# dds_phase_acc

dds_phase_acc, congestion heat map:
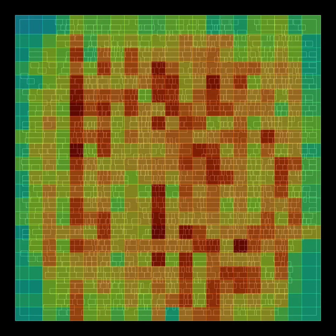
$ cat src/rtl/dds_phase_acc.sv
// rtl/dds_phase_acc.sv - DDS phase accumulator: programmable FTW, modulus wrap, phase offset, truncation
// Optional LFSR dither below the truncation point when DDS_PHASE_DITHER_EN is defined.
module dds_phase_acc #(
  parameter int ACC_W       = 32,
  parameter int OUT_W       = 12,
  parameter bit UPD_AT_WRAP = 1'b1
) (
  input  logic             clk,
  input  logic             rst,
  input  logic             en_i,
  input  logic             clr_i,
  input  logic [ACC_W-1:0] ftw_i,
  input  logic             ftw_ld_i,
  input  logic [ACC_W-1:0] mod_i,
  input  logic [ACC_W-1:0] pof_i,
  output logic [OUT_W-1:0] phase_o,
  output logic             phase_vld_o,
  output logic             wrap_o,
  output logic             ftw_busy_o,
  output logic             err_o
);

  logic [ACC_W-1:0] r_acc;
  logic [ACC_W-1:0] r_ftw_act;
  logic [ACC_W-1:0] r_ftw_pend;
  logic             r_busy;
  logic             r_err;
  logic             r_upd_d;
  logic             r_wrap_d;
  logic             r_vld;
  logic             r_wrap;
  logic [OUT_W-1:0] r_phase;

  logic             w_mod_en;
  logic [ACC_W:0]   w_sum;
  logic [ACC_W:0]   w_sum_red;
  logic [ACC_W-1:0] w_acc_nxt;
  logic             w_acc_wrap;
  logic             w_upd;
  logic             w_apply;
  logic             w_err_cmp;
  logic [ACC_W:0]   w_psum;
  logic [ACC_W:0]   w_psum_red;
  logic [ACC_W-1:0] w_p;
  logic [ACC_W-1:0] w_dith;
  logic [ACC_W-1:0] w_pd;

  assign w_mod_en  = |mod_i;
  assign w_sum     = {1'b0, r_acc} + {1'b0, r_ftw_act};
  assign w_sum_red = w_sum - {1'b0, mod_i};

  always_comb begin
    w_acc_nxt  = w_sum[ACC_W-1:0];
    w_acc_wrap = w_sum[ACC_W];
    if (w_mod_en) begin
      if (w_sum >= {1'b0, mod_i}) begin
        w_acc_nxt  = w_sum_red[ACC_W-1:0];
        w_acc_wrap = 1'b1;
      end else begin
        w_acc_wrap = 1'b0;
      end
    end
  end

  assign w_upd     = en_i & ~clr_i & ~r_err;
  // With UPD_AT_WRAP the new FTW only takes effect across a wrap, keeping phase continuous.
  assign w_apply   = w_upd & r_busy & (!UPD_AT_WRAP || w_acc_wrap);
  assign w_err_cmp = w_mod_en & ((r_ftw_act >= mod_i) | (pof_i >= mod_i));

  assign w_psum     = {1'b0, r_acc} + {1'b0, pof_i};
  assign w_psum_red = w_psum - {1'b0, mod_i};
  assign w_p        = (w_mod_en && (w_psum >= {1'b0, mod_i})) ? w_psum_red[ACC_W-1:0]
                                                              : w_psum[ACC_W-1:0];
  assign w_pd       = w_p + w_dith;

`ifdef DDS_PHASE_DITHER_EN
  localparam int DITH_W = (ACC_W - OUT_W > 16) ? 16 : (ACC_W - OUT_W);
  logic [15:0] r_lfsr;

  always_ff @(posedge clk or posedge rst) begin
    if (rst) begin
      r_lfsr <= 16'hACE1;
    end else if (w_upd) begin
      r_lfsr <= {1'b0, r_lfsr[15:1]} ^ (r_lfsr[0] ? 16'hB400 : 16'h0000);
    end
  end

  generate
    if (DITH_W >= 1) begin : g_dith
      assign w_dith = w_mod_en ? '0 : {{(ACC_W-DITH_W){1'b0}}, r_lfsr[DITH_W-1:0]};
    end else begin : g_no_dith
      assign w_dith = '0;
    end
  endgenerate
`else
  assign w_dith = '0;
`endif

  always_ff @(posedge clk or posedge rst) begin
    if (rst) begin
      r_acc      <= '0;
      r_ftw_act  <= '0;
      r_ftw_pend <= '0;
      r_busy     <= 1'b0;
      r_err      <= 1'b0;
      r_upd_d    <= 1'b0;
      r_wrap_d   <= 1'b0;
      r_vld      <= 1'b0;
      r_wrap     <= 1'b0;
      r_phase    <= '0;
    end else begin
      r_err    <= w_err_cmp;
      r_upd_d  <= w_upd;
      r_wrap_d <= w_upd & w_acc_wrap;
      r_vld    <= r_upd_d & ~w_err_cmp;
      r_wrap   <= r_upd_d & r_wrap_d & ~w_err_cmp;
      if (r_upd_d && !w_err_cmp) begin
        r_phase <= w_pd[ACC_W-1 -: OUT_W];
      end
      if (clr_i) begin
        r_acc  <= '0;
        r_busy <= 1'b0;
        if (ftw_ld_i) begin
          r_ftw_act  <= ftw_i;
          r_ftw_pend <= ftw_i;
        end else if (r_busy) begin
          r_ftw_act <= r_ftw_pend;
        end
      end else begin
        if (r_err) begin
          r_acc <= '0;
        end else if (w_upd) begin
          r_acc <= w_acc_nxt;
        end
        // Apply takes the old pending value; a same-edge load stays pending.
        if (w_apply) begin
          r_ftw_act <= r_ftw_pend;
        end
        if (ftw_ld_i) begin
          r_ftw_pend <= ftw_i;
          r_busy     <= 1'b1;
        end else if (w_apply) begin
          r_busy <= 1'b0;
        end
      end
    end
  end

  assign phase_o     = r_phase;
  assign phase_vld_o = r_vld;
  assign wrap_o      = r_wrap;
  assign ftw_busy_o  = r_busy;
  assign err_o       = r_err;

endmodule

$ cat config.mk
export PLATFORM = sky130hd
export DESIGN_NAME = dds_phase_acc
export DESIGN_NICKNAME = d
export VERILOG_FILES = /design/src/rtl/dds_phase_acc.sv
export SDC_FILE = /design/constraint.sdc
export NUM_CORES = 1
export LEC_CHECK = 0
export CORE_MARGIN = 2
export CORE_UTILIZATION = 55
export DETAILED_ROUTE_END_ITERATION = 10
export PLACE_DENSITY = 0.77
export SLEW_MARGIN = 10
export SYNTH_ARGS = -nofsm -noshare
export SYNTH_HDL_FRONTEND = slang
export SYNTH_SLANG_ARGS = --single-unit
$ cat constraint.sdc
create_clock -name clk -period 6.2 [get_ports clk]
set_clock_uncertainty 0.2 [all_clocks]
set_input_delay 1.55 -clock clk [delete_from_list [all_inputs] [get_ports clk]]
set_output_delay 1.55 -clock clk [all_outputs]
set_load 0.03 [all_outputs]
==> flow_metrics.py <==
# Auto-generated metrics
metrics = {
    "logic_synthesis": {
        "synth_flops": 114,
        "ys_types": 85,
        "fp_nets": 1662,
        "synth_area_per_cell_sq_um": 9.11,
    },
    "placement": {
        "dpl-instance-area_sq_um": 14500,
        "numPlacedInstances": 1820,
        "gpl.final_weighted_congestion": 0.965,
    },
    "critical_path": {
        "critical_path.endpoint_type": "flop",
        "r2r-start": "r_acc[0]",
    },
    "power": {
        "combinationalPowerShare_pct": 75.8,
        "pg_seq_mw": 1.20,
        "top_power_group": "combinational logic",
    },
    "global_route": {
        "first_pass_grt_wire_length_um": 56900,
    },
    "job": {
        "maxCapViolations": 0,
    },
    "final_timing": {
        "worst_slack_ns": 0.200,
        "finalSetupTns_ns": 0,
    },
    "min_path": {
        "hold_path.startpoint": "phase_o[2]",
        "min_delay_worst_endpoint": "phase_o[2]",
    },
    "drt": {
        "drt_pass1_iterations": 5,
    },
    "floorplan": {
        "placementRows": 55,
    },
    "clock_tree": {
        "clkSinkCount": 114,
        "clock_transition_at_the_register_clock_pins_on_the_worst_setup_and_hold_paths_after_cts_ns": 0.06,
    },
    "run_status": {
        "run_status": "finished, final reports clean",
    },
    "cells_and_area": {
        "comb_area_share_pct": 60.9,
    },
}
## Picture notes: 'congestion heat map' of dds_phase_acc
met3 track demand over resource: 3.47%
global-route usage over all layers: 30.1%
GR Layer Usage met2: 47.0%


# branch_resolve_unit

branch_resolve_unit, placement by cell class:
Drawn at 2 px/um.
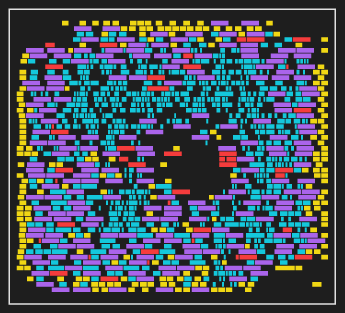
branch_resolve_unit, drive-strength map:
Drawn at 2 px/um.
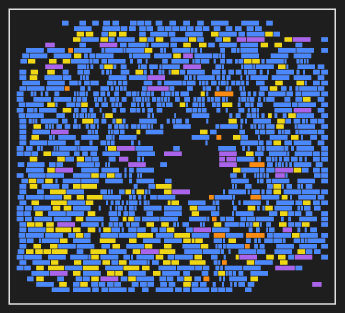
[src/rtl/branch_resolve_unit.sv]
// Multi-cycle conditional-branch resolver: MSB-first chunked compare, flags, taken and next PC.
// Optional BRANCH_MISPREDICT_EN adds req_pred_taken / res_mispredict.
module branch_resolve_unit #(
  parameter int unsigned XLEN  = 32,
  parameter int unsigned CHUNK = 8
) (
  input  logic            clk,
  input  logic            rst_n,
  input  logic            flush,
  input  logic            req_valid,
  output logic            req_ready,
  input  logic [2:0]      req_f3,
  input  logic [XLEN-1:0] req_rs1,
  input  logic [XLEN-1:0] req_rs2,
  input  logic [XLEN-1:0] req_pc,
  input  logic [XLEN-1:0] req_imm,
  output logic            res_valid,
  input  logic            res_ready,
  output logic [5:0]      res_flags,
  output logic            res_taken,
  output logic [XLEN-1:0] res_target,
  output logic [XLEN-1:0] res_next_pc
`ifdef BRANCH_MISPREDICT_EN
  ,
  input  logic            req_pred_taken,
  output logic            res_mispredict
`endif
);

  localparam int unsigned NCHUNK = XLEN / CHUNK;
  localparam int unsigned IdxW   = (NCHUNK > 1) ? $clog2(NCHUNK) : 1;

  typedef enum logic [1:0] {StIdle, StCmp, StDone} state_e;

  state_e            state_q, state_d;
  logic [IdxW-1:0]   idx_q, idx_d;
  logic [2:0]        f3_q, f3_d;
  logic [XLEN-1:0]   rs1_q, rs1_d, rs2_q, rs2_d, pc_q, pc_d, imm_q, imm_d;
  logic              res_valid_q, res_valid_d;
  logic [5:0]        res_flags_q, res_flags_d;
  logic              res_taken_q, res_taken_d;
  logic [XLEN-1:0]   res_target_q, res_target_d, res_next_pc_q, res_next_pc_d;
`ifdef BRANCH_MISPREDICT_EN
  logic              pred_q, pred_d, mis_q, mis_d;
`endif

  logic [31:0]       chunk_base;
  logic [CHUNK-1:0]  c1, c2;
  logic              fin_eq, fin_ltu, fin_lt, fin_taken;
  logic [XLEN-1:0]   sum_target, pc_plus4;

  assign chunk_base = CHUNK * 32'(idx_q);
  assign c1         = CHUNK'(rs1_q >> chunk_base);
  assign c2         = CHUNK'(rs2_q >> chunk_base);
  assign fin_eq     = (c1 == c2);
  assign fin_ltu    = (c1 < c2);
  // Differing sign bits decide the signed order on their own.
  assign fin_lt     = (rs1_q[XLEN-1] != rs2_q[XLEN-1]) ? rs1_q[XLEN-1] : fin_ltu;
  assign sum_target = pc_q + imm_q;
  assign pc_plus4   = pc_q + XLEN'(4);

  always_comb begin
    fin_taken = 1'b0;
    case (f3_q)
      3'b000:  fin_taken = fin_eq;
      3'b001:  fin_taken = !fin_eq;
      3'b100:  fin_taken = fin_lt;
      3'b101:  fin_taken = !fin_lt;
      3'b110:  fin_taken = fin_ltu;
      3'b111:  fin_taken = !fin_ltu;
      default: fin_taken = 1'b0;
    endcase
  end

  assign req_ready = (state_q == StIdle) && !flush;

  always_comb begin
    state_d       = state_q;
    idx_d         = idx_q;
    f3_d          = f3_q;
    rs1_d         = rs1_q;
    rs2_d         = rs2_q;
    pc_d          = pc_q;
    imm_d         = imm_q;
    res_valid_d   = res_valid_q;
    res_flags_d   = res_flags_q;
    res_taken_d   = res_taken_q;
    res_target_d  = res_target_q;
    res_next_pc_d = res_next_pc_q;
`ifdef BRANCH_MISPREDICT_EN
    pred_d        = pred_q;
    mis_d         = mis_q;
`endif
    if (flush) begin
      state_d     = StIdle;
      res_valid_d = 1'b0;
`ifdef BRANCH_MISPREDICT_EN
      mis_d       = 1'b0;
`endif
    end else begin
      case (state_q)
        StIdle: begin
          if (req_valid) begin
            f3_d    = req_f3;
            rs1_d   = req_rs1;
            rs2_d   = req_rs2;
            pc_d    = req_pc;
            imm_d   = req_imm;
            idx_d   = IdxW'(NCHUNK - 1);
            state_d = StCmp;
`ifdef BRANCH_MISPREDICT_EN
            pred_d  = req_pred_taken;
`endif
          end
        end
        StCmp: begin
          // Finish on the first differing chunk, or after the last (LSB) chunk.
          if (!fin_eq || idx_q == '0) begin
            res_flags_d   = {!fin_ltu, fin_ltu, !fin_lt, fin_lt, !fin_eq, fin_eq};
            res_taken_d   = fin_taken;
            res_target_d  = sum_target;
            res_next_pc_d = fin_taken ? sum_target : pc_plus4;
            res_valid_d   = 1'b1;
            state_d       = StDone;
`ifdef BRANCH_MISPREDICT_EN
            mis_d         = fin_taken ^ pred_q;
`endif
          end else begin
            idx_d = idx_q - 1'b1;
          end
        end
        StDone: begin
          if (res_ready) begin
            res_valid_d = 1'b0;
            state_d     = StIdle;
          end
        end
        default: state_d = StIdle;
      endcase
    end
  end

  always_ff @(posedge clk or negedge rst_n) begin
    if (!rst_n) begin
      state_q       <= StIdle;
      idx_q         <= '0;
      f3_q          <= '0;
      rs1_q         <= '0;
      rs2_q         <= '0;
      pc_q          <= '0;
      imm_q         <= '0;
      res_valid_q   <= 1'b0;
      res_flags_q   <= '0;
      res_taken_q   <= 1'b0;
      res_target_q  <= '0;
      res_next_pc_q <= '0;
`ifdef BRANCH_MISPREDICT_EN
      pred_q        <= 1'b0;
      mis_q         <= 1'b0;
`endif
    end else begin
      state_q       <= state_d;
      idx_q         <= idx_d;
      f3_q          <= f3_d;
      rs1_q         <= rs1_d;
      rs2_q         <= rs2_d;
      pc_q          <= pc_d;
      imm_q         <= imm_d;
      res_valid_q   <= res_valid_d;
      res_flags_q   <= res_flags_d;
      res_taken_q   <= res_taken_d;
      res_target_q  <= res_target_d;
      res_next_pc_q <= res_next_pc_d;
`ifdef BRANCH_MISPREDICT_EN
      pred_q        <= pred_d;
      mis_q         <= mis_d;
`endif
    end
  end

  assign res_valid   = res_valid_q;
  assign res_flags   = res_flags_q;
  assign res_taken   = res_taken_q;
  assign res_target  = res_target_q;
  assign res_next_pc = res_next_pc_q;
`ifdef BRANCH_MISPREDICT_EN
  assign res_mispredict = mis_q;
`endif

endmodule

[config.mk]
export PLATFORM = sky130hd
export DESIGN_NAME = branch_resolve_unit
export DESIGN_NICKNAME = d
export VERILOG_FILES = /design/src/rtl/branch_resolve_unit.sv
export SDC_FILE = /design/constraint.sdc
export NUM_CORES = 1
export LEC_CHECK = 0
export CAP_MARGIN = 20
export CORE_ASPECT_RATIO = 0.9
export CORE_MARGIN = 3
export CORE_UTILIZATION = 50
export CTS_CLUSTER_SIZE = 12
export DETAILED_ROUTE_END_ITERATION = 8
export GPL_ROUTABILITY_DRIVEN = 0
export PLACE_DENSITY_LB_ADDON = 0.3
export SLEW_MARGIN = 10
export SYNTH_ARGS = -nofsm -noshare
export SYNTH_HDL_FRONTEND = slang
export SYNTH_SLANG_ARGS = --single-unit
[constraint.sdc]
create_clock -name clk -period 12.5 [get_ports clk]
set_input_delay 1.875 -clock clk [delete_from_list [all_inputs] [get_ports clk]]
set_output_delay 1.875 -clock clk [all_outputs]
set_load 0.01 [all_outputs]
==> flow_metrics.py <==
# Auto-generated metrics
metrics = {
    "drt": {
        "wl_per_cell_um": 19.1,
        "avgViaCountPerCell": 5.67,
    },
    "global_route": {
        "grtUsageMet1_pct": 32.8,
    },
    "final_timing": {
        "finalSetupTns_ns": 0,
        "worst_case_headroom_to_the_max_slew_limit_pct": 32.0,
        "fin_skew_ns": 0.0114,
    },
    "cells_and_area": {
        "layout.clock_buffers": 36,
        "drive_above_1_share_pct": 18.7,
        "flop_area_sq_um": 5180,
        "comb_area_share_pct": 39.3,
        "fillerInstances": 1637,
    },
    "min_path": {
        "min_delay_worst_endpoint": "res_flags[4]",
        "hold_path_class": "flop to flop",
        "hold_path.startpoint": "res_flags[4]",
    },
    "logic_synthesis": {
        "ys_sh_xor_pct": 4.54,
        "fp_nets": 1159,
        "area_fraction_in_full_adders_half_adders_and_majority_gates_pct": 4.85,
    },
    "floorplan": {
        "die_y_um": 147,
    },
    "critical_path": {
        "critPathBufInv": 2,
        "critPathMostFrequentCell": "sky130_fd_sc_hd__clkdlybuf4s50_1",
        "cp_num_cells": 3,
        "rr_endpoint": "res_next_pc[30]",
    },
    "run_status": {
        "run_status": "finished, final reports clean",
    },
    "power": {
        "power_clock_mw": 0.663,
        "pg_seq_mw": 1.18,
        "p_int_mw": 2.33,
    },
}
## Picture notes: 'placement by cell class' of branch_resolve_unit
[purple] sequential cells | cells: 207 | share of their area: 38%
[yellow] remaining buffers and delay cells | cells: 216 | share of their area: 16%
[cyan] remaining logic cells | cells: 725 | share of their area: 41%
[red] clock drivers and dummy loads | cells: 41 | share of their area: 5.5%

## Picture notes: 'drive-strength map' of branch_resolve_unit
[orange] x3 and x4 | cells: 13 | share: 1.1% | most used: buf_4
[purple] x6 and larger | cells: 34 | share: 2.9% | most used: clkbuf_16
[blue] x1 and smaller | cells: 967 | share: 81%
[yellow] x2 | cells: 175 | share: 15% | most used: mux2_2


# vic_irq_sequencer

===== src/rtl/vic_irq_sequencer.sv =====
// APB master that programs the vectored interrupt controller after init_start and then
// services IRQs on its own: read VectAddr, present the vector, wait for the handler,
// acknowledge by writing VectAddr, let the VIC settle, and repeat.
module vic_irq_sequencer #(
    parameter logic [31:0] BASE_ADDR   = 32'hFFFF_F000,
    parameter int unsigned NUM_SLOTS   = 16,
    parameter logic [31:0] VECT_BASE   = 32'hFFF0_0010,
    parameter int unsigned VECT_STRIDE = 1,
    parameter logic [31:0] DEF_VECT    = 32'hFFF0_0000
) (
    input  logic        pclk,
    input  logic        presetn,
    input  logic        init_start,
    input  logic [31:0] cfg_int_select,
    input  logic [31:0] cfg_int_enable,
    output logic        pselVIC,
    output logic        penable,
    output logic [31:0] paddr,
    output logic        pwrite,
    output logic [31:0] pwdata,
    input  logic [31:0] prdata,
    input  logic        nvicirq,
    input  logic        nvicfiq,
    output logic        init_busy,
    output logic        init_done,
    output logic        vect_valid,
    output logic [31:0] vect_addr,
    input  logic        vect_done,
    output logic        fiq_pending
);

    typedef enum logic [2:0] {
        StUninit, StInit, StReady, StVrd, StHandler, StVwr, StSettle
    } state_e;

    typedef enum logic [1:0] {PhSetup, PhAccess, PhGap} phase_e;

    localparam logic [31:0] OffIntSelect = 32'h00C;
    localparam logic [31:0] OffIntEnable = 32'h010;
    localparam logic [31:0] OffVectReg   = 32'h030;
    localparam logic [31:0] OffDefVect   = 32'h034;
    localparam logic [31:0] OffVectAddr  = 32'h100;
    localparam logic [31:0] OffVectCntl  = 32'h200;

    // Write index 0: IntSelect, 1: DefVectAddr, 2..2N+1: slot pairs, 2N+2: IntEnable
    localparam logic [5:0] LastIdx = 6'(2 * NUM_SLOTS + 2);

    state_e      state_q, state_d;
    phase_e      phase_q, phase_d;
    logic [5:0]  idx_q, idx_d;
    logic        settle_q, settle_d;
    logic [31:0] sel_q, sel_d;
    logic [31:0] en_q, en_d;
    logic        psel_q, psel_d;
    logic        penable_q, penable_d;
    logic [31:0] paddr_q, paddr_d;
    logic        pwrite_q, pwrite_d;
    logic [31:0] pwdata_q, pwdata_d;
    logic        init_done_q, init_done_d;
    logic        vect_valid_q, vect_valid_d;
    logic [31:0] vect_addr_q, vect_addr_d;
    logic        fiq_q;

    function automatic logic [31:0] init_addr(input logic [5:0] idx);
        logic [4:0] rel;
        logic [3:0] slot;
        rel  = idx[4:0] - 5'd2;
        slot = rel[4:1];
        if (idx == 6'd0)         return BASE_ADDR + OffIntSelect;
        else if (idx == 6'd1)    return BASE_ADDR + OffDefVect;
        else if (idx == LastIdx) return BASE_ADDR + OffIntEnable;
        else if (!rel[0])        return BASE_ADDR + OffVectAddr + {26'd0, slot, 2'b00};
        else                     return BASE_ADDR + OffVectCntl + {26'd0, slot, 2'b00};
    endfunction

    function automatic logic [31:0] init_data(input logic [5:0] idx, input logic [31:0] sel,
                                              input logic [31:0] en);
        logic [4:0] rel;
        logic [3:0] slot;
        rel  = idx[4:0] - 5'd2;
        slot = rel[4:1];
        if (idx == 6'd0)         return sel;
        else if (idx == 6'd1)    return DEF_VECT;
        else if (idx == LastIdx) return en;
        else if (!rel[0])        return VECT_BASE + 32'(slot) * VECT_STRIDE;
        else                     return 32'h20 | {28'd0, slot};
    endfunction

    // State and bus registers; synchronous active-low reset drops the bus to idle at once
    always_ff @(posedge pclk) begin
        if (!presetn) begin
            state_q      <= StUninit;
            phase_q      <= PhSetup;
            idx_q        <= '0;
            settle_q     <= 1'b0;
            sel_q        <= '0;
            en_q         <= '0;
            psel_q       <= 1'b0;
            penable_q    <= 1'b0;
            paddr_q      <= '0;
            pwrite_q     <= 1'b0;
            pwdata_q     <= '0;
            init_done_q  <= 1'b0;
            vect_valid_q <= 1'b0;
            vect_addr_q  <= '0;
            fiq_q        <= 1'b0;
        end else begin
            state_q      <= state_d;
            phase_q      <= phase_d;
            idx_q        <= idx_d;
            settle_q     <= settle_d;
            sel_q        <= sel_d;
            en_q         <= en_d;
            psel_q       <= psel_d;
            penable_q    <= penable_d;
            paddr_q      <= paddr_d;
            pwrite_q     <= pwrite_d;
            pwdata_q     <= pwdata_d;
            init_done_q  <= init_done_d;
            vect_valid_q <= vect_valid_d;
            vect_addr_q  <= vect_addr_d;
            fiq_q        <= ~nvicfiq;
        end
    end

    // Next-state and next bus values; the bus registers hold whatever phase is shown next cycle
    always_comb begin
        state_d      = state_q;
        phase_d      = phase_q;
        idx_d        = idx_q;
        settle_d     = settle_q;
        sel_d        = sel_q;
        en_d         = en_q;
        psel_d       = psel_q;
        penable_d    = penable_q;
        paddr_d      = paddr_q;
        pwrite_d     = pwrite_q;
        pwdata_d     = pwdata_q;
        init_done_d  = init_done_q;
        vect_valid_d = vect_valid_q;
        vect_addr_d  = vect_addr_q;

        case (state_q)
            StUninit, StReady: begin
                if (init_start) begin
                    state_d     = StInit;
                    phase_d     = PhSetup;
                    idx_d       = '0;
                    sel_d       = cfg_int_select;
                    en_d        = cfg_int_enable;
                    init_done_d = 1'b0;
                    psel_d      = 1'b1;
                    penable_d   = 1'b0;
                    pwrite_d    = 1'b1;
                    paddr_d     = init_addr(6'd0);
                    pwdata_d    = cfg_int_select;
                end else if (state_q == StReady && !nvicirq) begin
                    state_d   = StVrd;
                    phase_d   = PhSetup;
                    psel_d    = 1'b1;
                    penable_d = 1'b0;
                    pwrite_d  = 1'b0;
                    paddr_d   = BASE_ADDR + OffVectReg;
                    pwdata_d  = '0;
                end
            end
            StInit: begin
                case (phase_q)
                    PhSetup: begin
                        penable_d = 1'b1;
                        phase_d   = PhAccess;
                    end
                    PhAccess: begin
                        psel_d    = 1'b0;
                        penable_d = 1'b0;
                        pwrite_d  = 1'b0;
                        paddr_d   = BASE_ADDR;
                        phase_d   = PhGap;
                        if (idx_q == LastIdx) init_done_d = 1'b1;
                    end
                    default: begin
                        if (idx_q == LastIdx) begin
                            state_d = StReady;
                        end else begin
                            idx_d    = idx_q + 6'd1;
                            phase_d  = PhSetup;
                            psel_d   = 1'b1;
                            pwrite_d = 1'b1;
                            paddr_d  = init_addr(idx_q + 6'd1);
                            pwdata_d = init_data(idx_q + 6'd1, sel_q, en_q);
                        end
                    end
                endcase
            end
            StVrd: begin
                if (phase_q == PhSetup) begin
                    penable_d = 1'b1;
                    phase_d   = PhAccess;
                end else begin
                    psel_d       = 1'b0;
                    penable_d    = 1'b0;
                    paddr_d      = BASE_ADDR;
                    vect_addr_d  = prdata;
                    vect_valid_d = 1'b1;
                    state_d      = StHandler;
                end
            end
            StHandler: begin
                if (vect_done && vect_valid_q) begin
                    vect_valid_d = 1'b0;
                    state_d      = StVwr;
                    phase_d      = PhSetup;
                    psel_d       = 1'b1;
                    penable_d    = 1'b0;
                    pwrite_d     = 1'b1;
                    paddr_d      = BASE_ADDR + OffVectReg;
                    pwdata_d     = '0;
                end
            end
            StVwr: begin
                if (phase_q == PhSetup) begin
                    penable_d = 1'b1;
                    phase_d   = PhAccess;
                end else begin
                    psel_d    = 1'b0;
                    penable_d = 1'b0;
                    pwrite_d  = 1'b0;
                    paddr_d   = BASE_ADDR;
                    settle_d  = 1'b0;
                    state_d   = StSettle;
                end
            end
            StSettle: begin
                // Two idle cycles so the VIC can re-arbitrate before nvicirq is sampled again
                if (!settle_q) settle_d = 1'b1;
                else           state_d  = StReady;
            end
            default: state_d = StUninit;
        endcase
    end

    assign pselVIC     = psel_q;
    assign penable     = penable_q;
    assign paddr       = paddr_q;
    assign pwrite      = pwrite_q;
    assign pwdata      = pwdata_q;
    assign init_busy   = (state_q == StInit);
    assign init_done   = init_done_q;
    assign vect_valid  = vect_valid_q;
    assign vect_addr   = vect_addr_q;
    assign fiq_pending = fiq_q;

endmodule


===== config.mk =====
export PLATFORM = sky130hd
export DESIGN_NAME = vic_irq_sequencer
export DESIGN_NICKNAME = d
export VERILOG_FILES = /design/src/rtl/vic_irq_sequencer.sv
export SDC_FILE = /design/constraint.sdc
export NUM_CORES = 1
export LEC_CHECK = 0
export CAP_MARGIN = 20
export CELL_PAD_IN_SITES_DETAIL_PLACEMENT = 1
export CELL_PAD_IN_SITES_GLOBAL_PLACEMENT = 2
export CORE_ASPECT_RATIO = 1.1
export CORE_MARGIN = 2
export CORE_UTILIZATION = 29
export CTS_CLUSTER_DIAMETER = 120
export CTS_CLUSTER_SIZE = 10
export DETAILED_ROUTE_END_ITERATION = 10
export PLACE_DENSITY_LB_ADDON = 0.2
export SLEW_MARGIN = 0
export SYNTH_ARGS = -nofsm -noshare
export SYNTH_HDL_FRONTEND = slang
export SYNTH_SLANG_ARGS = --single-unit

===== constraint.sdc =====
create_clock -name pclk -period 3.85 [get_ports pclk]
set_input_delay 0.77 -clock pclk [delete_from_list [all_inputs] [get_ports pclk]]
set_output_delay 0.77 -clock pclk [all_outputs]
set_load 0.01 [all_outputs]

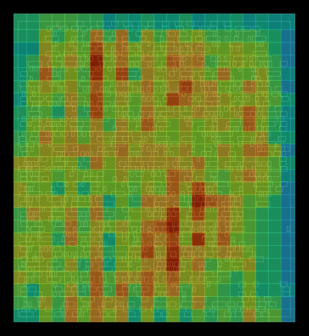
vic_irq_sequencer: congestion heat map
average wire per cell in the routed design: 17.6 um
met1 Track Usage GR: 23.2%
global-route usage over all layers: 18.6%
Post-Route Utilization: 40.8%

==> flow_metrics.py <==
# Auto-generated metrics
metrics = {
    "power": {
        "power_clock_mw": 1.74,
        "power_leakage_nw": 3.45,
        "total_power_mw": 4.24,
        "power.combinational.total_mw": 0.733,
        "pwr-share-clk_pct": 41.0,
    },
    "logic_synthesis": {
        "number_of_instances_in_the_synthesized_netlist": 896,
        "edf_count": 0,
        "synth_flops": 153,
        "netlist.top_cell.by_instances": "sky130_fd_sc_hd__nand2_1",
        "synth.top_cell.area_share_pct": 43.6,
        "ys_types": 74,
        "synthDominantAreaCellType": "sky130_fd_sc_hd__dfxtp_1",
    },
    "critical_path": {
        "critPathBufInv": 2,
        "crit_path_top_delay_cell": "sky130_fd_sc_hd__or3b_1",
        "worst_path_dominant_cell_family": "buffers and inverters",
        "critPathMaxFanout": 15,
    },
    "placement": {
        "dp_hpwl_um": 16000,
    },
    "cells_and_area": {
        "multi_input_logic_cell_count": 640,
        "drive_above_1_share_pct": 7.31,
        "area.combinational_sq_um": 3420,
        "layout.non_clock_buffers": 217,
        "comb_area_share_pct": 35.4,
        "flop_area_sq_um": 3060,
        "nets": 1147,
    },
    "clock_tree": {
        "ctsHtreeMaxLevel": 4,
        "clockBufferDepth": 2,
        "cts-resized-gates": 0,
        "cts_inserted_buffers": 17,
    },
    "min_path": {
        "min_delay_worst_endpoint": "sel_q[28]",
    },
    "run_status": {
        "run_status": "finished, final reports clean",
    },
    "floorplan": {
        "die_y_um": 167,
    },
    "drt": {
        "final_routed_drc_violation_total": 0,
    },
    "final_timing": {
        "finalSetupTns_ns": 0,
    },
    "job": {
        "maxCapViolations": 0,
    },
}

# rx_link_sync_ctrl

rx_link_sync_ctrl, placement by cell class:
Drawn at 4 px/um.
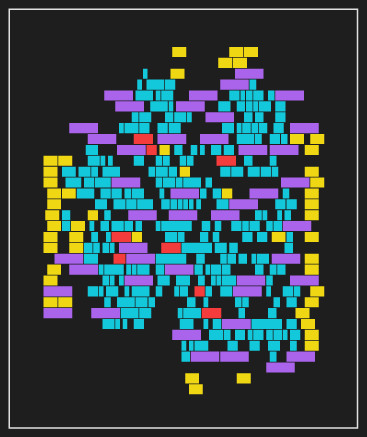
rx_link_sync_ctrl, congestion heat map:
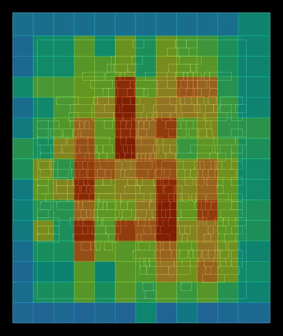
`src/rtl/rx_serdes_pkg.sv`:
```
// Shared constants and link-state encoding for the 8b/10b receive alignment path.
// Optional VERIFY timeout in rx_link_sync_ctrl is enabled by RX_ALIGN_TIMEOUT_EN.
package rx_serdes_pkg;

    localparam logic [9:0] COMMA_NEG = 10'b1100000101;
    localparam logic [9:0] COMMA_POS = 10'b0011111010;
    localparam int         SYM_BITS  = 10;
    localparam int         PHASE_W   = $clog2(SYM_BITS);

    typedef enum logic [1:0] {
        LINK_HUNT   = 2'd0,
        LINK_VERIFY = 2'd1,
        LINK_SYNC   = 2'd2
    } link_state_t;

endpackage

```
`src/rtl/rx_phase_counter.sv`:
```
// Mod-10 bit-phase counter; boundary marks the cycle a full symbol sits in the window.
// Also reports whether the next cycle is a boundary, so callers can register strobes.
module rx_phase_counter
    import rx_serdes_pkg::*;
(
    input  logic clk,
    input  logic resetN,
    input  logic clear,
    input  logic align,
    output logic boundary,
    output logic boundary_next
);

    logic [PHASE_W-1:0] phase_q;
    logic [PHASE_W-1:0] phase_d;

    // The match cycle is itself phase 0, so the count resumes at 1 and the
    // next boundary lands exactly one symbol later.
    always_comb begin
        if (clear) begin
            phase_d = '0;
        end else if (align) begin
            phase_d = PHASE_W'(1);
        end else if (phase_q == PHASE_W'(SYM_BITS - 1)) begin
            phase_d = '0;
        end else begin
            phase_d = phase_q + 1'b1;
        end
    end

    // NOTE: sequential state uses non-blocking assignments so every flop samples pre-edge values.
    always_ff @(posedge clk) begin
        if (!resetN) begin
            phase_q <= '0;
        end else begin
            phase_q <= phase_d;
        end
    end

    assign boundary      = (phase_q == '0);
    assign boundary_next = (phase_d == '0);

endmodule

```
`src/rtl/rx_link_sync_ctrl.sv`:
```
// K28.5 word-alignment and link-sync controller (HUNT / VERIFY / SYNC) for the 8b/10b RX path.
// Define RX_ALIGN_TIMEOUT_EN to drop back to HUNT when VERIFY sees no on-phase comma for too long.
module rx_link_sync_ctrl
    import rx_serdes_pkg::*;
#(
    parameter int VERIFY_COMMAS  = 3,
    parameter int LOSS_ERRS      = 4,
`ifdef RX_ALIGN_TIMEOUT_EN
    parameter int VERIFY_TIMEOUT = 64,
`endif
    parameter int GOOD_RUN       = 16
) (
    input  logic        clk,
    input  logic        resetN,
    input  logic        enable,
    input  logic        clr_cnt,
    input  logic [9:0]  data_win,
    input  logic        code_err,
    input  logic        rd_err,
    output logic        sym_tick,
    output logic        sync_ok,
    output logic [1:0]  link_state,
    output logic        rd_load,
    output logic        rd_value,
    output logic [15:0] err_cnt,
    output logic [7:0]  relock_cnt
);

    localparam int VC_W  = $clog2(VERIFY_COMMAS + 1);
    localparam int BAD_W = $clog2(LOSS_ERRS + 1);
    localparam int GR_W  = $clog2(GOOD_RUN + 1);
`ifdef RX_ALIGN_TIMEOUT_EN
    localparam int TMR_W = $clog2(VERIFY_TIMEOUT + 1);
    logic [TMR_W-1:0] timer_q, timer_d;
`endif

    link_state_t      state_q, state_d;
    logic [VC_W-1:0]  vcount_q, vcount_d;
    logic [BAD_W-1:0] bad_q, bad_d;
    logic [GR_W-1:0]  good_q, good_d;
    logic             realign, sym_err, relock;
    logic             boundary, boundary_next;
    logic             is_pos, comma, err_flag;
    logic             sym_tick_d, sync_ok_d, rd_load_d, rd_value_d;

    assign is_pos   = (data_win == COMMA_POS);
    assign comma    = (data_win == COMMA_NEG) || is_pos;
    assign err_flag = code_err | rd_err;

    rx_phase_counter u_phase (
        .clk           (clk),
        .resetN        (resetN),
        .clear         (~enable),
        .align         (realign),
        .boundary      (boundary),
        .boundary_next (boundary_next)
    );

    always_ff @(posedge clk) begin
        if (!resetN) begin
            state_q  <= LINK_HUNT;
            vcount_q <= '0;
            bad_q    <= '0;
            good_q   <= '0;
`ifdef RX_ALIGN_TIMEOUT_EN
            timer_q  <= '0;
`endif
        end else begin
            state_q  <= state_d;
            vcount_q <= vcount_d;
            bad_q    <= bad_d;
            good_q   <= good_d;
`ifdef RX_ALIGN_TIMEOUT_EN
            timer_q  <= timer_d;
`endif
        end
    end

    always_comb begin
        // NOTE: every variable gets a default first so no path leaves it unassigned (no latch).
        state_d  = state_q;
        vcount_d = vcount_q;
        bad_d    = bad_q;
        good_d   = good_q;
        realign  = 1'b0;
        sym_err  = 1'b0;
        relock   = 1'b0;
`ifdef RX_ALIGN_TIMEOUT_EN
        timer_d  = timer_q;
`endif
        if (!enable) begin
            state_d  = LINK_HUNT;
            vcount_d = '0;
            bad_d    = '0;
            good_d   = '0;
        end else begin
            unique case (state_q)
                LINK_HUNT: begin
                    if (comma) begin
                        state_d  = LINK_VERIFY;
                        vcount_d = VC_W'(1);
                        realign  = 1'b1;
`ifdef RX_ALIGN_TIMEOUT_EN
                        timer_d  = '0;
`endif
                    end
                end
                LINK_VERIFY: begin
                    if (boundary) begin
                        if (err_flag) begin
                            state_d = LINK_HUNT;
                        end else if (comma) begin
                            vcount_d = vcount_q + 1'b1;
`ifdef RX_ALIGN_TIMEOUT_EN
                            timer_d  = '0;
`endif
                            if (vcount_q == VC_W'(VERIFY_COMMAS - 1)) begin
                                state_d = LINK_SYNC;
                            end
                        end else begin
`ifdef RX_ALIGN_TIMEOUT_EN
                            if (timer_q == TMR_W'(VERIFY_TIMEOUT - 1)) begin
                                state_d = LINK_HUNT;
                            end else begin
                                timer_d = timer_q + 1'b1;
                            end
`endif
                        end
                    end else if (comma) begin
                        // Off-phase comma: restart verification at the new alignment.
                        vcount_d = VC_W'(1);
                        realign  = 1'b1;
`ifdef RX_ALIGN_TIMEOUT_EN
                        timer_d  = '0;
`endif
                    end
                end
                LINK_SYNC: begin
                    if (boundary) begin
                        if (err_flag) begin
                            sym_err = 1'b1;
                            good_d  = '0;
                            if (bad_q == BAD_W'(LOSS_ERRS - 1)) begin
                                state_d = LINK_HUNT;
                                relock  = 1'b1;
                                bad_d   = '0;
                            end else begin
                                bad_d = bad_q + 1'b1;
                            end
                        end else if (good_q == GR_W'(GOOD_RUN - 1)) begin
                            // A full clean run forgives one counted error.
                            good_d = '0;
                            if (bad_q != '0) begin
                                bad_d = bad_q - 1'b1;
                            end
                        end else begin
                            good_d = good_q + 1'b1;
                        end
                    end
                end
                default: state_d = LINK_HUNT;
            endcase
        end
    end

    always_comb begin
        sync_ok_d  = (state_d == LINK_SYNC);
        sym_tick_d = sync_ok_d && boundary_next;
        rd_load_d  = realign;
        rd_value_d = realign ? is_pos : rd_value;
    end

    always_ff @(posedge clk) begin
        if (!resetN) begin
            sym_tick <= 1'b0;
            sync_ok  <= 1'b0;
            rd_load  <= 1'b0;
            rd_value <= 1'b0;
        end else begin
            sym_tick <= sym_tick_d;
            sync_ok  <= sync_ok_d;
            rd_load  <= rd_load_d;
            rd_value <= rd_value_d;
        end
    end

    // A clear wins over a coincident increment.
    always_ff @(posedge clk) begin
        if (!resetN) begin
            err_cnt    <= '0;
            relock_cnt <= '0;
        end else begin
            if (clr_cnt) begin
                err_cnt <= '0;
            end else if (sym_err && (err_cnt != '1)) begin
                err_cnt <= err_cnt + 1'b1;
            end
            if (clr_cnt) begin
                relock_cnt <= '0;
            end else if (relock && (relock_cnt != '1)) begin
                relock_cnt <= relock_cnt + 1'b1;
            end
        end
    end

    assign link_state = state_q;

endmodule

```
`config.mk`:
```
export PLATFORM = sky130hd
export DESIGN_NAME = rx_link_sync_ctrl
export DESIGN_NICKNAME = d
export VERILOG_FILES = /design/src/rtl/rx_serdes_pkg.sv /design/src/rtl/rx_phase_counter.sv /design/src/rtl/rx_link_sync_ctrl.sv
export SDC_FILE = /design/constraint.sdc
export NUM_CORES = 1
export LEC_CHECK = 0
export CAP_MARGIN = 15
export CORE_ASPECT_RATIO = 1.25
export CORE_MARGIN = 8
export CORE_UTILIZATION = 40
export CTS_CLUSTER_DIAMETER = 80
export DETAILED_ROUTE_END_ITERATION = 12
export GPL_TIMING_DRIVEN = 1
export PLACE_DENSITY = 0.75
export SYNTH_ARGS = -nofsm -noshare
export SYNTH_HDL_FRONTEND = slang
export SYNTH_HIERARCHICAL = 1
export SYNTH_SLANG_ARGS = --single-unit
```
`constraint.sdc`:
```
create_clock -name clk -period 3.2 [get_ports clk]
set_clock_uncertainty 0.2 [all_clocks]
set_input_delay 0.64 -clock clk [delete_from_list [all_inputs] [get_ports clk]]
set_output_delay 0.64 -clock clk [all_outputs]
set_load 0.05 [all_outputs]
```
==> flow_metrics.py <==
# Auto-generated metrics
metrics = {
    "critical_path": {
        "worst_path_arrival_time_ns": 2.58,
        "critPathMaxFanout": 9,
        "critical_path_launch_point": "u_phase/phase_q[0]",
        "r2r_slack_ns": 0.66,
        "cp_num_cells": 9,
        "critical_path.startpoint_type": "flop",
    },
    "drt": {
        "avgViaCountPerCell": 5.64,
    },
    "final_timing": {
        "clock.fmax_mhz": 393,
        "worst_case_headroom_to_the_max_slew_limit_pct": 57.1,
        "finalSetupTns_ns": 0,
        "max_slew.worst_pin.slew_ns": 0.639,
        "timing.hold.ws_ns": 0.280,
    },
    "cells_and_area": {
        "layout_top_cell_excl_fill_tap": "sky130_fd_sc_hd__clkdlybuf4s50_1",
        "area.combinational_sq_um": 1480,
        "layout-area-overhead-vs-synth_pct": 24.4,
        "seq-cell-share_pct": 28.4,
        "largest_class": "combinational gates",
        "inv_count": 15,
        "layout.non_clock_buffers": 50,
        "multi_input_logic_cell_count": 212,
    },
    "global_route": {
        "first_pass_grt_wire_length_um": 9770,
        "grt_max_degree": 18,
    },
    "power": {
        "power.combinational.total_mw": 0.0612,
        "power_leakage_nw": 0.980,
        "swShare_pct": 24.4,
        "pg_seq_mw": 0.550,
    },
    "min_path": {
        "hold_path.startpoint": "good_q[4]",
        "min_delay_worst_endpoint": "good_q[4]",
    },
    "logic_synthesis": {
        "ys_types": 57,
        "synthDominantAreaCellType": "sky130_fd_sc_hd__dfxtp_1",
        "yosys-mux-area-fraction_pct": 2.40,
        "number_of_instances_in_the_synthesized_netlist": 281,
        "netlist_area_sq_um": 2500,
        "synth.yosys.warnings": 6,
        "yosys-stat-area_sq_um": 2500,
        "fp_nets": 307,
    },
    "run_status": {
        "run_status": "finished, final reports clean",
    },
    "floorplan": {
        "tapCellCount": 85,
        "initCoreUtil_pct": 40.8,
    },
    "clock_tree": {
        "post_cts_hold_buffer_count": 0,
    },
}
About 'placement by cell class' of rx_link_sync_ctrl:
[red] clock drivers and dummy loads | cells: 8 | share of their area: 3.1%
[yellow] remaining buffers and delay cells | cells: 50 | share of their area: 16%
[purple] sequential cells | cells: 44 | share of their area: 29%
[cyan] remaining logic cells | cells: 227 | share of their area: 51%

About 'congestion heat map' of rx_link_sync_ctrl:
met1 Track Usage GR: 14.3%
met3 track demand over resource: 3.79%


# seg_scan_decoder

**config.mk**
```make
export PLATFORM = sky130hd
export DESIGN_NAME = seg_scan_decoder
export DESIGN_NICKNAME = d
export VERILOG_FILES = /design/src/rtl/seg_scan_decoder.sv
export SDC_FILE = /design/constraint.sdc
export NUM_CORES = 1
export LEC_CHECK = 0
export CORE_ASPECT_RATIO = 1.1
export CORE_UTILIZATION = 35
export CTS_CLUSTER_DIAMETER = 50
export DETAILED_ROUTE_END_ITERATION = 8
export PLACE_DENSITY = 0.53
export SYNTH_ARGS = -nofsm -noshare
export SYNTH_HDL_FRONTEND = slang
export SYNTH_SLANG_ARGS = --single-unit
```
**constraint.sdc**
```tcl
create_clock -name CLK -period 2.4 [get_ports CLK]
set_clock_uncertainty 0.15 [all_clocks]
set_input_delay 0.6 -clock CLK [delete_from_list [all_inputs] [get_ports CLK]]
set_output_delay 0.6 -clock CLK [all_outputs]
set_load 0.01 [all_outputs]
```
**src/rtl/seg_scan_decoder.sv**
```systemverilog
// seg_scan_decoder
// Recovers the four digits shown on a multiplexed, active-low 7-segment
// display by watching its anode enables and its shared segment bus.
// Once a selector/segment pair has been stable for SETTLE cycles, it is
// captured. A frame is accepted only when digits 0,1,2,3 are captured in
// that order. The four results are then published together.
//
// Ports
//   CLK           clock, rising edge
//   RESET         asynchronous, active-high reset
//   selector[3:0] anode enables, active-low (bit k low selects digit k)
//   dispDigit[6:0]segment bus gfedcba, active-low
//   d0..d3[3:0]   digit codes of the last complete frame
//                 0-9 digit, A dash, B blank, E undecodable
//   frame_valid   a frame has completed within the last STALE_LIMIT cycles
//   frame_strobe  one-cycle pulse when a frame completes
//   seg_err       one-cycle pulse when an undecodable pattern is captured
//   sel_err       one-cycle pulse when an illegal selector is captured
module seg_scan_decoder #(
  parameter int SETTLE      = 4,
  parameter int STALE_LIMIT = 1048576
) (
  input  logic       CLK,
  input  logic       RESET,
  input  logic [3:0] selector,
  input  logic [6:0] dispDigit,
  output logic [3:0] d0,
  output logic [3:0] d1,
  output logic [3:0] d2,
  output logic [3:0] d3,
  output logic       frame_valid,
  output logic       frame_strobe,
  output logic       seg_err,
  output logic       sel_err
);

  localparam int SW = $clog2(STALE_LIMIT + 1);
  localparam logic [7:0]    SETTLE_MAX = 8'(SETTLE);
  localparam logic [7:0]    SETTLE_PRE = 8'(SETTLE - 1);
  localparam logic [SW-1:0] STALE_MAX  = SW'(STALE_LIMIT);
  localparam logic [SW-1:0] STALE_PRE  = SW'(STALE_LIMIT - 1);

  typedef enum logic [1:0] {IDLE, EXP1, EXP2, EXP3} state_t;

  function automatic logic [3:0] seg_decode(input logic [6:0] seg);
    logic [3:0] code;
    case (seg)
      7'b1000000: code = 4'h0;
      7'b1111001: code = 4'h1;
      7'b0100100: code = 4'h2;
      7'b0110000: code = 4'h3;
      7'b0011001: code = 4'h4;
      7'b0010010: code = 4'h5;
      7'b0000010: code = 4'h6;
      7'b1111000: code = 4'h7;
      7'b0000000: code = 4'h8;
      7'b0010000: code = 4'h9;
      7'b0111111: code = 4'hA;
      7'b1111111: code = 4'hB;
      default:    code = 4'hE;
    endcase
    return code;
  endfunction

  logic [3:0] sel_p0;
  logic [6:0] seg_p0;
  logic [7:0] cnt_p0;
  logic       chg;
  logic       cap_vld_p0;

  state_t     state, state_nxt;
  logic [1:0] dig_idx;
  logic       sel_idle, sel_bad;
  logic [3:0] code;
  logic       code_bad;
  logic [2:0] sh_we;
  logic       commit, seg_err_nxt, sel_err_nxt;
  logic [3:0] sh0, sh1, sh2;
  logic [SW-1:0] stale;

  // ---- stage 0: input sample and stability counter ----
  assign chg = ({selector, dispDigit} != {sel_p0, seg_p0});
  // The counter passes SETTLE-1 -> SETTLE only once per dwell, so this
  // event fires once per stable value. It fires on the edge where the
  // sampled value is still current.
  assign cap_vld_p0 = !chg && (cnt_p0 == SETTLE_PRE);

  always_ff @(posedge CLK or posedge RESET) begin
    if (RESET) begin
      sel_p0 <= 4'hF;
      seg_p0 <= 7'h7F;
      cnt_p0 <= 8'd0;
    end else begin
      sel_p0 <= selector;
      seg_p0 <= dispDigit;
      if (chg)
        cnt_p0 <= 8'd0;
      else if (cnt_p0 != SETTLE_MAX)
        cnt_p0 <= cnt_p0 + 8'd1;
    end
  end

  // ---- stage 1: capture decode, frame FSM, published outputs ----
  always_comb begin
    dig_idx  = 2'd0;
    sel_idle = 1'b0;
    sel_bad  = 1'b0;
    case (sel_p0)
      4'b1110: dig_idx = 2'd0;
      4'b1101: dig_idx = 2'd1;
      4'b1011: dig_idx = 2'd2;
      4'b0111: dig_idx = 2'd3;
      4'b1111: sel_idle = 1'b1;
      default: sel_bad  = 1'b1;
    endcase
  end

  assign code     = seg_decode(seg_p0);
  assign code_bad = (code == 4'hE);

  always_ff @(posedge CLK or posedge RESET) begin
    if (RESET) state <= IDLE;
    else       state <= state_nxt;
  end

  always_comb begin
    state_nxt = state;
    if (cap_vld_p0 && !sel_idle) begin
      if (sel_bad)                              state_nxt = IDLE;
      else if (dig_idx == 2'd0)                 state_nxt = EXP1;
      else if (dig_idx == 2'd1 && state == EXP1) state_nxt = EXP2;
      else if (dig_idx == 2'd2 && state == EXP2) state_nxt = EXP3;
      else                                      state_nxt = IDLE;
    end
  end

  always_comb begin
    sh_we       = 3'b000;
    commit      = 1'b0;
    seg_err_nxt = 1'b0;
    sel_err_nxt = 1'b0;
    if (cap_vld_p0 && !sel_idle) begin
      if (sel_bad) begin
        sel_err_nxt = 1'b1;
      end else begin
        seg_err_nxt = code_bad;
        if (dig_idx == 2'd0)                      sh_we[0] = 1'b1;
        else if (dig_idx == 2'd1 && state == EXP1) sh_we[1] = 1'b1;
        else if (dig_idx == 2'd2 && state == EXP2) sh_we[2] = 1'b1;
        else if (dig_idx == 2'd3 && state == EXP3) commit   = 1'b1;
      end
    end
  end

  // Shadow slots are gated by the FSM, which reset forces to IDLE,
  // so stale slot contents can never reach the outputs.
  always_ff @(posedge CLK) begin
    if (sh_we[0]) sh0 <= code;
    if (sh_we[1]) sh1 <= code;
    if (sh_we[2]) sh2 <= code;
  end

  always_ff @(posedge CLK or posedge RESET) begin
    if (RESET) begin
      d0           <= 4'hB;
      d1           <= 4'hB;
      d2           <= 4'hB;
      d3           <= 4'hB;
      frame_strobe <= 1'b0;
      seg_err      <= 1'b0;
      sel_err      <= 1'b0;
      frame_valid  <= 1'b0;
      stale        <= '0;
    end else begin
      frame_strobe <= commit;
      seg_err      <= seg_err_nxt;
      sel_err      <= sel_err_nxt;
      if (commit) begin
        d0          <= sh0;
        d1          <= sh1;
        d2          <= sh2;
        d3          <= code;
        frame_valid <= 1'b1;
        stale       <= '0;
      end else if (stale != STALE_MAX) begin
        stale <= stale + 1'b1;
        if (stale == STALE_PRE)
          frame_valid <= 1'b0;
      end
    end
  end

endmodule

```
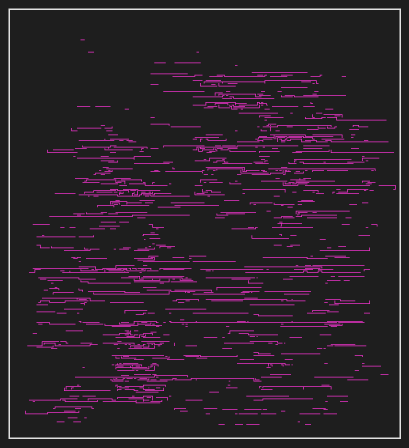
seg_scan_decoder: met1 routing
Drawn at 4 px/um.
share of all routed wire: 49%
main direction: horizontal
wire length on this layer: 3120 um

==> flow_metrics.py <==
# Auto-generated metrics
metrics = {
    "clock_tree": {
        "clkSinkCount": 74,
        "post-cts-setup-buffer-count": 6,
    },
    "floorplan": {
        "die_w_um": 97.4,
    },
    "job": {
        "tool_warnings": 29,
    },
    "critical_path": {
        "r2r-start": "seg_p0[6]",
        "r2r_slack_ns": 0.12,
    },
    "final_timing": {
        "finalSetupTns_ns": 0,
    },
    "placement": {
        "pre_cts_slack_ns": -0.485,
    },
    "drt": {
        "routed-wl-met3_um": 175,
    },
    "global_route": {
        "grt_use_met3_pct": 2.09,
    },
    "cells_and_area": {
        "sequential_cell_total": 74,
        "layout-area-overhead-vs-synth_pct": 23.7,
        "comb_area_share_pct": 33.5,
        "instances_no_fill": 483,
    },
    "logic_synthesis": {
        "synth_simple_gate_area_share_pct": 19.2,
        "ys_sh_xor_pct": 9.76,
        "edf_count": 12,
        "number_of_instances_in_the_synthesized_netlist": 306,
    },
    "min_path": {
        "hold_path_class": "flop to flop",
        "worstHoldPathCells": 1,
    },
    "power": {
        "power.combinational.total_mw": 0.222,
    },
    "run_status": {
        "run_status": "finished, final reports clean",
    },
}
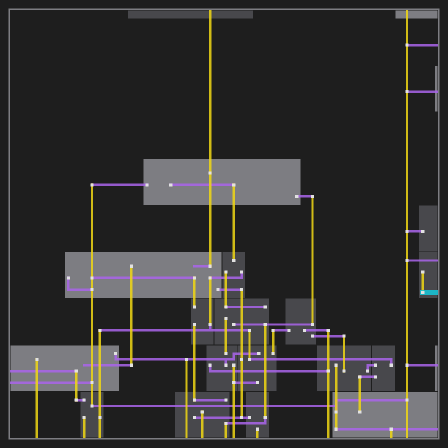
seg_scan_decoder: zoomed window
Region (12, 68) to (37, 93) um. Cells in grey, sequential cells in the stronger grey; small squares are vias.
[yellow] M2
[cyan] M3
[purple] M1
netlist names of flops here include: cnt_p0 (4)
most frequent: nor2_1 (5), dfrtp_1 (4), xor2_1 (3)
sequential cells in the window: 4
cells with their middle in the window: 16


# time_keeper_ctrl_flat

time_keeper_ctrl_flat, congestion heat map:
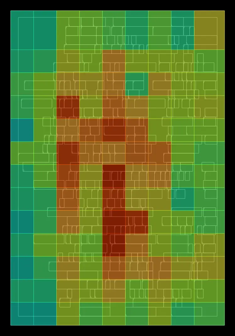
time_keeper_ctrl_flat, met1 routing:
Drawn at 4 px/um.
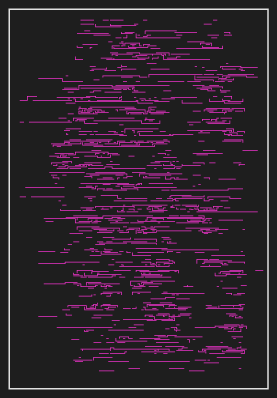
time_keeper_ctrl_flat, placement by cell class:
Drawn at 4 px/um.
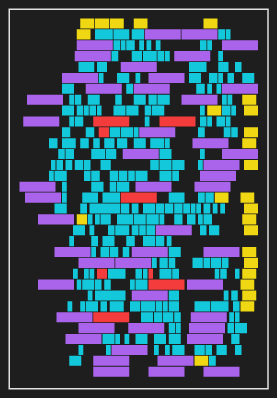
[src/rtl/time_keeper_ctrl_if.sv]
// ---------------------------------------------------------------------------
// time_keeper_ctrl_if
//   Bundles the button pulses going into the time-of-day controller and the
//   time/mode/blink signals coming out of it.
//
//   Signals:
//     modeBtn     button pulse, one cycle, advances the set-mode state
//     incBtn      button pulse, one cycle, increments the selected field
//     hours       0..23
//     minutes     0..59
//     seconds     0..59
//     secondTick  one-cycle pulse on every seconds advance
//     mode        0 = RUN, 1 = SET_HOUR, 2 = SET_MIN
//     blink       field blink for the set modes, 1 s period, 50 % duty
//
//   Modports:
//     master  button side (drives the pulses, observes the time)
//     slave   controller side
// ---------------------------------------------------------------------------
interface time_keeper_ctrl_if;
  logic       modeBtn;
  logic       incBtn;
  logic [4:0] hours;
  logic [5:0] minutes;
  logic [5:0] seconds;
  logic       secondTick;
  logic [1:0] mode;
  logic       blink;

  modport master (
    output modeBtn, incBtn,
    input  hours, minutes, seconds, secondTick, mode, blink
  );

  modport slave (
    input  modeBtn, incBtn,
    output hours, minutes, seconds, secondTick, mode, blink
  );
endinterface

[src/rtl/time_keeper_ctrl.sv]
// ---------------------------------------------------------------------------
// time_keeper_ctrl
//   Time-of-day controller for the analog clock. Divides cmosClock down to a
//   one-second tick, sequences seconds/minutes/hours and owns the user
//   set-mode state machine (run / set hours / set minutes).
//
//   Ports:
//     cmosClock  system clock, all state on the rising edge
//     reset      asynchronous, active-high
//     bus        time_keeper_ctrl_if.slave: button pulses in, time,
//                secondTick, mode and blink out (all registered)
//
//   Parameters:
//     TICKS_PER_SEC  cmosClock cycles per second (even, >= 2)
//     CNT_W          prescaler width, derived
//
//   state       | meaning
//   ------------+-----------------------------------------------------------
//   ST_RUN      | time advances once per second, incBtn ignored
//   ST_SET_HOUR | time frozen, incBtn steps hours 0..23
//   ST_SET_MIN  | time frozen, incBtn steps minutes 0..59 (no carry)
// ---------------------------------------------------------------------------
module time_keeper_ctrl #(
  parameter  int unsigned TICKS_PER_SEC = 100000000,
  localparam int unsigned CNT_W         = $clog2(TICKS_PER_SEC)
) (
  input  logic               cmosClock,
  input  logic               reset,
  time_keeper_ctrl_if.slave  bus
);

  typedef enum logic [1:0] {
    ST_RUN      = 2'd0,
    ST_SET_HOUR = 2'd1,
    ST_SET_MIN  = 2'd2
  } state_t;

  localparam logic [CNT_W-1:0] PRE_LAST = CNT_W'(TICKS_PER_SEC - 1);
  localparam logic [CNT_W-1:0] PRE_HALF = CNT_W'(TICKS_PER_SEC / 2);

  state_t           state_q,     state_d;
  logic [CNT_W-1:0] prescaler_q, prescaler_d;
  logic [4:0]       hours_q,     hours_d;
  logic [5:0]       minutes_q,   minutes_d;
  logic [5:0]       seconds_q,   seconds_d;
  logic             tick_q,      tick_d;
  logic             blink_q,     blink_d;

  logic             wrap;

  assign wrap = (prescaler_q == PRE_LAST);

  // -------------------------------------------------------------------------
  // State and datapath registers
  // -------------------------------------------------------------------------
  always_ff @(posedge cmosClock or posedge reset) begin
    if (reset) begin
      state_q     <= ST_RUN;
      prescaler_q <= '0;
      hours_q     <= '0;
      minutes_q   <= '0;
      seconds_q   <= '0;
      tick_q      <= 1'b0;
      blink_q     <= 1'b0;
    end else begin
      state_q     <= state_d;
      prescaler_q <= prescaler_d;
      hours_q     <= hours_d;
      minutes_q   <= minutes_d;
      seconds_q   <= seconds_d;
      tick_q      <= tick_d;
      blink_q     <= blink_d;
    end
  end

  // -------------------------------------------------------------------------
  // Next-state logic
  // -------------------------------------------------------------------------
  always_comb begin
    state_d = state_q;
    case (state_q)
      ST_RUN:      if (bus.modeBtn) state_d = ST_SET_HOUR;
      ST_SET_HOUR: if (bus.modeBtn) state_d = ST_SET_MIN;
      ST_SET_MIN:  if (bus.modeBtn) state_d = ST_RUN;
      default:     state_d = ST_RUN;
    endcase
  end

  // -------------------------------------------------------------------------
  // Output / datapath next values
  // -------------------------------------------------------------------------
  always_comb begin
    prescaler_d = wrap ? '0 : prescaler_q + CNT_W'(1);
    hours_d     = hours_q;
    minutes_d   = minutes_q;
    seconds_d   = seconds_q;
    tick_d      = 1'b0;

    if (bus.modeBtn) begin
      // A mode change always wins over a simultaneous tick or increment.
      // Entering SET_HOUR restarts the second so blink starts low; leaving
      // SET_MIN restarts it so the first tick is a full second away.
      if (state_q == ST_RUN) begin
        seconds_d   = '0;
        prescaler_d = '0;
      end else if (state_q == ST_SET_MIN) begin
        prescaler_d = '0;
      end
    end else begin
      case (state_q)
        ST_RUN: begin
          if (wrap) begin
            tick_d = 1'b1;
            if (seconds_q == 6'd59) begin
              seconds_d = '0;
              if (minutes_q == 6'd59) begin
                minutes_d = '0;
                hours_d   = (hours_q == 5'd23) ? 5'd0 : hours_q + 5'd1;
              end else begin
                minutes_d = minutes_q + 6'd1;
              end
            end else begin
              seconds_d = seconds_q + 6'd1;
            end
          end
        end
        ST_SET_HOUR: begin
          if (bus.incBtn) begin
            hours_d = (hours_q == 5'd23) ? 5'd0 : hours_q + 5'd1;
          end
        end
        ST_SET_MIN: begin
          if (bus.incBtn) begin
            minutes_d = (minutes_q == 6'd59) ? 6'd0 : minutes_q + 6'd1;
          end
        end
        default: ;
      endcase
    end

    // Blink follows the prescaler value that will be held next cycle, so the
    // high half lines up exactly with the second boundary.
    blink_d = (state_d != ST_RUN) && (prescaler_d >= PRE_HALF);
  end

  assign bus.hours      = hours_q;
  assign bus.minutes    = minutes_q;
  assign bus.seconds    = seconds_q;
  assign bus.secondTick = tick_q;
  assign bus.mode       = state_q;
  assign bus.blink      = blink_q;

endmodule

[src/flat_wrapper.sv]
// flat-port wrapper written by rule: the top's interface ports become plain ports
module time_keeper_ctrl_flat 
#(
  parameter  int unsigned TICKS_PER_SEC = 100000000,
  localparam int unsigned CNT_W         = $clog2(TICKS_PER_SEC)
)
  (cmosClock, reset, bus_modeBtn, bus_incBtn, bus_hours, bus_minutes, bus_seconds, bus_secondTick, bus_mode, bus_blink);
  time_keeper_ctrl_if bus_i ();
  input  logic cmosClock;
  input  logic reset;
  input wire logic [$bits(bus_i.modeBtn)-1:0] bus_modeBtn;
  input wire logic [$bits(bus_i.incBtn)-1:0] bus_incBtn;
  output wire logic [$bits(bus_i.hours)-1:0] bus_hours;
  output wire logic [$bits(bus_i.minutes)-1:0] bus_minutes;
  output wire logic [$bits(bus_i.seconds)-1:0] bus_seconds;
  output wire logic [$bits(bus_i.secondTick)-1:0] bus_secondTick;
  output wire logic [$bits(bus_i.mode)-1:0] bus_mode;
  output wire logic [$bits(bus_i.blink)-1:0] bus_blink;
  assign bus_i.modeBtn = bus_modeBtn;
  assign bus_i.incBtn = bus_incBtn;
  assign bus_hours = bus_i.hours;
  assign bus_minutes = bus_i.minutes;
  assign bus_seconds = bus_i.seconds;
  assign bus_secondTick = bus_i.secondTick;
  assign bus_mode = bus_i.mode;
  assign bus_blink = bus_i.blink;
  time_keeper_ctrl #(.TICKS_PER_SEC(TICKS_PER_SEC)) u_core (.cmosClock(cmosClock), .reset(reset), .bus(bus_i));
endmodule
[config.mk]
export PLATFORM = sky130hd
export DESIGN_NAME = time_keeper_ctrl_flat
export DESIGN_NICKNAME = d
export VERILOG_FILES = /design/src/rtl/time_keeper_ctrl_if.sv /design/src/rtl/time_keeper_ctrl.sv /design/src/flat_wrapper.sv
export SDC_FILE = /design/constraint.sdc
export NUM_CORES = 1
export LEC_CHECK = 0
export CAP_MARGIN = 15
export CORE_ASPECT_RATIO = 1.5
export CORE_MARGIN = 2
export CORE_UTILIZATION = 50
export CTS_BUF_LIST = sky130_fd_sc_hd__clkbuf_16
export DETAILED_ROUTE_END_ITERATION = 12
export HOLD_SLACK_MARGIN = 0.12
export PLACE_DENSITY = 0.71
export SLEW_MARGIN = 20
export SYNTH_ARGS = -nofsm -noshare
export SYNTH_HDL_FRONTEND = slang
export SYNTH_SLANG_ARGS = --single-unit
[constraint.sdc]
create_clock -name cmosClock -period 5.1 [get_ports cmosClock]
set_input_delay 0.51 -clock cmosClock [delete_from_list [all_inputs] [get_ports cmosClock]]
set_output_delay 0.51 -clock cmosClock [all_outputs]
set_load 0.02 [all_outputs]
==> flow_metrics.py <==
# Auto-generated metrics
metrics = {
    "final_timing": {
        "report.final.hold_viol_count": 0,
        "finalSetupTns_ns": 0,
        "max_slew.worst_pin.slew_ns": 0.873,
        "setup_viol_count_final": 0,
        "period_needed_ns": 2.92,
        "clock.fmax_mhz": 342,
    },
    "power": {
        "swShare_pct": 32.9,
        "combinationalPowerShare_pct": 24.4,
        "power.combinational.total_mw": 0.266,
    },
    "clock_tree": {
        "cts-resized-gates": 0,
        "clock-root-buffer": "sky130_fd_sc_hd__clkbuf_16",
        "cts_tree": "built",
    },
    "min_path": {
        "hold_path.startpoint": "u_core.bus.minutes[4]",
        "min_delay_worst_endpoint": "u_core.bus.minutes[4]",
        "worstHoldPathCells": 1,
    },
    "global_route": {
        "antenna_found_initial": 0,
        "first_pass_grt_wire_length_um": 10200,
    },
    "critical_path": {
        "rr_endpoint": "u_core.bus.blink",
        "cp-endpoint": "u_core.bus.blink",
    },
    "drt": {
        "avgViaCountPerCell": 5.86,
        "route.met2.wl_um": 3000,
    },
    "logic_synthesis": {
        "synth.yosys.warnings": 0,
        "synth.cellmix.compoundShare_pct": 11.1,
        "ys_dominant_reg_cell": "sky130_fd_sc_hd__dfrtp_1",
    },
    "cells_and_area": {
        "layout-area-overhead-vs-synth_pct": 15.7,
        "area_share_clock_buf_inv_pct": 4.55,
        "insertedDiodeCount": 0,
    },
    "run_status": {
        "run_status": "finished, final reports clean",
    },
    "placement": {
        "gpl.final_weighted_congestion": 0.857,
    },
}
Notes on 'congestion heat map' of time_keeper_ctrl_flat above:
Most Used Layer, Global Route: met2
GR Layer Usage met2: 36.3%
average wire per cell in the routed design: 15.1 um
global-route usage over all layers: 21.3%
met1 Track Usage GR: 26.7%

Notes on 'met1 routing' of time_keeper_ctrl_flat above:
main direction: horizontal
wire length on this layer: 2540 um
share of all routed wire: 43%

Notes on 'placement by cell class' of time_keeper_ctrl_flat above:
[yellow] remaining buffers and delay cells | cells: 25 | share of their area: 8.1%
[purple] sequential cells | cells: 48 | share of their area: 39%
[red] clock drivers and dummy loads | cells: 8 | share of their area: 4.7%
[cyan] remaining logic cells | cells: 235 | share of their area: 48%


# fcvt_sched

fcvt_sched, placement by cell class:
Drawn at 2 px/um.
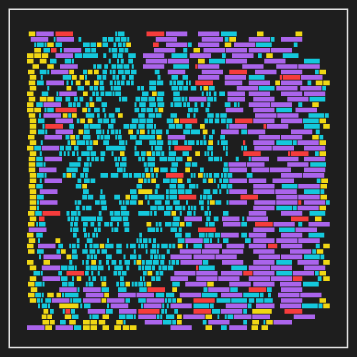
`config.mk`:
```
export PLATFORM = sky130hd
export DESIGN_NAME = fcvt_sched
export DESIGN_NICKNAME = d
export VERILOG_FILES = /design/src/rtl/fcvt_pkg.sv /design/src/rtl/fcvt_rr_arb.sv /design/src/rtl/fcvt_sched.sv
export SDC_FILE = /design/constraint.sdc
export NUM_CORES = 1
export LEC_CHECK = 0
export CAP_MARGIN = 20
export CORE_MARGIN = 8
export CORE_UTILIZATION = 53
export DETAILED_ROUTE_END_ITERATION = 6
export HOLD_SLACK_MARGIN = 0.06
export PLACE_DENSITY_LB_ADDON = 0.12
export SYNTH_ARGS = -nofsm -noshare
export SYNTH_HDL_FRONTEND = slang
export SYNTH_SLANG_ARGS = --single-unit
```
`constraint.sdc`:
```
create_clock -name clk -period 4.61 [get_ports clk]
set_input_delay 0.461 -clock clk [delete_from_list [all_inputs] [get_ports clk]]
set_output_delay 0.461 -clock clk [all_outputs]
set_load 0.005 [all_outputs]
```
`src/rtl/fcvt_pkg.sv`:
```
// Shared FP32 field constants, id-width helper and result FIFO entry type
// for the int-to-float conversion scheduler.
package fcvt_pkg;

  localparam int BIAS    = 127;
  localparam int EXP_W   = 8;
  localparam int FRAC_W  = 23;
  localparam int ID_MAXW = 3;

  localparam logic [31:0] FP32_ZERO = 32'h0000_0000;

  function automatic int id_w(input int n);
    return $clog2(n);
  endfunction

  typedef struct packed {
    logic [31:0]        res;
    logic [ID_MAXW-1:0] id;
  } fcvt_entry_t;

endpackage

```
`src/rtl/fcvt_rr_arb.sv`:
```
// Round-robin arbiter: grants the first requester at or above the pointer,
// wrapping; the pointer moves just past the winner on every grant.
module fcvt_rr_arb #(
  parameter int N = 2
) (
  input  logic         clk,
  input  logic         rstn,
  input  logic [N-1:0] req,
  input  logic         en,
  output logic [N-1:0] gnt
);

  localparam int PW = $clog2(N);

  logic [PW-1:0] ptr;
  logic [PW-1:0] gidx;
  logic [PW-1:0] j;
  logic          hit;

  always_comb begin
    gnt  = '0;
    gidx = '0;
    hit  = 1'b0;
    j    = '0;
    for (int unsigned k = 0; k < N; k++) begin
      j = PW'((32'(ptr) + k) % N);
      if (en && !hit && req[j]) begin
        hit    = 1'b1;
        gnt[j] = 1'b1;
        gidx   = j;
      end
    end
  end

  always_ff @(posedge clk or negedge rstn) begin
    if (!rstn)    ptr <= '0;
    else if (hit) ptr <= PW'((32'(gidx) + 1) % N);
  end

endmodule

```
`src/rtl/fcvt_sched.sv`:
```
// Shared int-to-float converter: round-robin issue, 2-stage pipeline and a
// credit-protected show-ahead result FIFO. FCVT_SCHED_PERF_EN adds perf counters.
module fcvt_sched
  import fcvt_pkg::*;
#(
  parameter int N_REQ      = 2,
  parameter int FIFO_DEPTH = 4
) (
  input  logic                    clk,
  input  logic                    rstn,
  input  logic [N_REQ-1:0]        req_valid,
  output logic [N_REQ-1:0]        req_ready,
  input  logic [N_REQ*32-1:0]     req_data,
  output logic                    rsp_valid,
  input  logic                    rsp_ready,
  output logic [31:0]             rsp_data,
  output logic [id_w(N_REQ)-1:0]  rsp_id,
  output logic                    busy
`ifdef FCVT_SCHED_PERF_EN
  ,
  output logic [31:0]             perf_issue,
  output logic [31:0]             perf_stall
`endif
);

  localparam int IDW = id_w(N_REQ);
  localparam int CW  = $clog2(FIFO_DEPTH + 1);
  localparam int PW  = $clog2(FIFO_DEPTH);

  logic [CW-1:0]      cnt, fcnt;
  logic               issue_en, accept, pop;
  logic [ID_MAXW-1:0] acc_id;
  logic [31:0]        acc_op;

  logic               s1_v, s2_v;
  logic [31:0]        s1_op;
  logic [ID_MAXW-1:0] s1_id;
  fcvt_entry_t        s2_e;

  logic [31:0]        mag, norm, conv;
  logic [4:0]         lead;

  fcvt_entry_t        mem [FIFO_DEPTH];
  logic [PW-1:0]      wp, rp;
  fcvt_entry_t        head;

  // Credit check covers every in-flight conversion, so S1/S2 never stall.
  assign issue_en = rstn && (cnt < CW'(FIFO_DEPTH));

  fcvt_rr_arb #(.N(N_REQ)) u_arb (
    .clk  (clk),
    .rstn (rstn),
    .req  (req_valid),
    .en   (issue_en),
    .gnt  (req_ready)
  );

  assign accept = |req_ready;
  assign pop    = rsp_valid & rsp_ready;
  assign busy   = (cnt != '0);

  always_comb begin
    acc_id = '0;
    acc_op = '0;
    for (int unsigned i = 0; i < N_REQ; i++) begin
      if (req_ready[i]) begin
        acc_id = ID_MAXW'(i);
        acc_op = req_data[32*i +: 32];
      end
    end
  end

  always_comb begin
    mag  = s1_op[31] ? (~s1_op + 32'd1) : s1_op;
    lead = '0;
    for (int unsigned b = 0; b < 32; b++) begin
      if (mag[b]) lead = 5'(b);
    end
    norm = mag << (5'd31 - lead);
    conv = (s1_op == '0) ? FP32_ZERO
         : {s1_op[31], EXP_W'(BIAS) + {3'b000, lead}, FRAC_W'(norm >> 8)};
  end

  always_ff @(posedge clk or negedge rstn) begin
    if (!rstn) begin
      s1_v  <= 1'b0;
      s1_op <= '0;
      s1_id <= '0;
      s2_v  <= 1'b0;
      s2_e  <= '0;
    end else begin
      s1_v <= accept;
      if (accept) begin
        s1_op <= acc_op;
        s1_id <= acc_id;
      end
      s2_v <= s1_v;
      if (s1_v) s2_e <= '{res: conv, id: s1_id};
    end
  end

  always_ff @(posedge clk) begin
    if (s2_v) mem[wp] <= s2_e;
  end

  always_ff @(posedge clk or negedge rstn) begin
    if (!rstn) begin
      wp   <= '0;
      rp   <= '0;
      fcnt <= '0;
      cnt  <= '0;
    end else begin
      if (s2_v) wp <= (wp == PW'(FIFO_DEPTH - 1)) ? '0 : wp + 1'b1;
      if (pop)  rp <= (rp == PW'(FIFO_DEPTH - 1)) ? '0 : rp + 1'b1;
      if (s2_v && !pop)      fcnt <= fcnt + 1'b1;
      else if (!s2_v && pop) fcnt <= fcnt - 1'b1;
      if (accept && !pop)      cnt <= cnt + 1'b1;
      else if (!accept && pop) cnt <= cnt - 1'b1;
    end
  end

  assign head      = mem[rp];
  assign rsp_valid = (fcnt != '0);
  assign rsp_data  = rsp_valid ? head.res : FP32_ZERO;
  assign rsp_id    = rsp_valid ? IDW'(head.id) : '0;

`ifdef FCVT_SCHED_PERF_EN
  always_ff @(posedge clk or negedge rstn) begin
    if (!rstn) begin
      perf_issue <= '0;
      perf_stall <= '0;
    end else begin
      if (accept) perf_issue <= perf_issue + 32'd1;
      if ((|req_valid) && (cnt == CW'(FIFO_DEPTH))) perf_stall <= perf_stall + 32'd1;
    end
  end
`endif

endmodule

```
==> flow_metrics.py <==
# Auto-generated metrics
metrics = {
    "final_timing": {
        "clock.fmax_mhz": 232,
        "max_slew.worst_pin.slew_ns": 0.857,
        "final.period_utilization_pct": 93.5,
    },
    "clock_tree": {
        "clock_transition_at_the_register_clock_pins_on_the_worst_setup_and_hold_paths_after_cts_ns": 0.06,
        "post-cts-setup-buffer-count": 0,
        "clkSinkCount": 211,
    },
    "drt": {
        "met1_length_um": 13300,
        "ant_nets": 0,
        "drt_first_iter_violations": 771,
    },
    "floorplan": {
        "dieArea_sq_um": 28300,
        "die_w_um": 168,
    },
    "logic_synthesis": {
        "synthArstFlopShare_pct": 37.4,
        "ys_dominant_reg_cell": "sky130_fd_sc_hd__edfxtp_1",
        "area_fraction_in_full_adders_half_adders_and_majority_gates_pct": 1.24,
        "edf_count": 132,
        "seq_area_frac_synth_pct": 48.3,
        "ys_types": 90,
    },
    "cells_and_area": {
        "comb_area_share_pct": 39.3,
        "multi_input_logic_cell_count": 731,
        "area_share_clock_buf_inv_pct": 5.21,
    },
    "power": {
        "pwr-share-clk_pct": 14.4,
        "total_power_mw": 12.8,
    },
    "run_status": {
        "run_status": "finished, final reports clean",
    },
    "global_route": {
        "grt.total_usage_pct": 21.8,
        "antenna_found_initial": 0,
        "global_route.usage.met2_pct": 37.2,
        "grt_max_degree": 80,
    },
    "critical_path": {
        "critPathBufInv": 0,
        "r2r-start": "s1_op[5]",
        "worst_path_arrival_time_ns": 4.74,
    },
}
About 'placement by cell class' of fcvt_sched:
[yellow] remaining buffers and delay cells | cells: 185 | share of their area: 12%
[purple] sequential cells | cells: 211 | share of their area: 41%
[red] clock drivers and dummy loads | cells: 40 | share of their area: 5.3%
[cyan] remaining logic cells | cells: 784 | share of their area: 42%


# program_counter_flat

`src/rtl/program_counter_if.sv`:
```
`default_nettype none
// ---------------------------------------------------------------------------
// program_counter_if : redirect request in, current/next fetch address out. rev 1.0
// ---------------------------------------------------------------------------
interface program_counter_if #(
  parameter int WIDTH = 32
);
  logic             branch;
  logic [WIDTH-1:0] branch_address;
  logic [WIDTH-1:0] pc;
  logic [WIDTH-1:0] pc_next;
  logic [WIDTH-1:0] pc_plus_step;
  logic             misaligned;

  modport master (
    output branch, branch_address,
    input  pc, pc_next, pc_plus_step, misaligned
  );

  modport slave (
    input  branch, branch_address,
    output pc, pc_next, pc_plus_step, misaligned
  );
endinterface
`default_nettype wire

```
`src/rtl/program_counter.sv`:
```
`default_nettype none
// ---------------------------------------------------------------------------
// program_counter : Tinker fetch-address register, +STEP or word-aligned redirect. rev 1.0
// ---------------------------------------------------------------------------
module program_counter #(
  parameter int               WIDTH      = 32,
  parameter logic [WIDTH-1:0] RESET_ADDR = 32'h0000_2000,
  parameter int               STEP       = 4
) (
  input  wire logic          clk,
  input  wire logic          reset,
  program_counter_if.slave   bus
);
  logic [WIDTH-1:0] pc_reg;
  logic [WIDTH-1:0] seq_addr;
  logic [WIDTH-1:0] target_addr;
  logic [WIDTH-1:0] next_addr;

  assign seq_addr    = pc_reg + WIDTH'(STEP);
  // Low bits are dropped so a bad target still lands on a word boundary.
  assign target_addr = {bus.branch_address[WIDTH-1:2], 2'b00};
  assign next_addr   = bus.branch ? target_addr : seq_addr;

  always_ff @(posedge clk or posedge reset) begin
    if (reset) begin
      pc_reg <= RESET_ADDR;
    end else begin
      pc_reg <= next_addr;
    end
  end

  assign bus.pc           = pc_reg;
  assign bus.pc_next      = next_addr;
  assign bus.pc_plus_step = seq_addr;
  assign bus.misaligned   = bus.branch & (bus.branch_address[1:0] != 2'b00);
endmodule
`default_nettype wire

```
`src/flat_wrapper.sv`:
```
// flat-port wrapper written by rule: the top's interface ports become plain ports
module program_counter_flat 
#(
  parameter int               WIDTH      = 32,
  parameter logic [WIDTH-1:0] RESET_ADDR = 32'h0000_2000,
  parameter int               STEP       = 4
)
  (clk, reset, bus_branch, bus_branch_address, bus_pc, bus_pc_next, bus_pc_plus_step, bus_misaligned);
  program_counter_if #(.WIDTH(WIDTH)) bus_i ();
  input  wire logic clk;
  input  wire logic reset;
  input wire logic [$bits(bus_i.branch)-1:0] bus_branch;
  input wire logic [$bits(bus_i.branch_address)-1:0] bus_branch_address;
  output wire logic [$bits(bus_i.pc)-1:0] bus_pc;
  output wire logic [$bits(bus_i.pc_next)-1:0] bus_pc_next;
  output wire logic [$bits(bus_i.pc_plus_step)-1:0] bus_pc_plus_step;
  output wire logic [$bits(bus_i.misaligned)-1:0] bus_misaligned;
  assign bus_i.branch = bus_branch;
  assign bus_i.branch_address = bus_branch_address;
  assign bus_pc = bus_i.pc;
  assign bus_pc_next = bus_i.pc_next;
  assign bus_pc_plus_step = bus_i.pc_plus_step;
  assign bus_misaligned = bus_i.misaligned;
  program_counter #(.WIDTH(WIDTH), .RESET_ADDR(RESET_ADDR), .STEP(STEP)) u_core (.clk(clk), .reset(reset), .bus(bus_i));
endmodule
```
`config.mk`:
```
export PLATFORM = sky130hd
export DESIGN_NAME = program_counter_flat
export DESIGN_NICKNAME = d
export VERILOG_FILES = /design/src/rtl/program_counter_if.sv /design/src/rtl/program_counter.sv /design/src/flat_wrapper.sv
export SDC_FILE = /design/constraint.sdc
export NUM_CORES = 1
export LEC_CHECK = 0
export CELL_PAD_IN_SITES_DETAIL_PLACEMENT = 0
export CELL_PAD_IN_SITES_GLOBAL_PLACEMENT = 1
export CORE_AREA = 2 2 73 128
export CTS_CLUSTER_SIZE = 30
export DETAILED_ROUTE_END_ITERATION = 16
export DIE_AREA = 0 0 75 130
export PLACE_DENSITY = 0.77
export SLEW_MARGIN = 10
export SYNTH_ARGS = -nofsm -noshare
export SYNTH_HDL_FRONTEND = slang
export SYNTH_SLANG_ARGS = --single-unit
```
`constraint.sdc`:
```
create_clock -name clk -period 2 [get_ports clk]
set_input_delay 0.3 -clock clk [delete_from_list [all_inputs] [get_ports clk]]
set_output_delay 0.3 -clock clk [all_outputs]
set_load 0.03 [all_outputs]
```
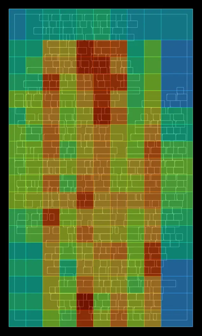
program_counter_flat: congestion heat map
GR Layer Usage met2: 35.9%
global-route usage over all layers: 19.1%
average wire per cell in the routed design: 16.1 um
met3 track demand over resource: 2.93%

==> flow_metrics.py <==
# Auto-generated metrics
metrics = {
    "run_status": {
        "run_status": "finished, violations left",
        "violations": "setup timing",
    },
    "final_timing": {
        "fin_skew_ns": 0.00443,
        "report.final.hold_viol_count": 0,
        "worst_slack_ns": -0.455,
        "clock.fmax_mhz": 407,
        "setup_viol_count_final": 45,
    },
    "critical_path": {
        "critical_path_class": "flop to output port",
        "worst_path_arrival_time_ns": 2.16,
    },
    "cells_and_area": {
        "drive_above_1_share_pct": 63.8,
    },
    "logic_synthesis": {
        "yosys-mux-area-fraction_pct": 8.04,
        "synth_flops": 32,
        "netlist.top_cell.by_instances": "sky130_fd_sc_hd__dfrtp_1",
        "largest_cells_by_area_after_synthesis": "sky130_fd_sc_hd__dfrtp_1 (40%), sky130_fd_sc_hd__mux2_2 (8.0%), sky130_fd_sc_hd__xnor2_1 (5.8%)",
    },
    "global_route": {
        "grt_pass1_vias": 2775,
        "first_pass_grt_wire_length_um": 14100,
        "grtUsageMet1_pct": 20.2,
    },
    "power": {
        "power_clock_mw": 0.764,
        "power_per_cell_area_nw_per_um2": 660,
    },
    "job": {
        "maxCapViolations": 0,
    },
    "drt": {
        "met1_length_um": 3120,
        "route.final.wire_length_um": 9170,
    },
    "floorplan": {
        "ioPinCount": 132,
    },
    "placement": {
        "dp_hpwl_um": 6920,
    },
}
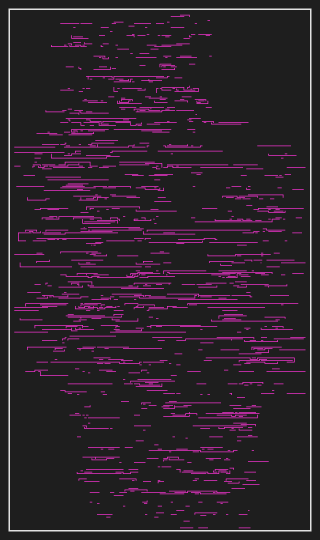
program_counter_flat: met1 routing
Drawn at 4 px/um.
longest straight run: 27.6 um
share of all routed wire: 34%
nets with wire on the layer: 420
main direction: horizontal


# io_hard_bottom_pad_ctrl

<file path="src/rtl/io_pad_ctrl_pkg.sv">
// Purpose: shared types and defaults for the bottom-edge hard I/O pad controller.
// Latency: n/a (declarations only).
// Backpressure: n/a (declarations only).
package io_pad_ctrl_pkg;

   // Output-pad ownership phases: free, owned by one requester, one-cycle handover gap.
   typedef enum logic [1:0] {
      IDLE  = 2'd0,
      GRANT = 2'd1,
      TURN  = 2'd2
   } pad_state_t;

   localparam int   DEF_BURST_LEN   = 8;
   localparam int   DEF_SYNC_STAGES = 2;
   localparam logic DEF_IDLE_LEVEL  = 1'b0;

   // Burst counter width; a one-cycle burst still needs a one-bit counter.
   function automatic int cnt_width(input int burst_len);
      return (burst_len > 1) ? $clog2(burst_len) : 1;
   endfunction

endpackage

</file>
<file path="src/rtl/io_pad_sync.sv">
// Purpose: one-bit multi-flop synchroniser for an asynchronous pad, with rising-edge pulse.
// Latency: din change before edge e appears on sync SYNC_STAGES edges later; rise in that same cycle.
// Backpressure: none; free-running sampler.
module io_pad_sync #(
   parameter int SYNC_STAGES = 2
) (
   input  logic clk,
   input  logic reset,
   input  logic din,
   output logic sync,
   output logic rise
);

   logic [SYNC_STAGES-1:0] chain;
   logic                   sync_prev;

   // Shift the raw pad level through the flop chain; remember the previous synchronised level.
   always_ff @(posedge clk) begin
      if (reset) begin
         chain     <= '0;
         sync_prev <= 1'b0;
      end else begin
         chain     <= {chain[SYNC_STAGES-2:0], din};
         sync_prev <= chain[SYNC_STAGES-1];
      end
   end

   assign sync = chain[SYNC_STAGES-1];
   assign rise = chain[SYNC_STAGES-1] & ~sync_prev;

endmodule

</file>
<file path="src/rtl/io_hard_bottom_pad_ctrl.sv">
// Purpose: round-robin, burst-limited sharing of one outpad among N_REQ requesters plus inpad sync.
// Latency: req in IDLE -> gnt/busy next cycle; outpad carries owner data one cycle after sampling.
// Backpressure: requesters hold req until granted; non-owner req is ignored until the pad is IDLE again.
module io_hard_bottom_pad_ctrl
   import io_pad_ctrl_pkg::*;
#(
   parameter int   N_REQ       = 4,
   parameter int   BURST_LEN   = DEF_BURST_LEN,
   parameter logic IDLE_LEVEL  = DEF_IDLE_LEVEL,
   parameter int   SYNC_STAGES = DEF_SYNC_STAGES
) (
   input  logic                     clk,
   input  logic                     reset,
   input  logic [N_REQ-1:0]         req,
   input  logic [N_REQ-1:0]         req_data,
   output logic [N_REQ-1:0]         gnt,
   output logic [$clog2(N_REQ)-1:0] owner,
   output logic                     busy,
   output logic                     outpad,
   input  logic [3:0]               inpad,
   output logic [3:0]               in_sync,
   output logic [3:0]               in_rise
);

   localparam int                OW       = $clog2(N_REQ);
   localparam int                CNT_W    = cnt_width(BURST_LEN);
   localparam logic [CNT_W-1:0]  CNT_LAST = CNT_W'(BURST_LEN - 1);

   pad_state_t       state, state_nxt;
   logic [OW-1:0]    rr_ptr, rr_ptr_nxt;
   logic [OW-1:0]    owner_nxt;
   logic [CNT_W-1:0] cnt, cnt_nxt;
   logic [N_REQ-1:0] gnt_nxt;
   logic             busy_nxt;
   logic             outpad_nxt;
   logic [OW-1:0]    pick;
   logic             pick_vld;

   // Requester index 'off' positions after 'base', wrapping at N_REQ (N_REQ need not be a power of two).
   function automatic logic [OW-1:0] rr_idx(input logic [OW-1:0] base, input int off);
      return OW'((int'(base) + off) % N_REQ);
   endfunction

   // Round-robin pick: first active requester at or after rr_ptr. Scanning from the far end
   // lets the nearest candidate overwrite the others.
   always_comb begin
      pick     = '0;
      pick_vld = 1'b0;
      for (int i = N_REQ - 1; i >= 0; i--) begin
         if (req[rr_idx(rr_ptr, i)]) begin
            pick     = rr_idx(rr_ptr, i);
            pick_vld = 1'b1;
         end
      end
   end

   // Next-state and registered-output decode for the ownership FSM.
   always_comb begin
      state_nxt  = state;
      rr_ptr_nxt = rr_ptr;
      owner_nxt  = owner;
      cnt_nxt    = cnt;
      gnt_nxt    = gnt;
      busy_nxt   = busy;
      outpad_nxt = outpad;
      unique case (state)
         IDLE: begin
            outpad_nxt = IDLE_LEVEL;
            if (pick_vld) begin
               state_nxt       = GRANT;
               gnt_nxt         = '0;
               gnt_nxt[pick]   = 1'b1;
               owner_nxt       = pick;
               busy_nxt        = 1'b1;
               cnt_nxt         = '0;
               outpad_nxt      = req_data[pick];
            end
         end
         GRANT: begin
            // Release and burst expiry together still yield a single move to TURN.
            if (!req[owner] || (cnt == CNT_LAST)) begin
               state_nxt  = TURN;
               gnt_nxt    = '0;
               busy_nxt   = 1'b0;
               outpad_nxt = IDLE_LEVEL;
            end else begin
               cnt_nxt    = cnt + 1'b1;
               outpad_nxt = req_data[owner];
            end
         end
         TURN: begin
            state_nxt  = IDLE;
            rr_ptr_nxt = (owner == OW'(N_REQ - 1)) ? '0 : owner + 1'b1;
            outpad_nxt = IDLE_LEVEL;
         end
         default: begin
            state_nxt  = IDLE;
            gnt_nxt    = '0;
            busy_nxt   = 1'b0;
            outpad_nxt = IDLE_LEVEL;
         end
      endcase
   end

   // State and output registers; reset abandons any burst without a handover cycle.
   always_ff @(posedge clk) begin
      if (reset) begin
         state  <= IDLE;
         rr_ptr <= '0;
         owner  <= '0;
         cnt    <= '0;
         gnt    <= '0;
         busy   <= 1'b0;
         outpad <= IDLE_LEVEL;
      end else begin
         state  <= state_nxt;
         rr_ptr <= rr_ptr_nxt;
         owner  <= owner_nxt;
         cnt    <= cnt_nxt;
         gnt    <= gnt_nxt;
         busy   <= busy_nxt;
         outpad <= outpad_nxt;
      end
   end

   // One synchroniser per input pad.
   for (genvar p = 0; p < 4; p++) begin : g_inpad
      io_pad_sync #(
         .SYNC_STAGES (SYNC_STAGES)
      ) u_sync (
         .clk   (clk),
         .reset (reset),
         .din   (inpad[p]),
         .sync  (in_sync[p]),
         .rise  (in_rise[p])
      );
   end

endmodule
</file>
<file path="config.mk">
export PLATFORM = sky130hd
export DESIGN_NAME = io_hard_bottom_pad_ctrl
export DESIGN_NICKNAME = d
export VERILOG_FILES = /design/src/rtl/io_pad_ctrl_pkg.sv /design/src/rtl/io_pad_sync.sv /design/src/rtl/io_hard_bottom_pad_ctrl.sv
export SDC_FILE = /design/constraint.sdc
export NUM_CORES = 1
export LEC_CHECK = 0
export CAP_MARGIN = 20
export CORE_ASPECT_RATIO = 0.6
export CORE_MARGIN = 5
export CORE_UTILIZATION = 51
export DETAILED_ROUTE_END_ITERATION = 10
export PLACE_DENSITY_LB_ADDON = 0.12
export SETUP_SLACK_MARGIN = 0.3
export SLEW_MARGIN = 0
export SYNTH_ARGS = -nofsm -noshare
export SYNTH_HDL_FRONTEND = slang
export SYNTH_HIERARCHICAL = 1
export SYNTH_SLANG_ARGS = --single-unit
</file>
<file path="constraint.sdc">
create_clock -name clk -period 2.5 [get_ports clk]
set_input_delay 0.375 -clock clk [delete_from_list [all_inputs] [get_ports clk]]
set_output_delay 0.375 -clock clk [all_outputs]
set_load 0.005 [all_outputs]
</file>
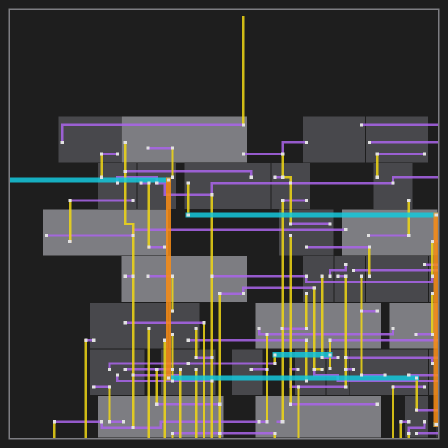
io_hard_bottom_pad_ctrl: zoomed window
Region (5, 22) to (30, 47) um. Cells in grey, sequential cells in the stronger grey; small squares are vias.
[cyan] M3
[yellow] M2
[purple] M1
[orange] M4
netlist names of flops here include: g_inpad.u_sync/chain (3), cnt (2)
cells with their middle in the window: 28
most frequent: dfxtp_1 (7), nor2b_1 (4), clkdlybuf4s50_1 (4)
sequential cells in the window: 7

==> flow_metrics.py <==
# Auto-generated metrics
metrics = {
    "run_status": {
        "run_status": "finished, final reports clean",
    },
    "drt": {
        "final_routed_drc_violation_total": 0,
        "drt_first_iter_violations": 66,
        "met1_length_um": 1140,
    },
    "floorplan": {
        "placementRows": 13,
        "dieArea_sq_um": 3360,
        "ioPinCount": 30,
        "die_y_um": 46.9,
    },
    "power": {
        "max-vdd-ir-drop_uv": 411,
        "p_int_mw": 0.668,
    },
    "final_timing": {
        "period_needed_ns": 1.83,
        "final_max_slew_viol_count": 0,
        "setup_repair_after_global_routing_missed_its_margin": "no",
    },
    "critical_path": {
        "critical_path.endpoint_type": "flop",
        "cp-endpoint": "gnt[1]",
        "crit_path_cell_trace": "clkdlybuf4s50_1, mux4_2, nand2_2, o21a_1, nor2_2, a22o_1",
        "critPathBufInv": 1,
    },
    "logic_synthesis": {
        "synth.cellmix.compoundShare_pct": 11.4,
        "synth.yosys.warnings": 6,
        "ys_dominant_reg_cell": "sky130_fd_sc_hd__dfxtp_1",
        "edf_count": 0,
        "synth_flops": 27,
        "ys_sh_xor_pct": 0,
        "largest_cells_by_area_after_synthesis": "sky130_fd_sc_hd__dfxtp_1 (47%), sky130_fd_sc_hd__nor2b_1 (7.0%), sky130_fd_sc_hd__mux2i_1 (4.3%)",
    },
    "global_route": {
        "grt_max_degree": 25,
        "grt_pass1_vias": 827,
    },
    "cells_and_area": {
        "area_share_nonclk_buffers_pct": 19.4,
        "seq-cell-share_pct": 35.3,
        "fillerInstances": 175,
        "layout_top_cell_excl_fill_tap": "sky130_fd_sc_hd__clkdlybuf4s50_1",
    },
    "min_path": {
        "hold_path.startpoint": "g_inpad[2].u_sync/chain[0]",
    },
    "clock_tree": {
        "post-cts-setup-buffer-count": 0,
    },
    "job": {
        "tool_warnings": 26,
    },
}

# imem_loadable_flat

imem_loadable_flat, met1 routing:
Drawn at 1 px/um.
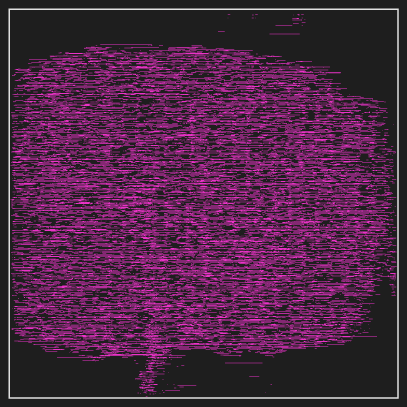
## config.mk

```make
export PLATFORM = sky130hd
export DESIGN_NAME = imem_loadable_flat
export DESIGN_NICKNAME = d
export VERILOG_FILES = /design/src/rtl/imem_loadable_if.sv /design/src/rtl/imem_loadable.sv /design/src/flat_wrapper.sv
export SDC_FILE = /design/constraint.sdc
export NUM_CORES = 2
export LEC_CHECK = 0
export CAP_MARGIN = 20
export CORE_MARGIN = 2
export CORE_UTILIZATION = 55
export CTS_BUF_LIST = sky130_fd_sc_hd__clkbuf_16
export DETAILED_ROUTE_END_ITERATION = 7
export PLACE_DENSITY = 0.85
export SETUP_SLACK_MARGIN = 0.1
export SLEW_MARGIN = 20
export SYNTH_ARGS = -nofsm -noshare
export SYNTH_HDL_FRONTEND = slang
export SYNTH_SLANG_ARGS = --single-unit
```

## constraint.sdc

```tcl
create_clock -name clk -period 4.5 [get_ports clk]
set_input_delay 0.9 -clock clk [delete_from_list [all_inputs] [get_ports clk]]
set_output_delay 0.9 -clock clk [all_outputs]
set_load 0.005 [all_outputs]
```

## src/rtl/imem_loadable_if.sv

```systemverilog
`default_nettype none
// ============================================================================
//  Module      : imem_loadable_if
//  Description : Fetch port and byte-serial program-loader port of the
//                loadable instruction memory.
//                master = CPU/loader side, slave = memory side.
//  Revision    : 1.0 - initial release
// ============================================================================
interface imem_loadable_if #(
    parameter int ADDR_W = 6
);
    logic [31:0]     A;
    logic [31:0]     RD;
    logic [31:0]     mVal;
    logic            fault;
    logic            hold;
    logic            ld_start;
    logic            ld_valid;
    logic [7:0]      ld_byte;
    logic            ld_end;
    logic            ld_ready;
    logic [ADDR_W:0] ld_count;

    modport master (
        output A, ld_start, ld_valid, ld_byte, ld_end,
        input  RD, mVal, fault, hold, ld_ready, ld_count
    );

    modport slave (
        input  A, ld_start, ld_valid, ld_byte, ld_end,
        output RD, mVal, fault, hold, ld_ready, ld_count
    );
endinterface
`default_nettype wire

```

## src/rtl/imem_loadable.sv

```systemverilog
`default_nettype none
// ============================================================================
//  Module      : imem_loadable
//  Description : Instruction memory with asynchronous word fetch whose
//                contents are swept to a branch-to-self fill word after reset
//                and then written by a byte-serial little-endian loader.
//                The CPU is held and parked on the fill word while clearing
//                or loading; out-of-range / misaligned fetches are flagged.
//  Revision    : 1.0 - initial release
// ============================================================================
module imem_loadable #(
    parameter int          ADDR_W     = 6,
    parameter logic [31:0] FILL_INSTR = 32'hEAFF_FFFE
) (
    input  logic           clk,
    input  logic           reset,
    imem_loadable_if.slave bus
);
    localparam int              DEPTH    = 1 << ADDR_W;
    localparam logic [ADDR_W-1:0] PTR_LAST = '1;

    typedef enum logic [1:0] {
        ST_CLEAR = 2'd0,
        ST_IDLE  = 2'd1,
        ST_LOAD  = 2'd2
    } state_t;

    state_t            state_q, state_d;
    logic [ADDR_W-1:0] ptr_q, ptr_d;
    logic [1:0]        byte_cnt_q, byte_cnt_d;
    logic [23:0]       asm_q, asm_d;
    logic [ADDR_W:0]   ld_count_q, ld_count_d;
    logic              hold_q, hold_d;
    logic              ld_ready_q, ld_ready_d;

    logic              mem_we;
    logic [ADDR_W-1:0] mem_waddr;
    logic [31:0]       mem_wdata;
    logic [31:0]       mem [DEPTH];

    logic              fetch_fault;
    logic [31:0]       fetch_word;

    // Next-state logic: clear sweep, idle wait, and byte assembly during load.
    always_comb begin
        state_d    = state_q;
        ptr_d      = ptr_q;
        byte_cnt_d = byte_cnt_q;
        asm_d      = asm_q;
        ld_count_d = ld_count_q;
        mem_we     = 1'b0;
        mem_waddr  = ptr_q;
        mem_wdata  = FILL_INSTR;

        case (state_q)
            ST_CLEAR: begin
                mem_we = 1'b1;
                if (ptr_q == PTR_LAST) begin
                    state_d = ST_IDLE;
                    ptr_d   = '0;
                end else begin
                    ptr_d = ptr_q + 1'b1;
                end
            end
            ST_IDLE: begin
                if (bus.ld_start) begin
                    state_d    = ST_LOAD;
                    ptr_d      = '0;
                    byte_cnt_d = 2'd0;
                    ld_count_d = '0;
                end
            end
            ST_LOAD: begin
                // A restart wins over both the concurrent byte and ld_end.
                if (bus.ld_start) begin
                    ptr_d      = '0;
                    byte_cnt_d = 2'd0;
                    ld_count_d = '0;
                end else begin
                    if (bus.ld_valid) begin
                        case (byte_cnt_q)
                            2'd0: asm_d[7:0]   = bus.ld_byte;
                            2'd1: asm_d[15:8]  = bus.ld_byte;
                            2'd2: asm_d[23:16] = bus.ld_byte;
                            default: begin
                                mem_we     = 1'b1;
                                mem_wdata  = {bus.ld_byte, asm_q};
                                ld_count_d = ld_count_q + 1'b1;
                                ptr_d      = ptr_q + 1'b1;
                                if (ptr_q == PTR_LAST) begin
                                    state_d = ST_IDLE;
                                end
                            end
                        endcase
                        byte_cnt_d = byte_cnt_q + 1'b1;
                    end
                    // Any partially assembled word is simply dropped.
                    if (bus.ld_end) begin
                        state_d    = ST_IDLE;
                        byte_cnt_d = 2'd0;
                    end
                end
            end
            default: begin
                state_d = ST_CLEAR;
                ptr_d   = '0;
            end
        endcase

        hold_d     = (state_d != ST_IDLE);
        ld_ready_d = (state_d == ST_LOAD);
    end

    // Control registers, synchronous reset into the clear sweep.
    always_ff @(posedge clk) begin
        if (reset) begin
            state_q    <= ST_CLEAR;
            ptr_q      <= '0;
            byte_cnt_q <= 2'd0;
            asm_q      <= '0;
            ld_count_q <= '0;
            hold_q     <= 1'b1;
            ld_ready_q <= 1'b0;
        end else begin
            state_q    <= state_d;
            ptr_q      <= ptr_d;
            byte_cnt_q <= byte_cnt_d;
            asm_q      <= asm_d;
            ld_count_q <= ld_count_d;
            hold_q     <= hold_d;
            ld_ready_q <= ld_ready_d;
        end
    end

    // Single write port shared by the clear sweep and the loader.
    always_ff @(posedge clk) begin
        if (mem_we && !reset) begin
            mem[mem_waddr] <= mem_wdata;
        end
    end

    // Asynchronous fetch; faulting or held fetches see the park instruction.
    assign fetch_fault = (|bus.A[1:0]) | (|bus.A[31:ADDR_W+2]);
    assign fetch_word  = (fetch_fault || hold_q) ? FILL_INSTR
                                                 : mem[bus.A[ADDR_W+1:2]];

    assign bus.RD       = fetch_word;
    assign bus.mVal     = fetch_word;
    assign bus.fault    = fetch_fault;
    assign bus.hold     = hold_q;
    assign bus.ld_ready = ld_ready_q;
    assign bus.ld_count = ld_count_q;

endmodule
`default_nettype wire

```

## src/flat_wrapper.sv

```systemverilog
// flat-port wrapper written by rule: the top's interface ports become plain ports
module imem_loadable_flat 
#(
    parameter int          ADDR_W     = 6,
    parameter logic [31:0] FILL_INSTR = 32'hEAFF_FFFE
)
  (clk, reset, bus_A, bus_ld_start, bus_ld_valid, bus_ld_byte, bus_ld_end, bus_RD, bus_mVal, bus_fault, bus_hold, bus_ld_ready, bus_ld_count);
  imem_loadable_if #(.ADDR_W(ADDR_W)) bus_i ();
  input  logic clk;
  input  logic reset;
  input wire logic [$bits(bus_i.A)-1:0] bus_A;
  input wire logic [$bits(bus_i.ld_start)-1:0] bus_ld_start;
  input wire logic [$bits(bus_i.ld_valid)-1:0] bus_ld_valid;
  input wire logic [$bits(bus_i.ld_byte)-1:0] bus_ld_byte;
  input wire logic [$bits(bus_i.ld_end)-1:0] bus_ld_end;
  output wire logic [$bits(bus_i.RD)-1:0] bus_RD;
  output wire logic [$bits(bus_i.mVal)-1:0] bus_mVal;
  output wire logic [$bits(bus_i.fault)-1:0] bus_fault;
  output wire logic [$bits(bus_i.hold)-1:0] bus_hold;
  output wire logic [$bits(bus_i.ld_ready)-1:0] bus_ld_ready;
  output wire logic [$bits(bus_i.ld_count)-1:0] bus_ld_count;
  assign bus_i.A = bus_A;
  assign bus_i.ld_start = bus_ld_start;
  assign bus_i.ld_valid = bus_ld_valid;
  assign bus_i.ld_byte = bus_ld_byte;
  assign bus_i.ld_end = bus_ld_end;
  assign bus_RD = bus_i.RD;
  assign bus_mVal = bus_i.mVal;
  assign bus_fault = bus_i.fault;
  assign bus_hold = bus_i.hold;
  assign bus_ld_ready = bus_i.ld_ready;
  assign bus_ld_count = bus_i.ld_count;
  imem_loadable #(.ADDR_W(ADDR_W), .FILL_INSTR(FILL_INSTR)) u_core (.clk(clk), .reset(reset), .bus(bus_i));
endmodule
```

==> flow_metrics.py <==
# Auto-generated metrics
metrics = {
    "run_status": {
        "run_status": "finished, violations left",
        "violations": "setup timing",
    },
    "power": {
        "power.combinational.total_mw": 1.42,
        "top_power_group": "sequential cells",
        "power_switching_mw": 8.25,
        "pg_seq_mw": 21.1,
    },
    "logic_synthesis": {
        "largest_cells_by_area_after_synthesis": "sky130_fd_sc_hd__edfxtp_1 (76%), sky130_fd_sc_hd__mux4_2 (15%), sky130_fd_sc_hd__mux2i_1 (1.4%)",
        "ys_top_cells_by_count": "sky130_fd_sc_hd__edfxtp_1 (2048), sky130_fd_sc_hd__mux4_2 (555), sky130_fd_sc_hd__nor2_1 (131)",
        "yosys-stat-area_sq_um": 80800,
    },
    "floorplan": {
        "initCoreUtil_pct": 55.4,
        "dieArea_sq_um": 150000,
    },
    "final_timing": {
        "finalSetupTns_ns": -0.123,
        "worst_slack_ns": -0.0999,
        "setup_viol_count_final": 2,
        "final.period_utilization_pct": 102,
    },
    "cells_and_area": {
        "finish.instance_area_sq_um": 95600,
        "fillerInstances": 8370,
        "layout.non_clock_buffers": 567,
        "nets": 4172,
    },
    "placement": {
        "dpl-instance-area_sq_um": 87400,
    },
    "global_route": {
        "first_pass_grt_wire_length_um": 351000,
        "grt_max_degree": 65,
        "grt.busiest_layer": "met2",
    },
    "critical_path": {
        "rr_endpoint": "u_core.mem[24][15]",
    },
}
Notes on 'met1 routing' of imem_loadable_flat above:
wire length on this layer: 75.7 mm
share of all routed wire: 29%


# load_store_unit

File: src/rtl/rv32_pkg.sv
// Shared RV32 memory-op encodings, LSU state type and op classification helpers.
package rv32_pkg;

    localparam logic [6:0] OP_LOAD  = 7'b0000011;
    localparam logic [6:0] OP_STORE = 7'b0100011;
    localparam logic [6:0] OP_FLW   = 7'b0000111;
    localparam logic [6:0] OP_FSW   = 7'b0100111;

    localparam logic [2:0] F3_B  = 3'b000;
    localparam logic [2:0] F3_H  = 3'b001;
    localparam logic [2:0] F3_W  = 3'b010;
    localparam logic [2:0] F3_BU = 3'b100;
    localparam logic [2:0] F3_HU = 3'b101;

    typedef enum logic [1:0] {
        StIdle,
        StReq,
        StWait,
        StDone
    } lsu_state_t;

    // True when the opcode/funct3 pair names a supported memory access.
    function automatic logic op_legal(input logic [6:0] opcode, input logic [2:0] funct3);
        logic ok;
        ok = 1'b0;
        case (opcode)
            OP_LOAD:  ok = (funct3 == F3_B) || (funct3 == F3_H) || (funct3 == F3_W) ||
                           (funct3 == F3_BU) || (funct3 == F3_HU);
            OP_STORE: ok = (funct3 == F3_B) || (funct3 == F3_H) || (funct3 == F3_W);
            OP_FLW:   ok = (funct3 == F3_W);
            OP_FSW:   ok = (funct3 == F3_W);
            default:  ok = 1'b0;
        endcase
        return ok;
    endfunction

    function automatic logic op_is_store(input logic [6:0] opcode);
        return (opcode == OP_STORE) || (opcode == OP_FSW);
    endfunction

    // Halfwords need even addresses, words need 4-byte alignment.
    function automatic logic op_misaligned(input logic [2:0] funct3, input logic [1:0] addr_lo);
        logic mis;
        mis = 1'b0;
        case (funct3)
            F3_H, F3_HU: mis = addr_lo[0];
            F3_W:        mis = (addr_lo != 2'b00);
            default:     mis = 1'b0;
        endcase
        return mis;
    endfunction

endpackage

File: src/rtl/load_store_unit_lane_align.sv
// Byte-lane steering: store strobes/replication and load extraction with extension.
module lsu_lane_align
    import rv32_pkg::*;
(
    input  logic [2:0]  funct3_i,
    input  logic [1:0]  addr_lo_i,
    input  logic [31:0] wdata_i,
    input  logic [31:0] rdata_i,
    output logic [3:0]  wstrb_o,
    output logic [31:0] wdata_o,
    output logic [31:0] rdata_o
);

    logic [7:0]  rbyte;
    logic [15:0] rhalf;

    // Select the addressed byte/half of the read word.
    always_comb begin
        rbyte = rdata_i[{addr_lo_i, 3'b000} +: 8];
        rhalf = rdata_i[{addr_lo_i[1], 4'b0000} +: 16];
    end

    // Store side: replicate the datum across all lanes and enable only the addressed ones.
    always_comb begin
        wstrb_o = 4'b1111;
        wdata_o = wdata_i;
        case (funct3_i)
            F3_B: begin
                wstrb_o = 4'b0001 << addr_lo_i;
                wdata_o = {4{wdata_i[7:0]}};
            end
            F3_H: begin
                wstrb_o = addr_lo_i[1] ? 4'b1100 : 4'b0011;
                wdata_o = {2{wdata_i[15:0]}};
            end
            default: begin
                wstrb_o = 4'b1111;
                wdata_o = wdata_i;
            end
        endcase
    end

    // Load side: sign- or zero-extend the extracted field.
    always_comb begin
        rdata_o = rdata_i;
        case (funct3_i)
            F3_B:    rdata_o = {{24{rbyte[7]}}, rbyte};
            F3_BU:   rdata_o = {24'h0, rbyte};
            F3_H:    rdata_o = {{16{rhalf[15]}}, rhalf};
            F3_HU:   rdata_o = {16'h0, rhalf};
            default: rdata_o = rdata_i;
        endcase
    end

endmodule

File: src/rtl/load_store_unit.sv
// Load/store unit: accepts one memory op at a time, runs a req/gnt/rvalid transaction and
// returns a single completion pulse with extended load data or an error/misaligned status.
module load_store_unit
    import rv32_pkg::*;
#(
    parameter int unsigned TIMEOUT_CYCLES = 256
) (
    input  logic        clk,
    input  logic        rst,
    input  logic        in_valid,
    output logic        in_ready,
    input  logic [6:0]  opcode,
    input  logic [2:0]  funct3,
    input  logic [31:0] addr,
    input  logic [31:0] wdata,
    output logic        out_valid,
    output logic [31:0] out_data,
    output logic        out_misaligned,
    output logic        out_err,
    output logic        mem_req,
    output logic        mem_we,
    output logic [31:0] mem_addr,
    output logic [31:0] mem_wdata,
    output logic [3:0]  mem_wstrb,
    input  logic        mem_gnt,
    input  logic        mem_rvalid,
    input  logic [31:0] mem_rdata
);

    localparam int unsigned CntW = $clog2(TIMEOUT_CYCLES);
    localparam logic [CntW-1:0] CntLast = CntW'(TIMEOUT_CYCLES - 1);

    lsu_state_t state_q, state_d;

    logic [6:0]      op_q, op_d;
    logic [2:0]      f3_q, f3_d;
    logic [31:0]     addr_q, addr_d;
    logic [31:0]     wdata_q, wdata_d;
    logic [31:0]     data_q, data_d;
    logic [CntW-1:0] cnt_q, cnt_d;
    logic            err_q, err_d;
    logic            mis_q, mis_d;

    logic            in_legal;
    logic            in_mis;
    logic            st_q;
    logic [3:0]      lane_wstrb;
    logic [31:0]     lane_wdata;
    logic [31:0]     lane_rdata;

    lsu_lane_align u_lane_align (
        .funct3_i  (f3_q),
        .addr_lo_i (addr_q[1:0]),
        .wdata_i   (wdata_q),
        .rdata_i   (mem_rdata),
        .wstrb_o   (lane_wstrb),
        .wdata_o   (lane_wdata),
        .rdata_o   (lane_rdata)
    );

    // Classify the incoming op and the captured op.
    always_comb begin
        in_legal = op_legal(opcode, funct3);
        in_mis   = op_misaligned(funct3, addr[1:0]);
        st_q     = op_is_store(op_q);
    end

    // State register.
    always_ff @(posedge clk) begin
        if (rst) begin
            state_q <= StIdle;
        end else begin
            state_q <= state_d;
        end
    end

    // Next-state logic.
    always_comb begin
        state_d = state_q;
        case (state_q)
            StIdle: begin
                if (in_valid) begin
                    state_d = (!in_legal || in_mis) ? StDone : StReq;
                end
            end
            StReq: begin
                if (mem_gnt) begin
                    state_d = st_q ? StDone : StWait;
                end
            end
            StWait: begin
                if (mem_rvalid || (cnt_q == CntLast)) begin
                    state_d = StDone;
                end
            end
            StDone:  state_d = StIdle;
            default: state_d = StIdle;
        endcase
    end

    // Capture registers, timeout counter and completion status.
    always_ff @(posedge clk) begin
        if (rst) begin
            op_q    <= '0;
            f3_q    <= '0;
            addr_q  <= '0;
            wdata_q <= '0;
            data_q  <= '0;
            cnt_q   <= '0;
            err_q   <= 1'b0;
            mis_q   <= 1'b0;
        end else begin
            op_q    <= op_d;
            f3_q    <= f3_d;
            addr_q  <= addr_d;
            wdata_q <= wdata_d;
            data_q  <= data_d;
            cnt_q   <= cnt_d;
            err_q   <= err_d;
            mis_q   <= mis_d;
        end
    end

    // Datapath next-state: capture in IDLE, count in WAIT, clear status leaving DONE.
    always_comb begin
        op_d    = op_q;
        f3_d    = f3_q;
        addr_d  = addr_q;
        wdata_d = wdata_q;
        data_d  = data_q;
        cnt_d   = cnt_q;
        err_d   = err_q;
        mis_d   = mis_q;
        case (state_q)
            StIdle: begin
                if (in_valid) begin
                    op_d    = opcode;
                    f3_d    = funct3;
                    addr_d  = addr;
                    wdata_d = wdata;
                    data_d  = '0;
                    // Illegal takes precedence so misaligned is only flagged for real ops.
                    err_d   = !in_legal;
                    mis_d   = in_legal && in_mis;
                end
            end
            StReq: begin
                if (mem_gnt) begin
                    cnt_d = '0;
                end
            end
            StWait: begin
                cnt_d = cnt_q + 1'b1;
                if (mem_rvalid) begin
                    data_d = lane_rdata;
                end else if (cnt_q == CntLast) begin
                    data_d = '0;
                    err_d  = 1'b1;
                end
            end
            StDone: begin
                data_d = '0;
                err_d  = 1'b0;
                mis_d  = 1'b0;
            end
            default: begin
                cnt_d = '0;
            end
        endcase
    end

    // Outputs decode purely from registered state and captured fields.
    always_comb begin
        in_ready       = (state_q == StIdle);
        mem_req        = (state_q == StReq);
        mem_we         = (state_q == StReq) && st_q;
        mem_addr       = (state_q == StReq) ? {addr_q[31:2], 2'b00} : 32'h0;
        mem_wdata      = ((state_q == StReq) && st_q) ? lane_wdata : 32'h0;
        mem_wstrb      = ((state_q == StReq) && st_q) ? lane_wstrb : 4'h0;
        out_valid      = (state_q == StDone);
        out_data       = (state_q == StDone) ? data_q : 32'h0;
        out_err        = (state_q == StDone) && err_q;
        out_misaligned = (state_q == StDone) && mis_q;
    end

endmodule
File: config.mk
export PLATFORM = sky130hd
export DESIGN_NAME = load_store_unit
export DESIGN_NICKNAME = d
export VERILOG_FILES = /design/src/rtl/rv32_pkg.sv /design/src/rtl/load_store_unit_lane_align.sv /design/src/rtl/load_store_unit.sv
export SDC_FILE = /design/constraint.sdc
export NUM_CORES = 1
export LEC_CHECK = 0
export CORE_MARGIN = 4
export CORE_UTILIZATION = 42
export CTS_BUF_LIST = sky130_fd_sc_hd__clkbuf_4 sky130_fd_sc_hd__clkbuf_8 sky130_fd_sc_hd__clkbuf_16
export DETAILED_ROUTE_END_ITERATION = 8
export GPL_TIMING_DRIVEN = 0
export MAX_ROUTING_LAYER = met4
export PLACE_DENSITY = 0.8
export SYNTH_ARGS = -nofsm -noshare
export SYNTH_HDL_FRONTEND = slang
export SYNTH_HIERARCHICAL = 1
export SYNTH_SLANG_ARGS = --single-unit
File: constraint.sdc
create_clock -name clk -period 1.8 [get_ports clk]
set_input_delay 0.36 -clock clk [delete_from_list [all_inputs] [get_ports clk]]
set_output_delay 0.36 -clock clk [all_outputs]
set_load 0.05 [all_outputs]
==> flow_metrics.py <==
# Auto-generated metrics
metrics = {
    "drt": {
        "avgViaCountPerCell": 5.44,
        "route.met2.wl_um": 11400,
        "route.final.wire_length_um": 23700,
    },
    "global_route": {
        "globalRoute.totalOverflow": 0,
        "grt_use_met3_pct": 5.89,
    },
    "final_timing": {
        "setup_viol_count_final": 138,
        "period_needed_ns": 2.44,
        "worst_slack_ns": -0.636,
    },
    "power": {
        "pwr-share-clk_pct": 28.4,
        "p_int_mw": 7.86,
        "power_per_cell_area_nw_per_um2": 1170,
        "total_power_mw": 12.6,
        "p_seq_share_pct": 26.5,
        "swShare_pct": 37.4,
        "top_power_group": "combinational logic",
        "power_leakage_nw": 4.44,
    },
    "run_status": {
        "violations": "setup timing",
        "run_status": "finished, violations left",
    },
    "floorplan": {
        "ioPinCount": 217,
    },
    "placement": {
        "numPlacedInstances": 1242,
        "dp_hpwl_um": 15600,
    },
    "logic_synthesis": {
        "synthArstFlopShare_pct": 0,
        "synth.cellmix.compoundShare_pct": 16.0,
        "seq_area_frac_synth_pct": 37.1,
        "post_synth_main_logic_family": "simple AND/OR/NAND/NOR gates",
        "synth.top_cell.area_share_pct": 37.1,
        "synth_area_per_cell_sq_um": 7.49,
    },
    "clock_tree": {
        "clockBufferDepth": 2,
        "clock_transition_at_the_register_clock_pins_on_the_worst_setup_and_hold_paths_after_cts_ns": 0.05,
        "post-cts-setup-buffer-count": 14,
    },
    "critical_path": {
        "ff2ff_path_depth": 9,
        "worst_path_dominant_cell_family": "simple AND/OR/NAND/NOR gates",
        "rr_endpoint": "data_q[30]",
        "crit_path_cell_trace": "inv_4, ha_4, nand2_2, or4_4, clkinv_8, clkbuf_16, and2_4, buf_8",
        "critPathMaxFanout": 8,
        "r2r-start": "state_q[1]",
    },
    "cells_and_area": {
        "flop_area_sq_um": 2350,
        "nets": 1235,
        "sequential_cell_total": 117,
        "seq-cell-share_pct": 22.0,
        "area_share_clock_buf_inv_pct": 5.76,
        "fillerInstances": 1044,
        "final_util_pct": 73.1,
    },
    "min_path": {
        "min_delay_worst_endpoint": "addr_q[31]",
    },
}
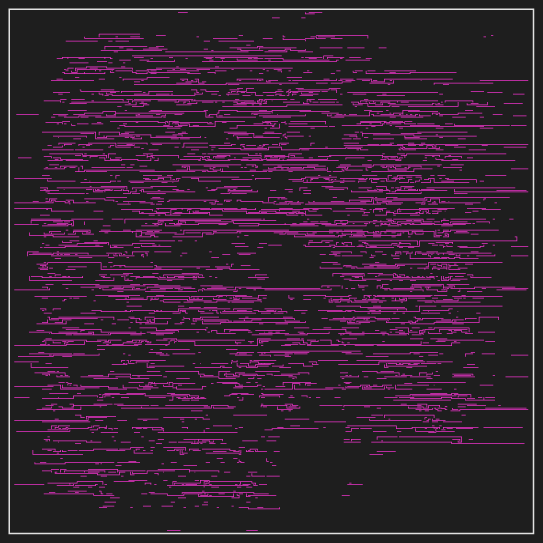
load_store_unit: met1 routing
Drawn at 4 px/um.
share of all routed wire: 39%
wire length on this layer: 9210 um
nets with wire on the layer: 1099
longest straight run: 37.3 um


# alu_seq_control_fsm

alu_seq_control_fsm, drive-strength map:
Drawn at 8 px/um.
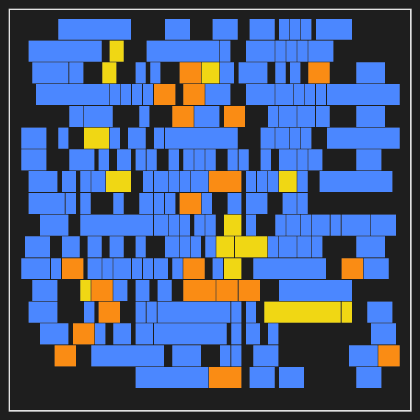
alu_seq_control_fsm, met1 routing:
Drawn at 10 px/um.
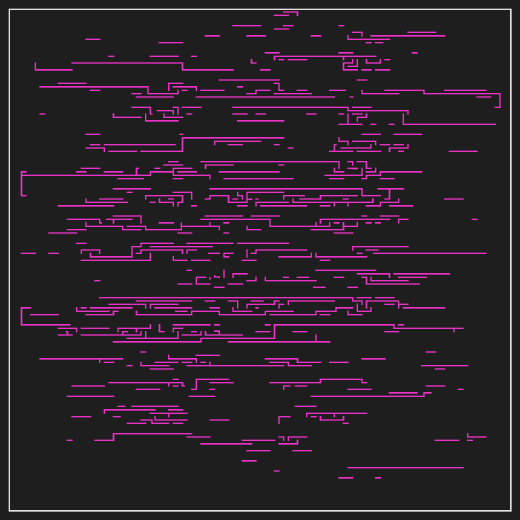
==> config.mk <==
export PLATFORM = sky130hd
export DESIGN_NAME = alu_seq_control_fsm
export DESIGN_NICKNAME = d
export VERILOG_FILES = /design/src/rtl/alu_seq_control_fsm_pkg.sv /design/src/rtl/alu_seq_control_fsm_state_reg.sv /design/src/rtl/alu_seq_control_fsm.sv
export SDC_FILE = /design/constraint.sdc
export NUM_CORES = 1
export LEC_CHECK = 0
export ABC_AREA = 1
export CORE_UTILIZATION = 47
export DETAILED_ROUTE_END_ITERATION = 7
export PLACE_DENSITY = 0.85
export SYNTH_ARGS = -nofsm -noshare
export SYNTH_HDL_FRONTEND = slang
export SYNTH_SLANG_ARGS = --single-unit
==> constraint.sdc <==
create_clock -name clk -period 1.7 [get_ports clk]
set_input_delay 0.34 -clock clk [delete_from_list [all_inputs] [get_ports clk]]
set_output_delay 0.34 -clock clk [all_outputs]
set_load 0.02 [all_outputs]
==> src/rtl/alu_seq_control_fsm_pkg.sv <==
// Shared encodings for the ALU sequencer: operation codes, one-hot state
// indices and the Booth digit decode used by the next-state logic.
package alu_seq_control_fsm_pkg;

    localparam int unsigned NUM_STATES  = 16;
    localparam int unsigned STATE_IDX_W = 4;
    localparam int unsigned OP_W        = 2;

    typedef enum logic [OP_W-1:0] {
        OP_ADD = 2'b00,
        OP_SUB = 2'b01,
        OP_MUL = 2'b10,
        OP_DIV = 2'b11
    } op_e;

    localparam int unsigned S_IDLE    = 0;
    localparam int unsigned S_LOAD    = 1;
    localparam int unsigned S_ADD     = 2;
    localparam int unsigned S_SUB     = 3;
    localparam int unsigned S_BPOS    = 4;
    localparam int unsigned S_RSHIFT  = 5;
    localparam int unsigned S_BNEG    = 6;
    localparam int unsigned S_COUNT   = 7;
    localparam int unsigned S_NORM    = 8;
    localparam int unsigned S_DZERO   = 9;
    localparam int unsigned S_DNEG    = 10;
    localparam int unsigned S_DPOS    = 11;
    localparam int unsigned S_CORR    = 12;
    localparam int unsigned S_DSHIFT  = 13;
    localparam int unsigned S_FIX     = 14;
    localparam int unsigned S_DONE    = 15;

    typedef logic [NUM_STATES-1:0] state_vec_t;

    typedef enum logic [1:0] {
        DIG_ZERO = 2'b00,
        DIG_POS  = 2'b01,
        DIG_NEG  = 2'b10
    } booth_dig_e;

    function automatic state_vec_t onehot(input int unsigned idx);
        state_vec_t v;
        v = '0;
        v[idx[STATE_IDX_W-1:0]] = 1'b1;
        return v;
    endfunction

    // b1 wins over b0 wins over bminus1; no strobe at all counts as a zero digit
    function automatic booth_dig_e booth_digit(input logic b1, input logic b0, input logic bm1);
        booth_dig_e d;
        if (b1)       d = DIG_POS;
        else if (b0)  d = DIG_ZERO;
        else if (bm1) d = DIG_NEG;
        else          d = DIG_ZERO;
        return d;
    endfunction

endpackage

==> src/rtl/alu_seq_control_fsm_state_reg.sv <==
// One-hot state register; reset lands on the idle state (bit 0).
module alu_seq_control_fsm_state_reg
    import alu_seq_control_fsm_pkg::*;
(
    input  logic       clk,
    input  logic       rst_n,
    input  state_vec_t d_i,
    output state_vec_t q_o
);

    always_ff @(posedge clk or negedge rst_n) begin
        if (!rst_n) q_o <= state_vec_t'(16'h0001);
        else        q_o <= d_i;
    end

endmodule

==> src/rtl/alu_seq_control_fsm.sv <==
// Moore control sequencer for the 8-bit ALU datapath: add, sub, radix-4
// Booth multiply and SRT-style divide, driving load/shift/count/select strobes.
module alu_seq_control_fsm
    import alu_seq_control_fsm_pkg::*;
(
    input  logic            clk,
    input  logic            rst_n,
    input  logic [OP_W-1:0] op,
    input  logic            bgn,
    input  logic            a8,
    input  logic            b1,
    input  logic            b0,
    input  logic            bminus1,
    input  logic            m7,
    input  logic            cnt0,
    input  logic            cnt7,
    output logic            endd,
    output logic            load_A,
    output logic            load_Q,
    output logic            load_M,
    output logic            load_QP,
    output logic            load_cnt,
    output logic            rshift_A,
    output logic            rshift_Q,
    output logic            lshift_A,
    output logic            lshift_Q,
    output logic            lshift_M,
    output logic            lshift_QP,
    output logic            c_up_1,
    output logic            c_up_2,
    output logic            c_up_QP,
    output logic            c_down_1,
    output logic            sel_mux_1,
    output logic            sel_mux_2,
    output logic            sel_mux_3,
    output logic            sel_mux_5,
    output logic            sel_mux_6,
    output logic            sel_mux_7,
    output logic            sel_demux_1,
    output logic            sel_demux_2,
    output logic            sel_demux_3,
    output logic            booth_digit_for_Q,
    output logic            booth_digit_for_QP,
    output logic            exor_in,
    output logic            a7_mem
);

    state_vec_t state_q;
    state_vec_t state_d;
    booth_dig_e digit;
    state_vec_t mul_step;
    state_vec_t div_step;
    state_vec_t div_tail;

    alu_seq_control_fsm_state_reg u_state_reg (
        .clk   (clk),
        .rst_n (rst_n),
        .d_i   (state_d),
        .q_o   (state_q)
    );

    // Next-state logic; mul_step/div_step pick the Booth-digit branch, div_tail the post-loop correction
    always_comb begin
        state_d  = onehot(S_IDLE);
        digit    = booth_digit(b1, b0, bminus1);
        mul_step = onehot(S_RSHIFT);
        div_step = onehot(S_DZERO);
        div_tail = a8 ? onehot(S_CORR) : (cnt0 ? onehot(S_FIX) : onehot(S_DSHIFT));

        case (digit)
            DIG_POS: begin
                mul_step = onehot(S_BPOS);
                div_step = onehot(S_DPOS);
            end
            DIG_NEG: begin
                mul_step = onehot(S_BNEG);
                div_step = onehot(S_DNEG);
            end
            default: ;
        endcase

        case (1'b1)
            state_q[S_IDLE]:   state_d = bgn ? onehot(S_LOAD) : onehot(S_IDLE);
            state_q[S_LOAD]: begin
                case (op_e'(op))
                    OP_ADD:  state_d = onehot(S_ADD);
                    OP_SUB:  state_d = onehot(S_SUB);
                    OP_MUL:  state_d = mul_step;
                    default: state_d = m7 ? div_step : onehot(S_NORM);
                endcase
            end
            state_q[S_ADD],
            state_q[S_SUB]:    state_d = onehot(S_DONE);
            state_q[S_BPOS],
            state_q[S_BNEG]: begin
                if (!op[0])     state_d = onehot(S_RSHIFT);
                else if (!cnt7) state_d = onehot(S_COUNT);
                else            state_d = div_tail;
            end
            state_q[S_RSHIFT]: state_d = cnt7 ? onehot(S_DONE) : onehot(S_COUNT);
            state_q[S_COUNT]:  state_d = op[0] ? div_step : mul_step;
            state_q[S_NORM]:   state_d = m7 ? div_step : onehot(S_NORM);
            state_q[S_DZERO]:  state_d = cnt7 ? div_tail : onehot(S_COUNT);
            state_q[S_DNEG]:   state_d = onehot(S_BPOS);
            state_q[S_DPOS]:   state_d = onehot(S_BNEG);
            state_q[S_CORR]:   state_d = onehot(S_DSHIFT);
            state_q[S_DSHIFT]: state_d = cnt0 ? onehot(S_FIX) : onehot(S_DSHIFT);
            state_q[S_FIX]:    state_d = onehot(S_DONE);
            state_q[S_DONE]:   state_d = bgn ? onehot(S_LOAD) : onehot(S_DONE);
            default:           state_d = onehot(S_IDLE);
        endcase
    end

    assign load_A    = state_q[S_LOAD] | state_q[S_BPOS] | state_q[S_BNEG] | state_q[S_CORR];
    assign load_Q    = state_q[S_LOAD] | state_q[S_ADD] | state_q[S_SUB] | state_q[S_FIX];
    assign load_M    = state_q[S_LOAD];
    assign load_QP   = state_q[S_LOAD];
    assign load_cnt  = state_q[S_LOAD];

    assign rshift_A  = state_q[S_RSHIFT] | state_q[S_DSHIFT];
    assign rshift_Q  = state_q[S_RSHIFT];
    assign lshift_A  = state_q[S_NORM] | state_q[S_DZERO] | state_q[S_DNEG] | state_q[S_DPOS];
    assign lshift_Q  = lshift_A;
    assign lshift_M  = state_q[S_NORM];
    assign lshift_QP = state_q[S_DZERO] | state_q[S_DNEG] | state_q[S_DPOS];

    assign c_up_1    = state_q[S_NORM];
    assign c_up_2    = state_q[S_COUNT];
    assign c_up_QP   = state_q[S_CORR];
    assign c_down_1  = state_q[S_DSHIFT];

    // Result write-back path shared by add, sub and the divide fix-up
    assign sel_mux_1   = state_q[S_BPOS] | state_q[S_BNEG] | state_q[S_CORR];
    assign sel_mux_2   = state_q[S_ADD] | state_q[S_SUB] | state_q[S_FIX];
    assign sel_mux_5   = sel_mux_2;
    assign sel_demux_1 = sel_mux_2;
    assign sel_demux_3 = sel_mux_2;
    assign sel_mux_3   = state_q[S_FIX];
    assign sel_demux_2 = state_q[S_DONE];

    assign booth_digit_for_Q  = state_q[S_DPOS];
    assign booth_digit_for_QP = state_q[S_DNEG];
    assign exor_in            = state_q[S_SUB] | state_q[S_BNEG] | state_q[S_FIX];
    assign endd               = state_q[S_DONE];

    // Op-decoded selects follow op directly, independent of state
    assign sel_mux_6 = op[0];
    assign sel_mux_7 = ~op[1];
    assign a7_mem    = op[1] & ~op[0];

endmodule

==> flow_metrics.py <==
# Auto-generated metrics
metrics = {
    "run_status": {
        "run_status": "finished, final reports clean",
    },
    "logic_synthesis": {
        "synth.top_cell.area_share_pct": 34.6,
        "netlist.top_cell.by_instances": "sky130_fd_sc_hd__nand2_1",
        "synth_simple_gate_area_share_pct": 36.8,
        "synth_area_per_cell_sq_um": 6.90,
    },
    "clock_tree": {
        "clockBufferDepth": 2,
        "cts_inserted_buffers": 3,
    },
    "floorplan": {
        "initCoreUtil_pct": 49.5,
    },
    "drt": {
        "maxUsedRoutingLayer": "met4",
        "vias": 1197,
    },
    "cells_and_area": {
        "top_register": "u_state_reg.q_o",
        "final_util_pct": 71.0,
    },
    "critical_path": {
        "critical_path.startpoint_type": "flop",
    },
    "global_route": {
        "grtUsageMet1_pct": 30.5,
    },
    "power": {
        "swShare_pct": 47.5,
    },
}
Notes on 'drive-strength map' of alu_seq_control_fsm above:
[blue] x1 and smaller | cells: 173 | share: 84% | most used: nand2_1
[orange] x3 and x4 | cells: 20 | share: 9.7% | most used: buf_4
[yellow] x2 | cells: 13 | share: 6.3% | most used: nor2_2

Notes on 'met1 routing' of alu_seq_control_fsm above:
longest straight run: 25.3 um
share of all routed wire: 40%
wire length on this layer: 1130 um
nets with wire on the layer: 193
main direction: horizontal



==> layout pictures side by side <==
Zoomed window.
(a)
Region (4, 58) to (29, 83) um. Cells in grey, sequential cells in the stronger grey; small squares are vias.
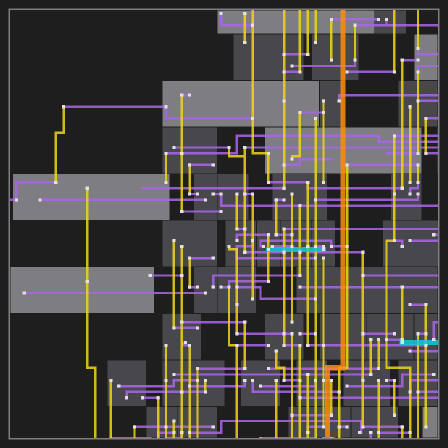
(b)
Region (6, 85) to (31, 110) um. Cells in grey, sequential cells in the stronger grey; small squares are vias.
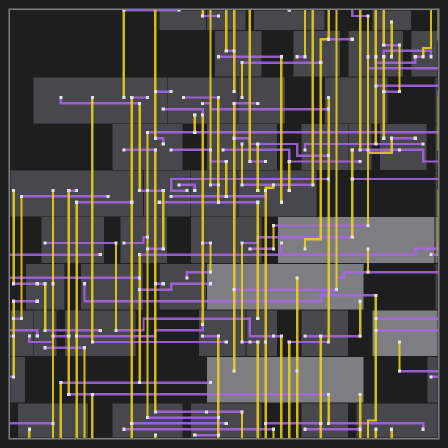
(c)
Region (9, 66) to (34, 91) um. Cells in grey, sequential cells in the stronger grey; small squares are vias.
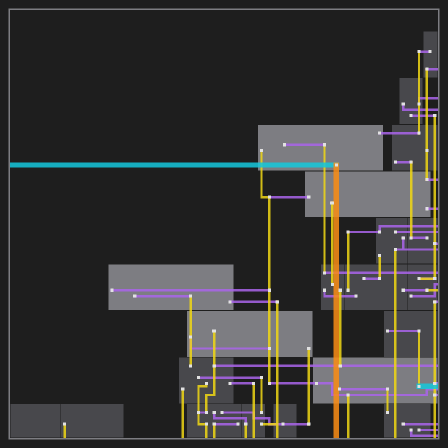
(d)
Region (26, 113) to (51, 138) um. Cells in grey, sequential cells in the stronger grey; small squares are vias.
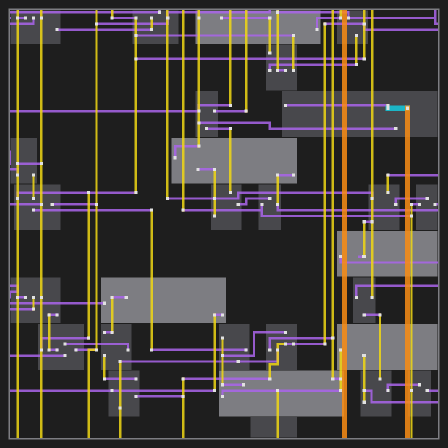
(e)
Region (26, 103) to (51, 128) um. Cells in grey, sequential cells in the stronger grey; small squares are vias.
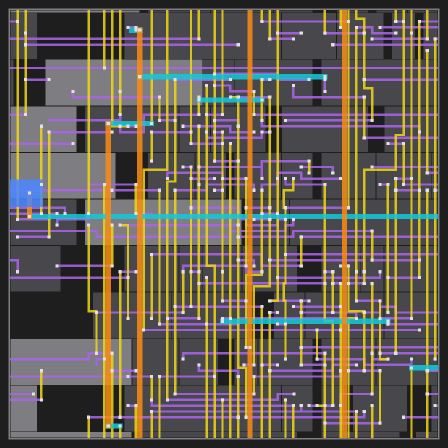
(f)
Region (28, 98) to (53, 123) um. Cells in grey, sequential cells in the stronger grey; small squares are vias.
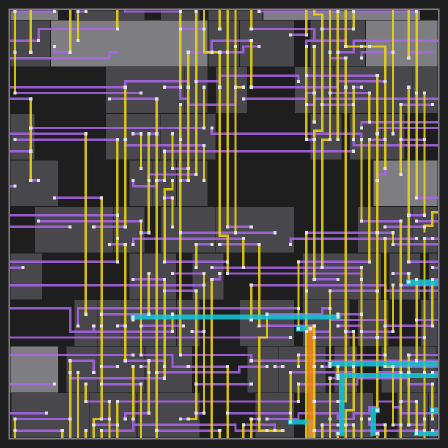
(e) -> dds_phase_acc
(f) -> branch_resolve_unit
(c) -> rx_link_sync_ctrl
(a) -> time_keeper_ctrl_flat
(d) -> vic_irq_sequencer
(b) -> program_counter_flat

Key to (f):
[orange] M4
[yellow] M2
[purple] M1
[cyan] M3
cells with their middle in the window: 51
netlist names of flops here include: pc_q (1)
sequential cells in the window: 1
most frequent: a21oi_1 (6), ha_1 (6)


## Gallery

Placement by cell class.
panel A
Drawn at 1 px/um.
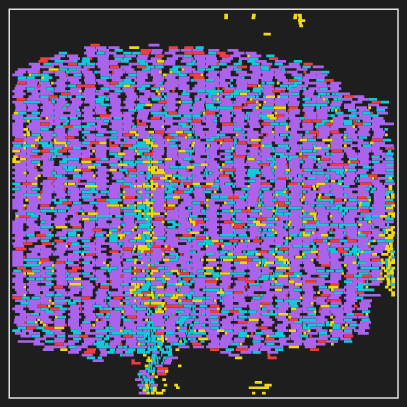
panel B
Drawn at 2 px/um.
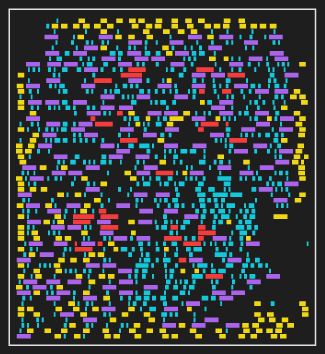
panel C
Drawn at 4 px/um.
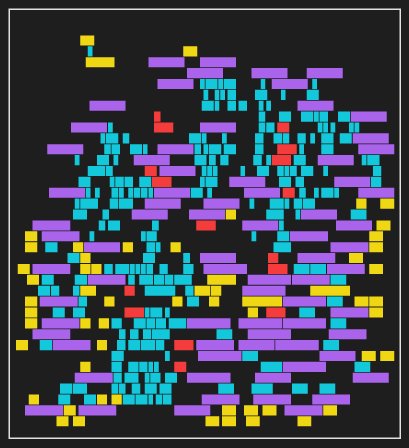
panel D
Drawn at 4 px/um.
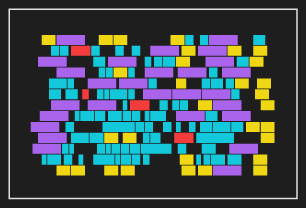
panel E
Drawn at 4 px/um.
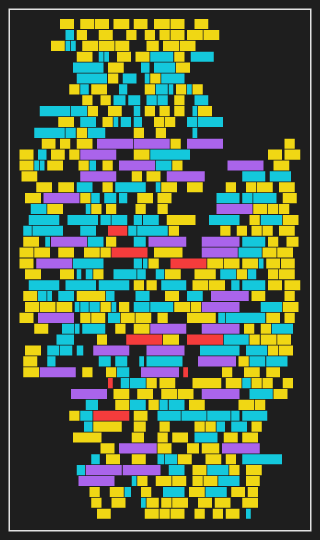
panel F
Drawn at 2 px/um.
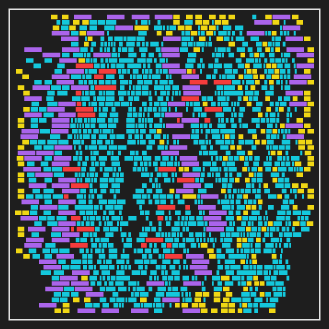
Panel F comes from dds_phase_acc.
Panel B comes from vic_irq_sequencer.
Panel A comes from imem_loadable_flat.
Panel C comes from seg_scan_decoder.
Panel D comes from io_hard_bottom_pad_ctrl.
Panel E comes from program_counter_flat.

Power and IR drop assume default switching activity.
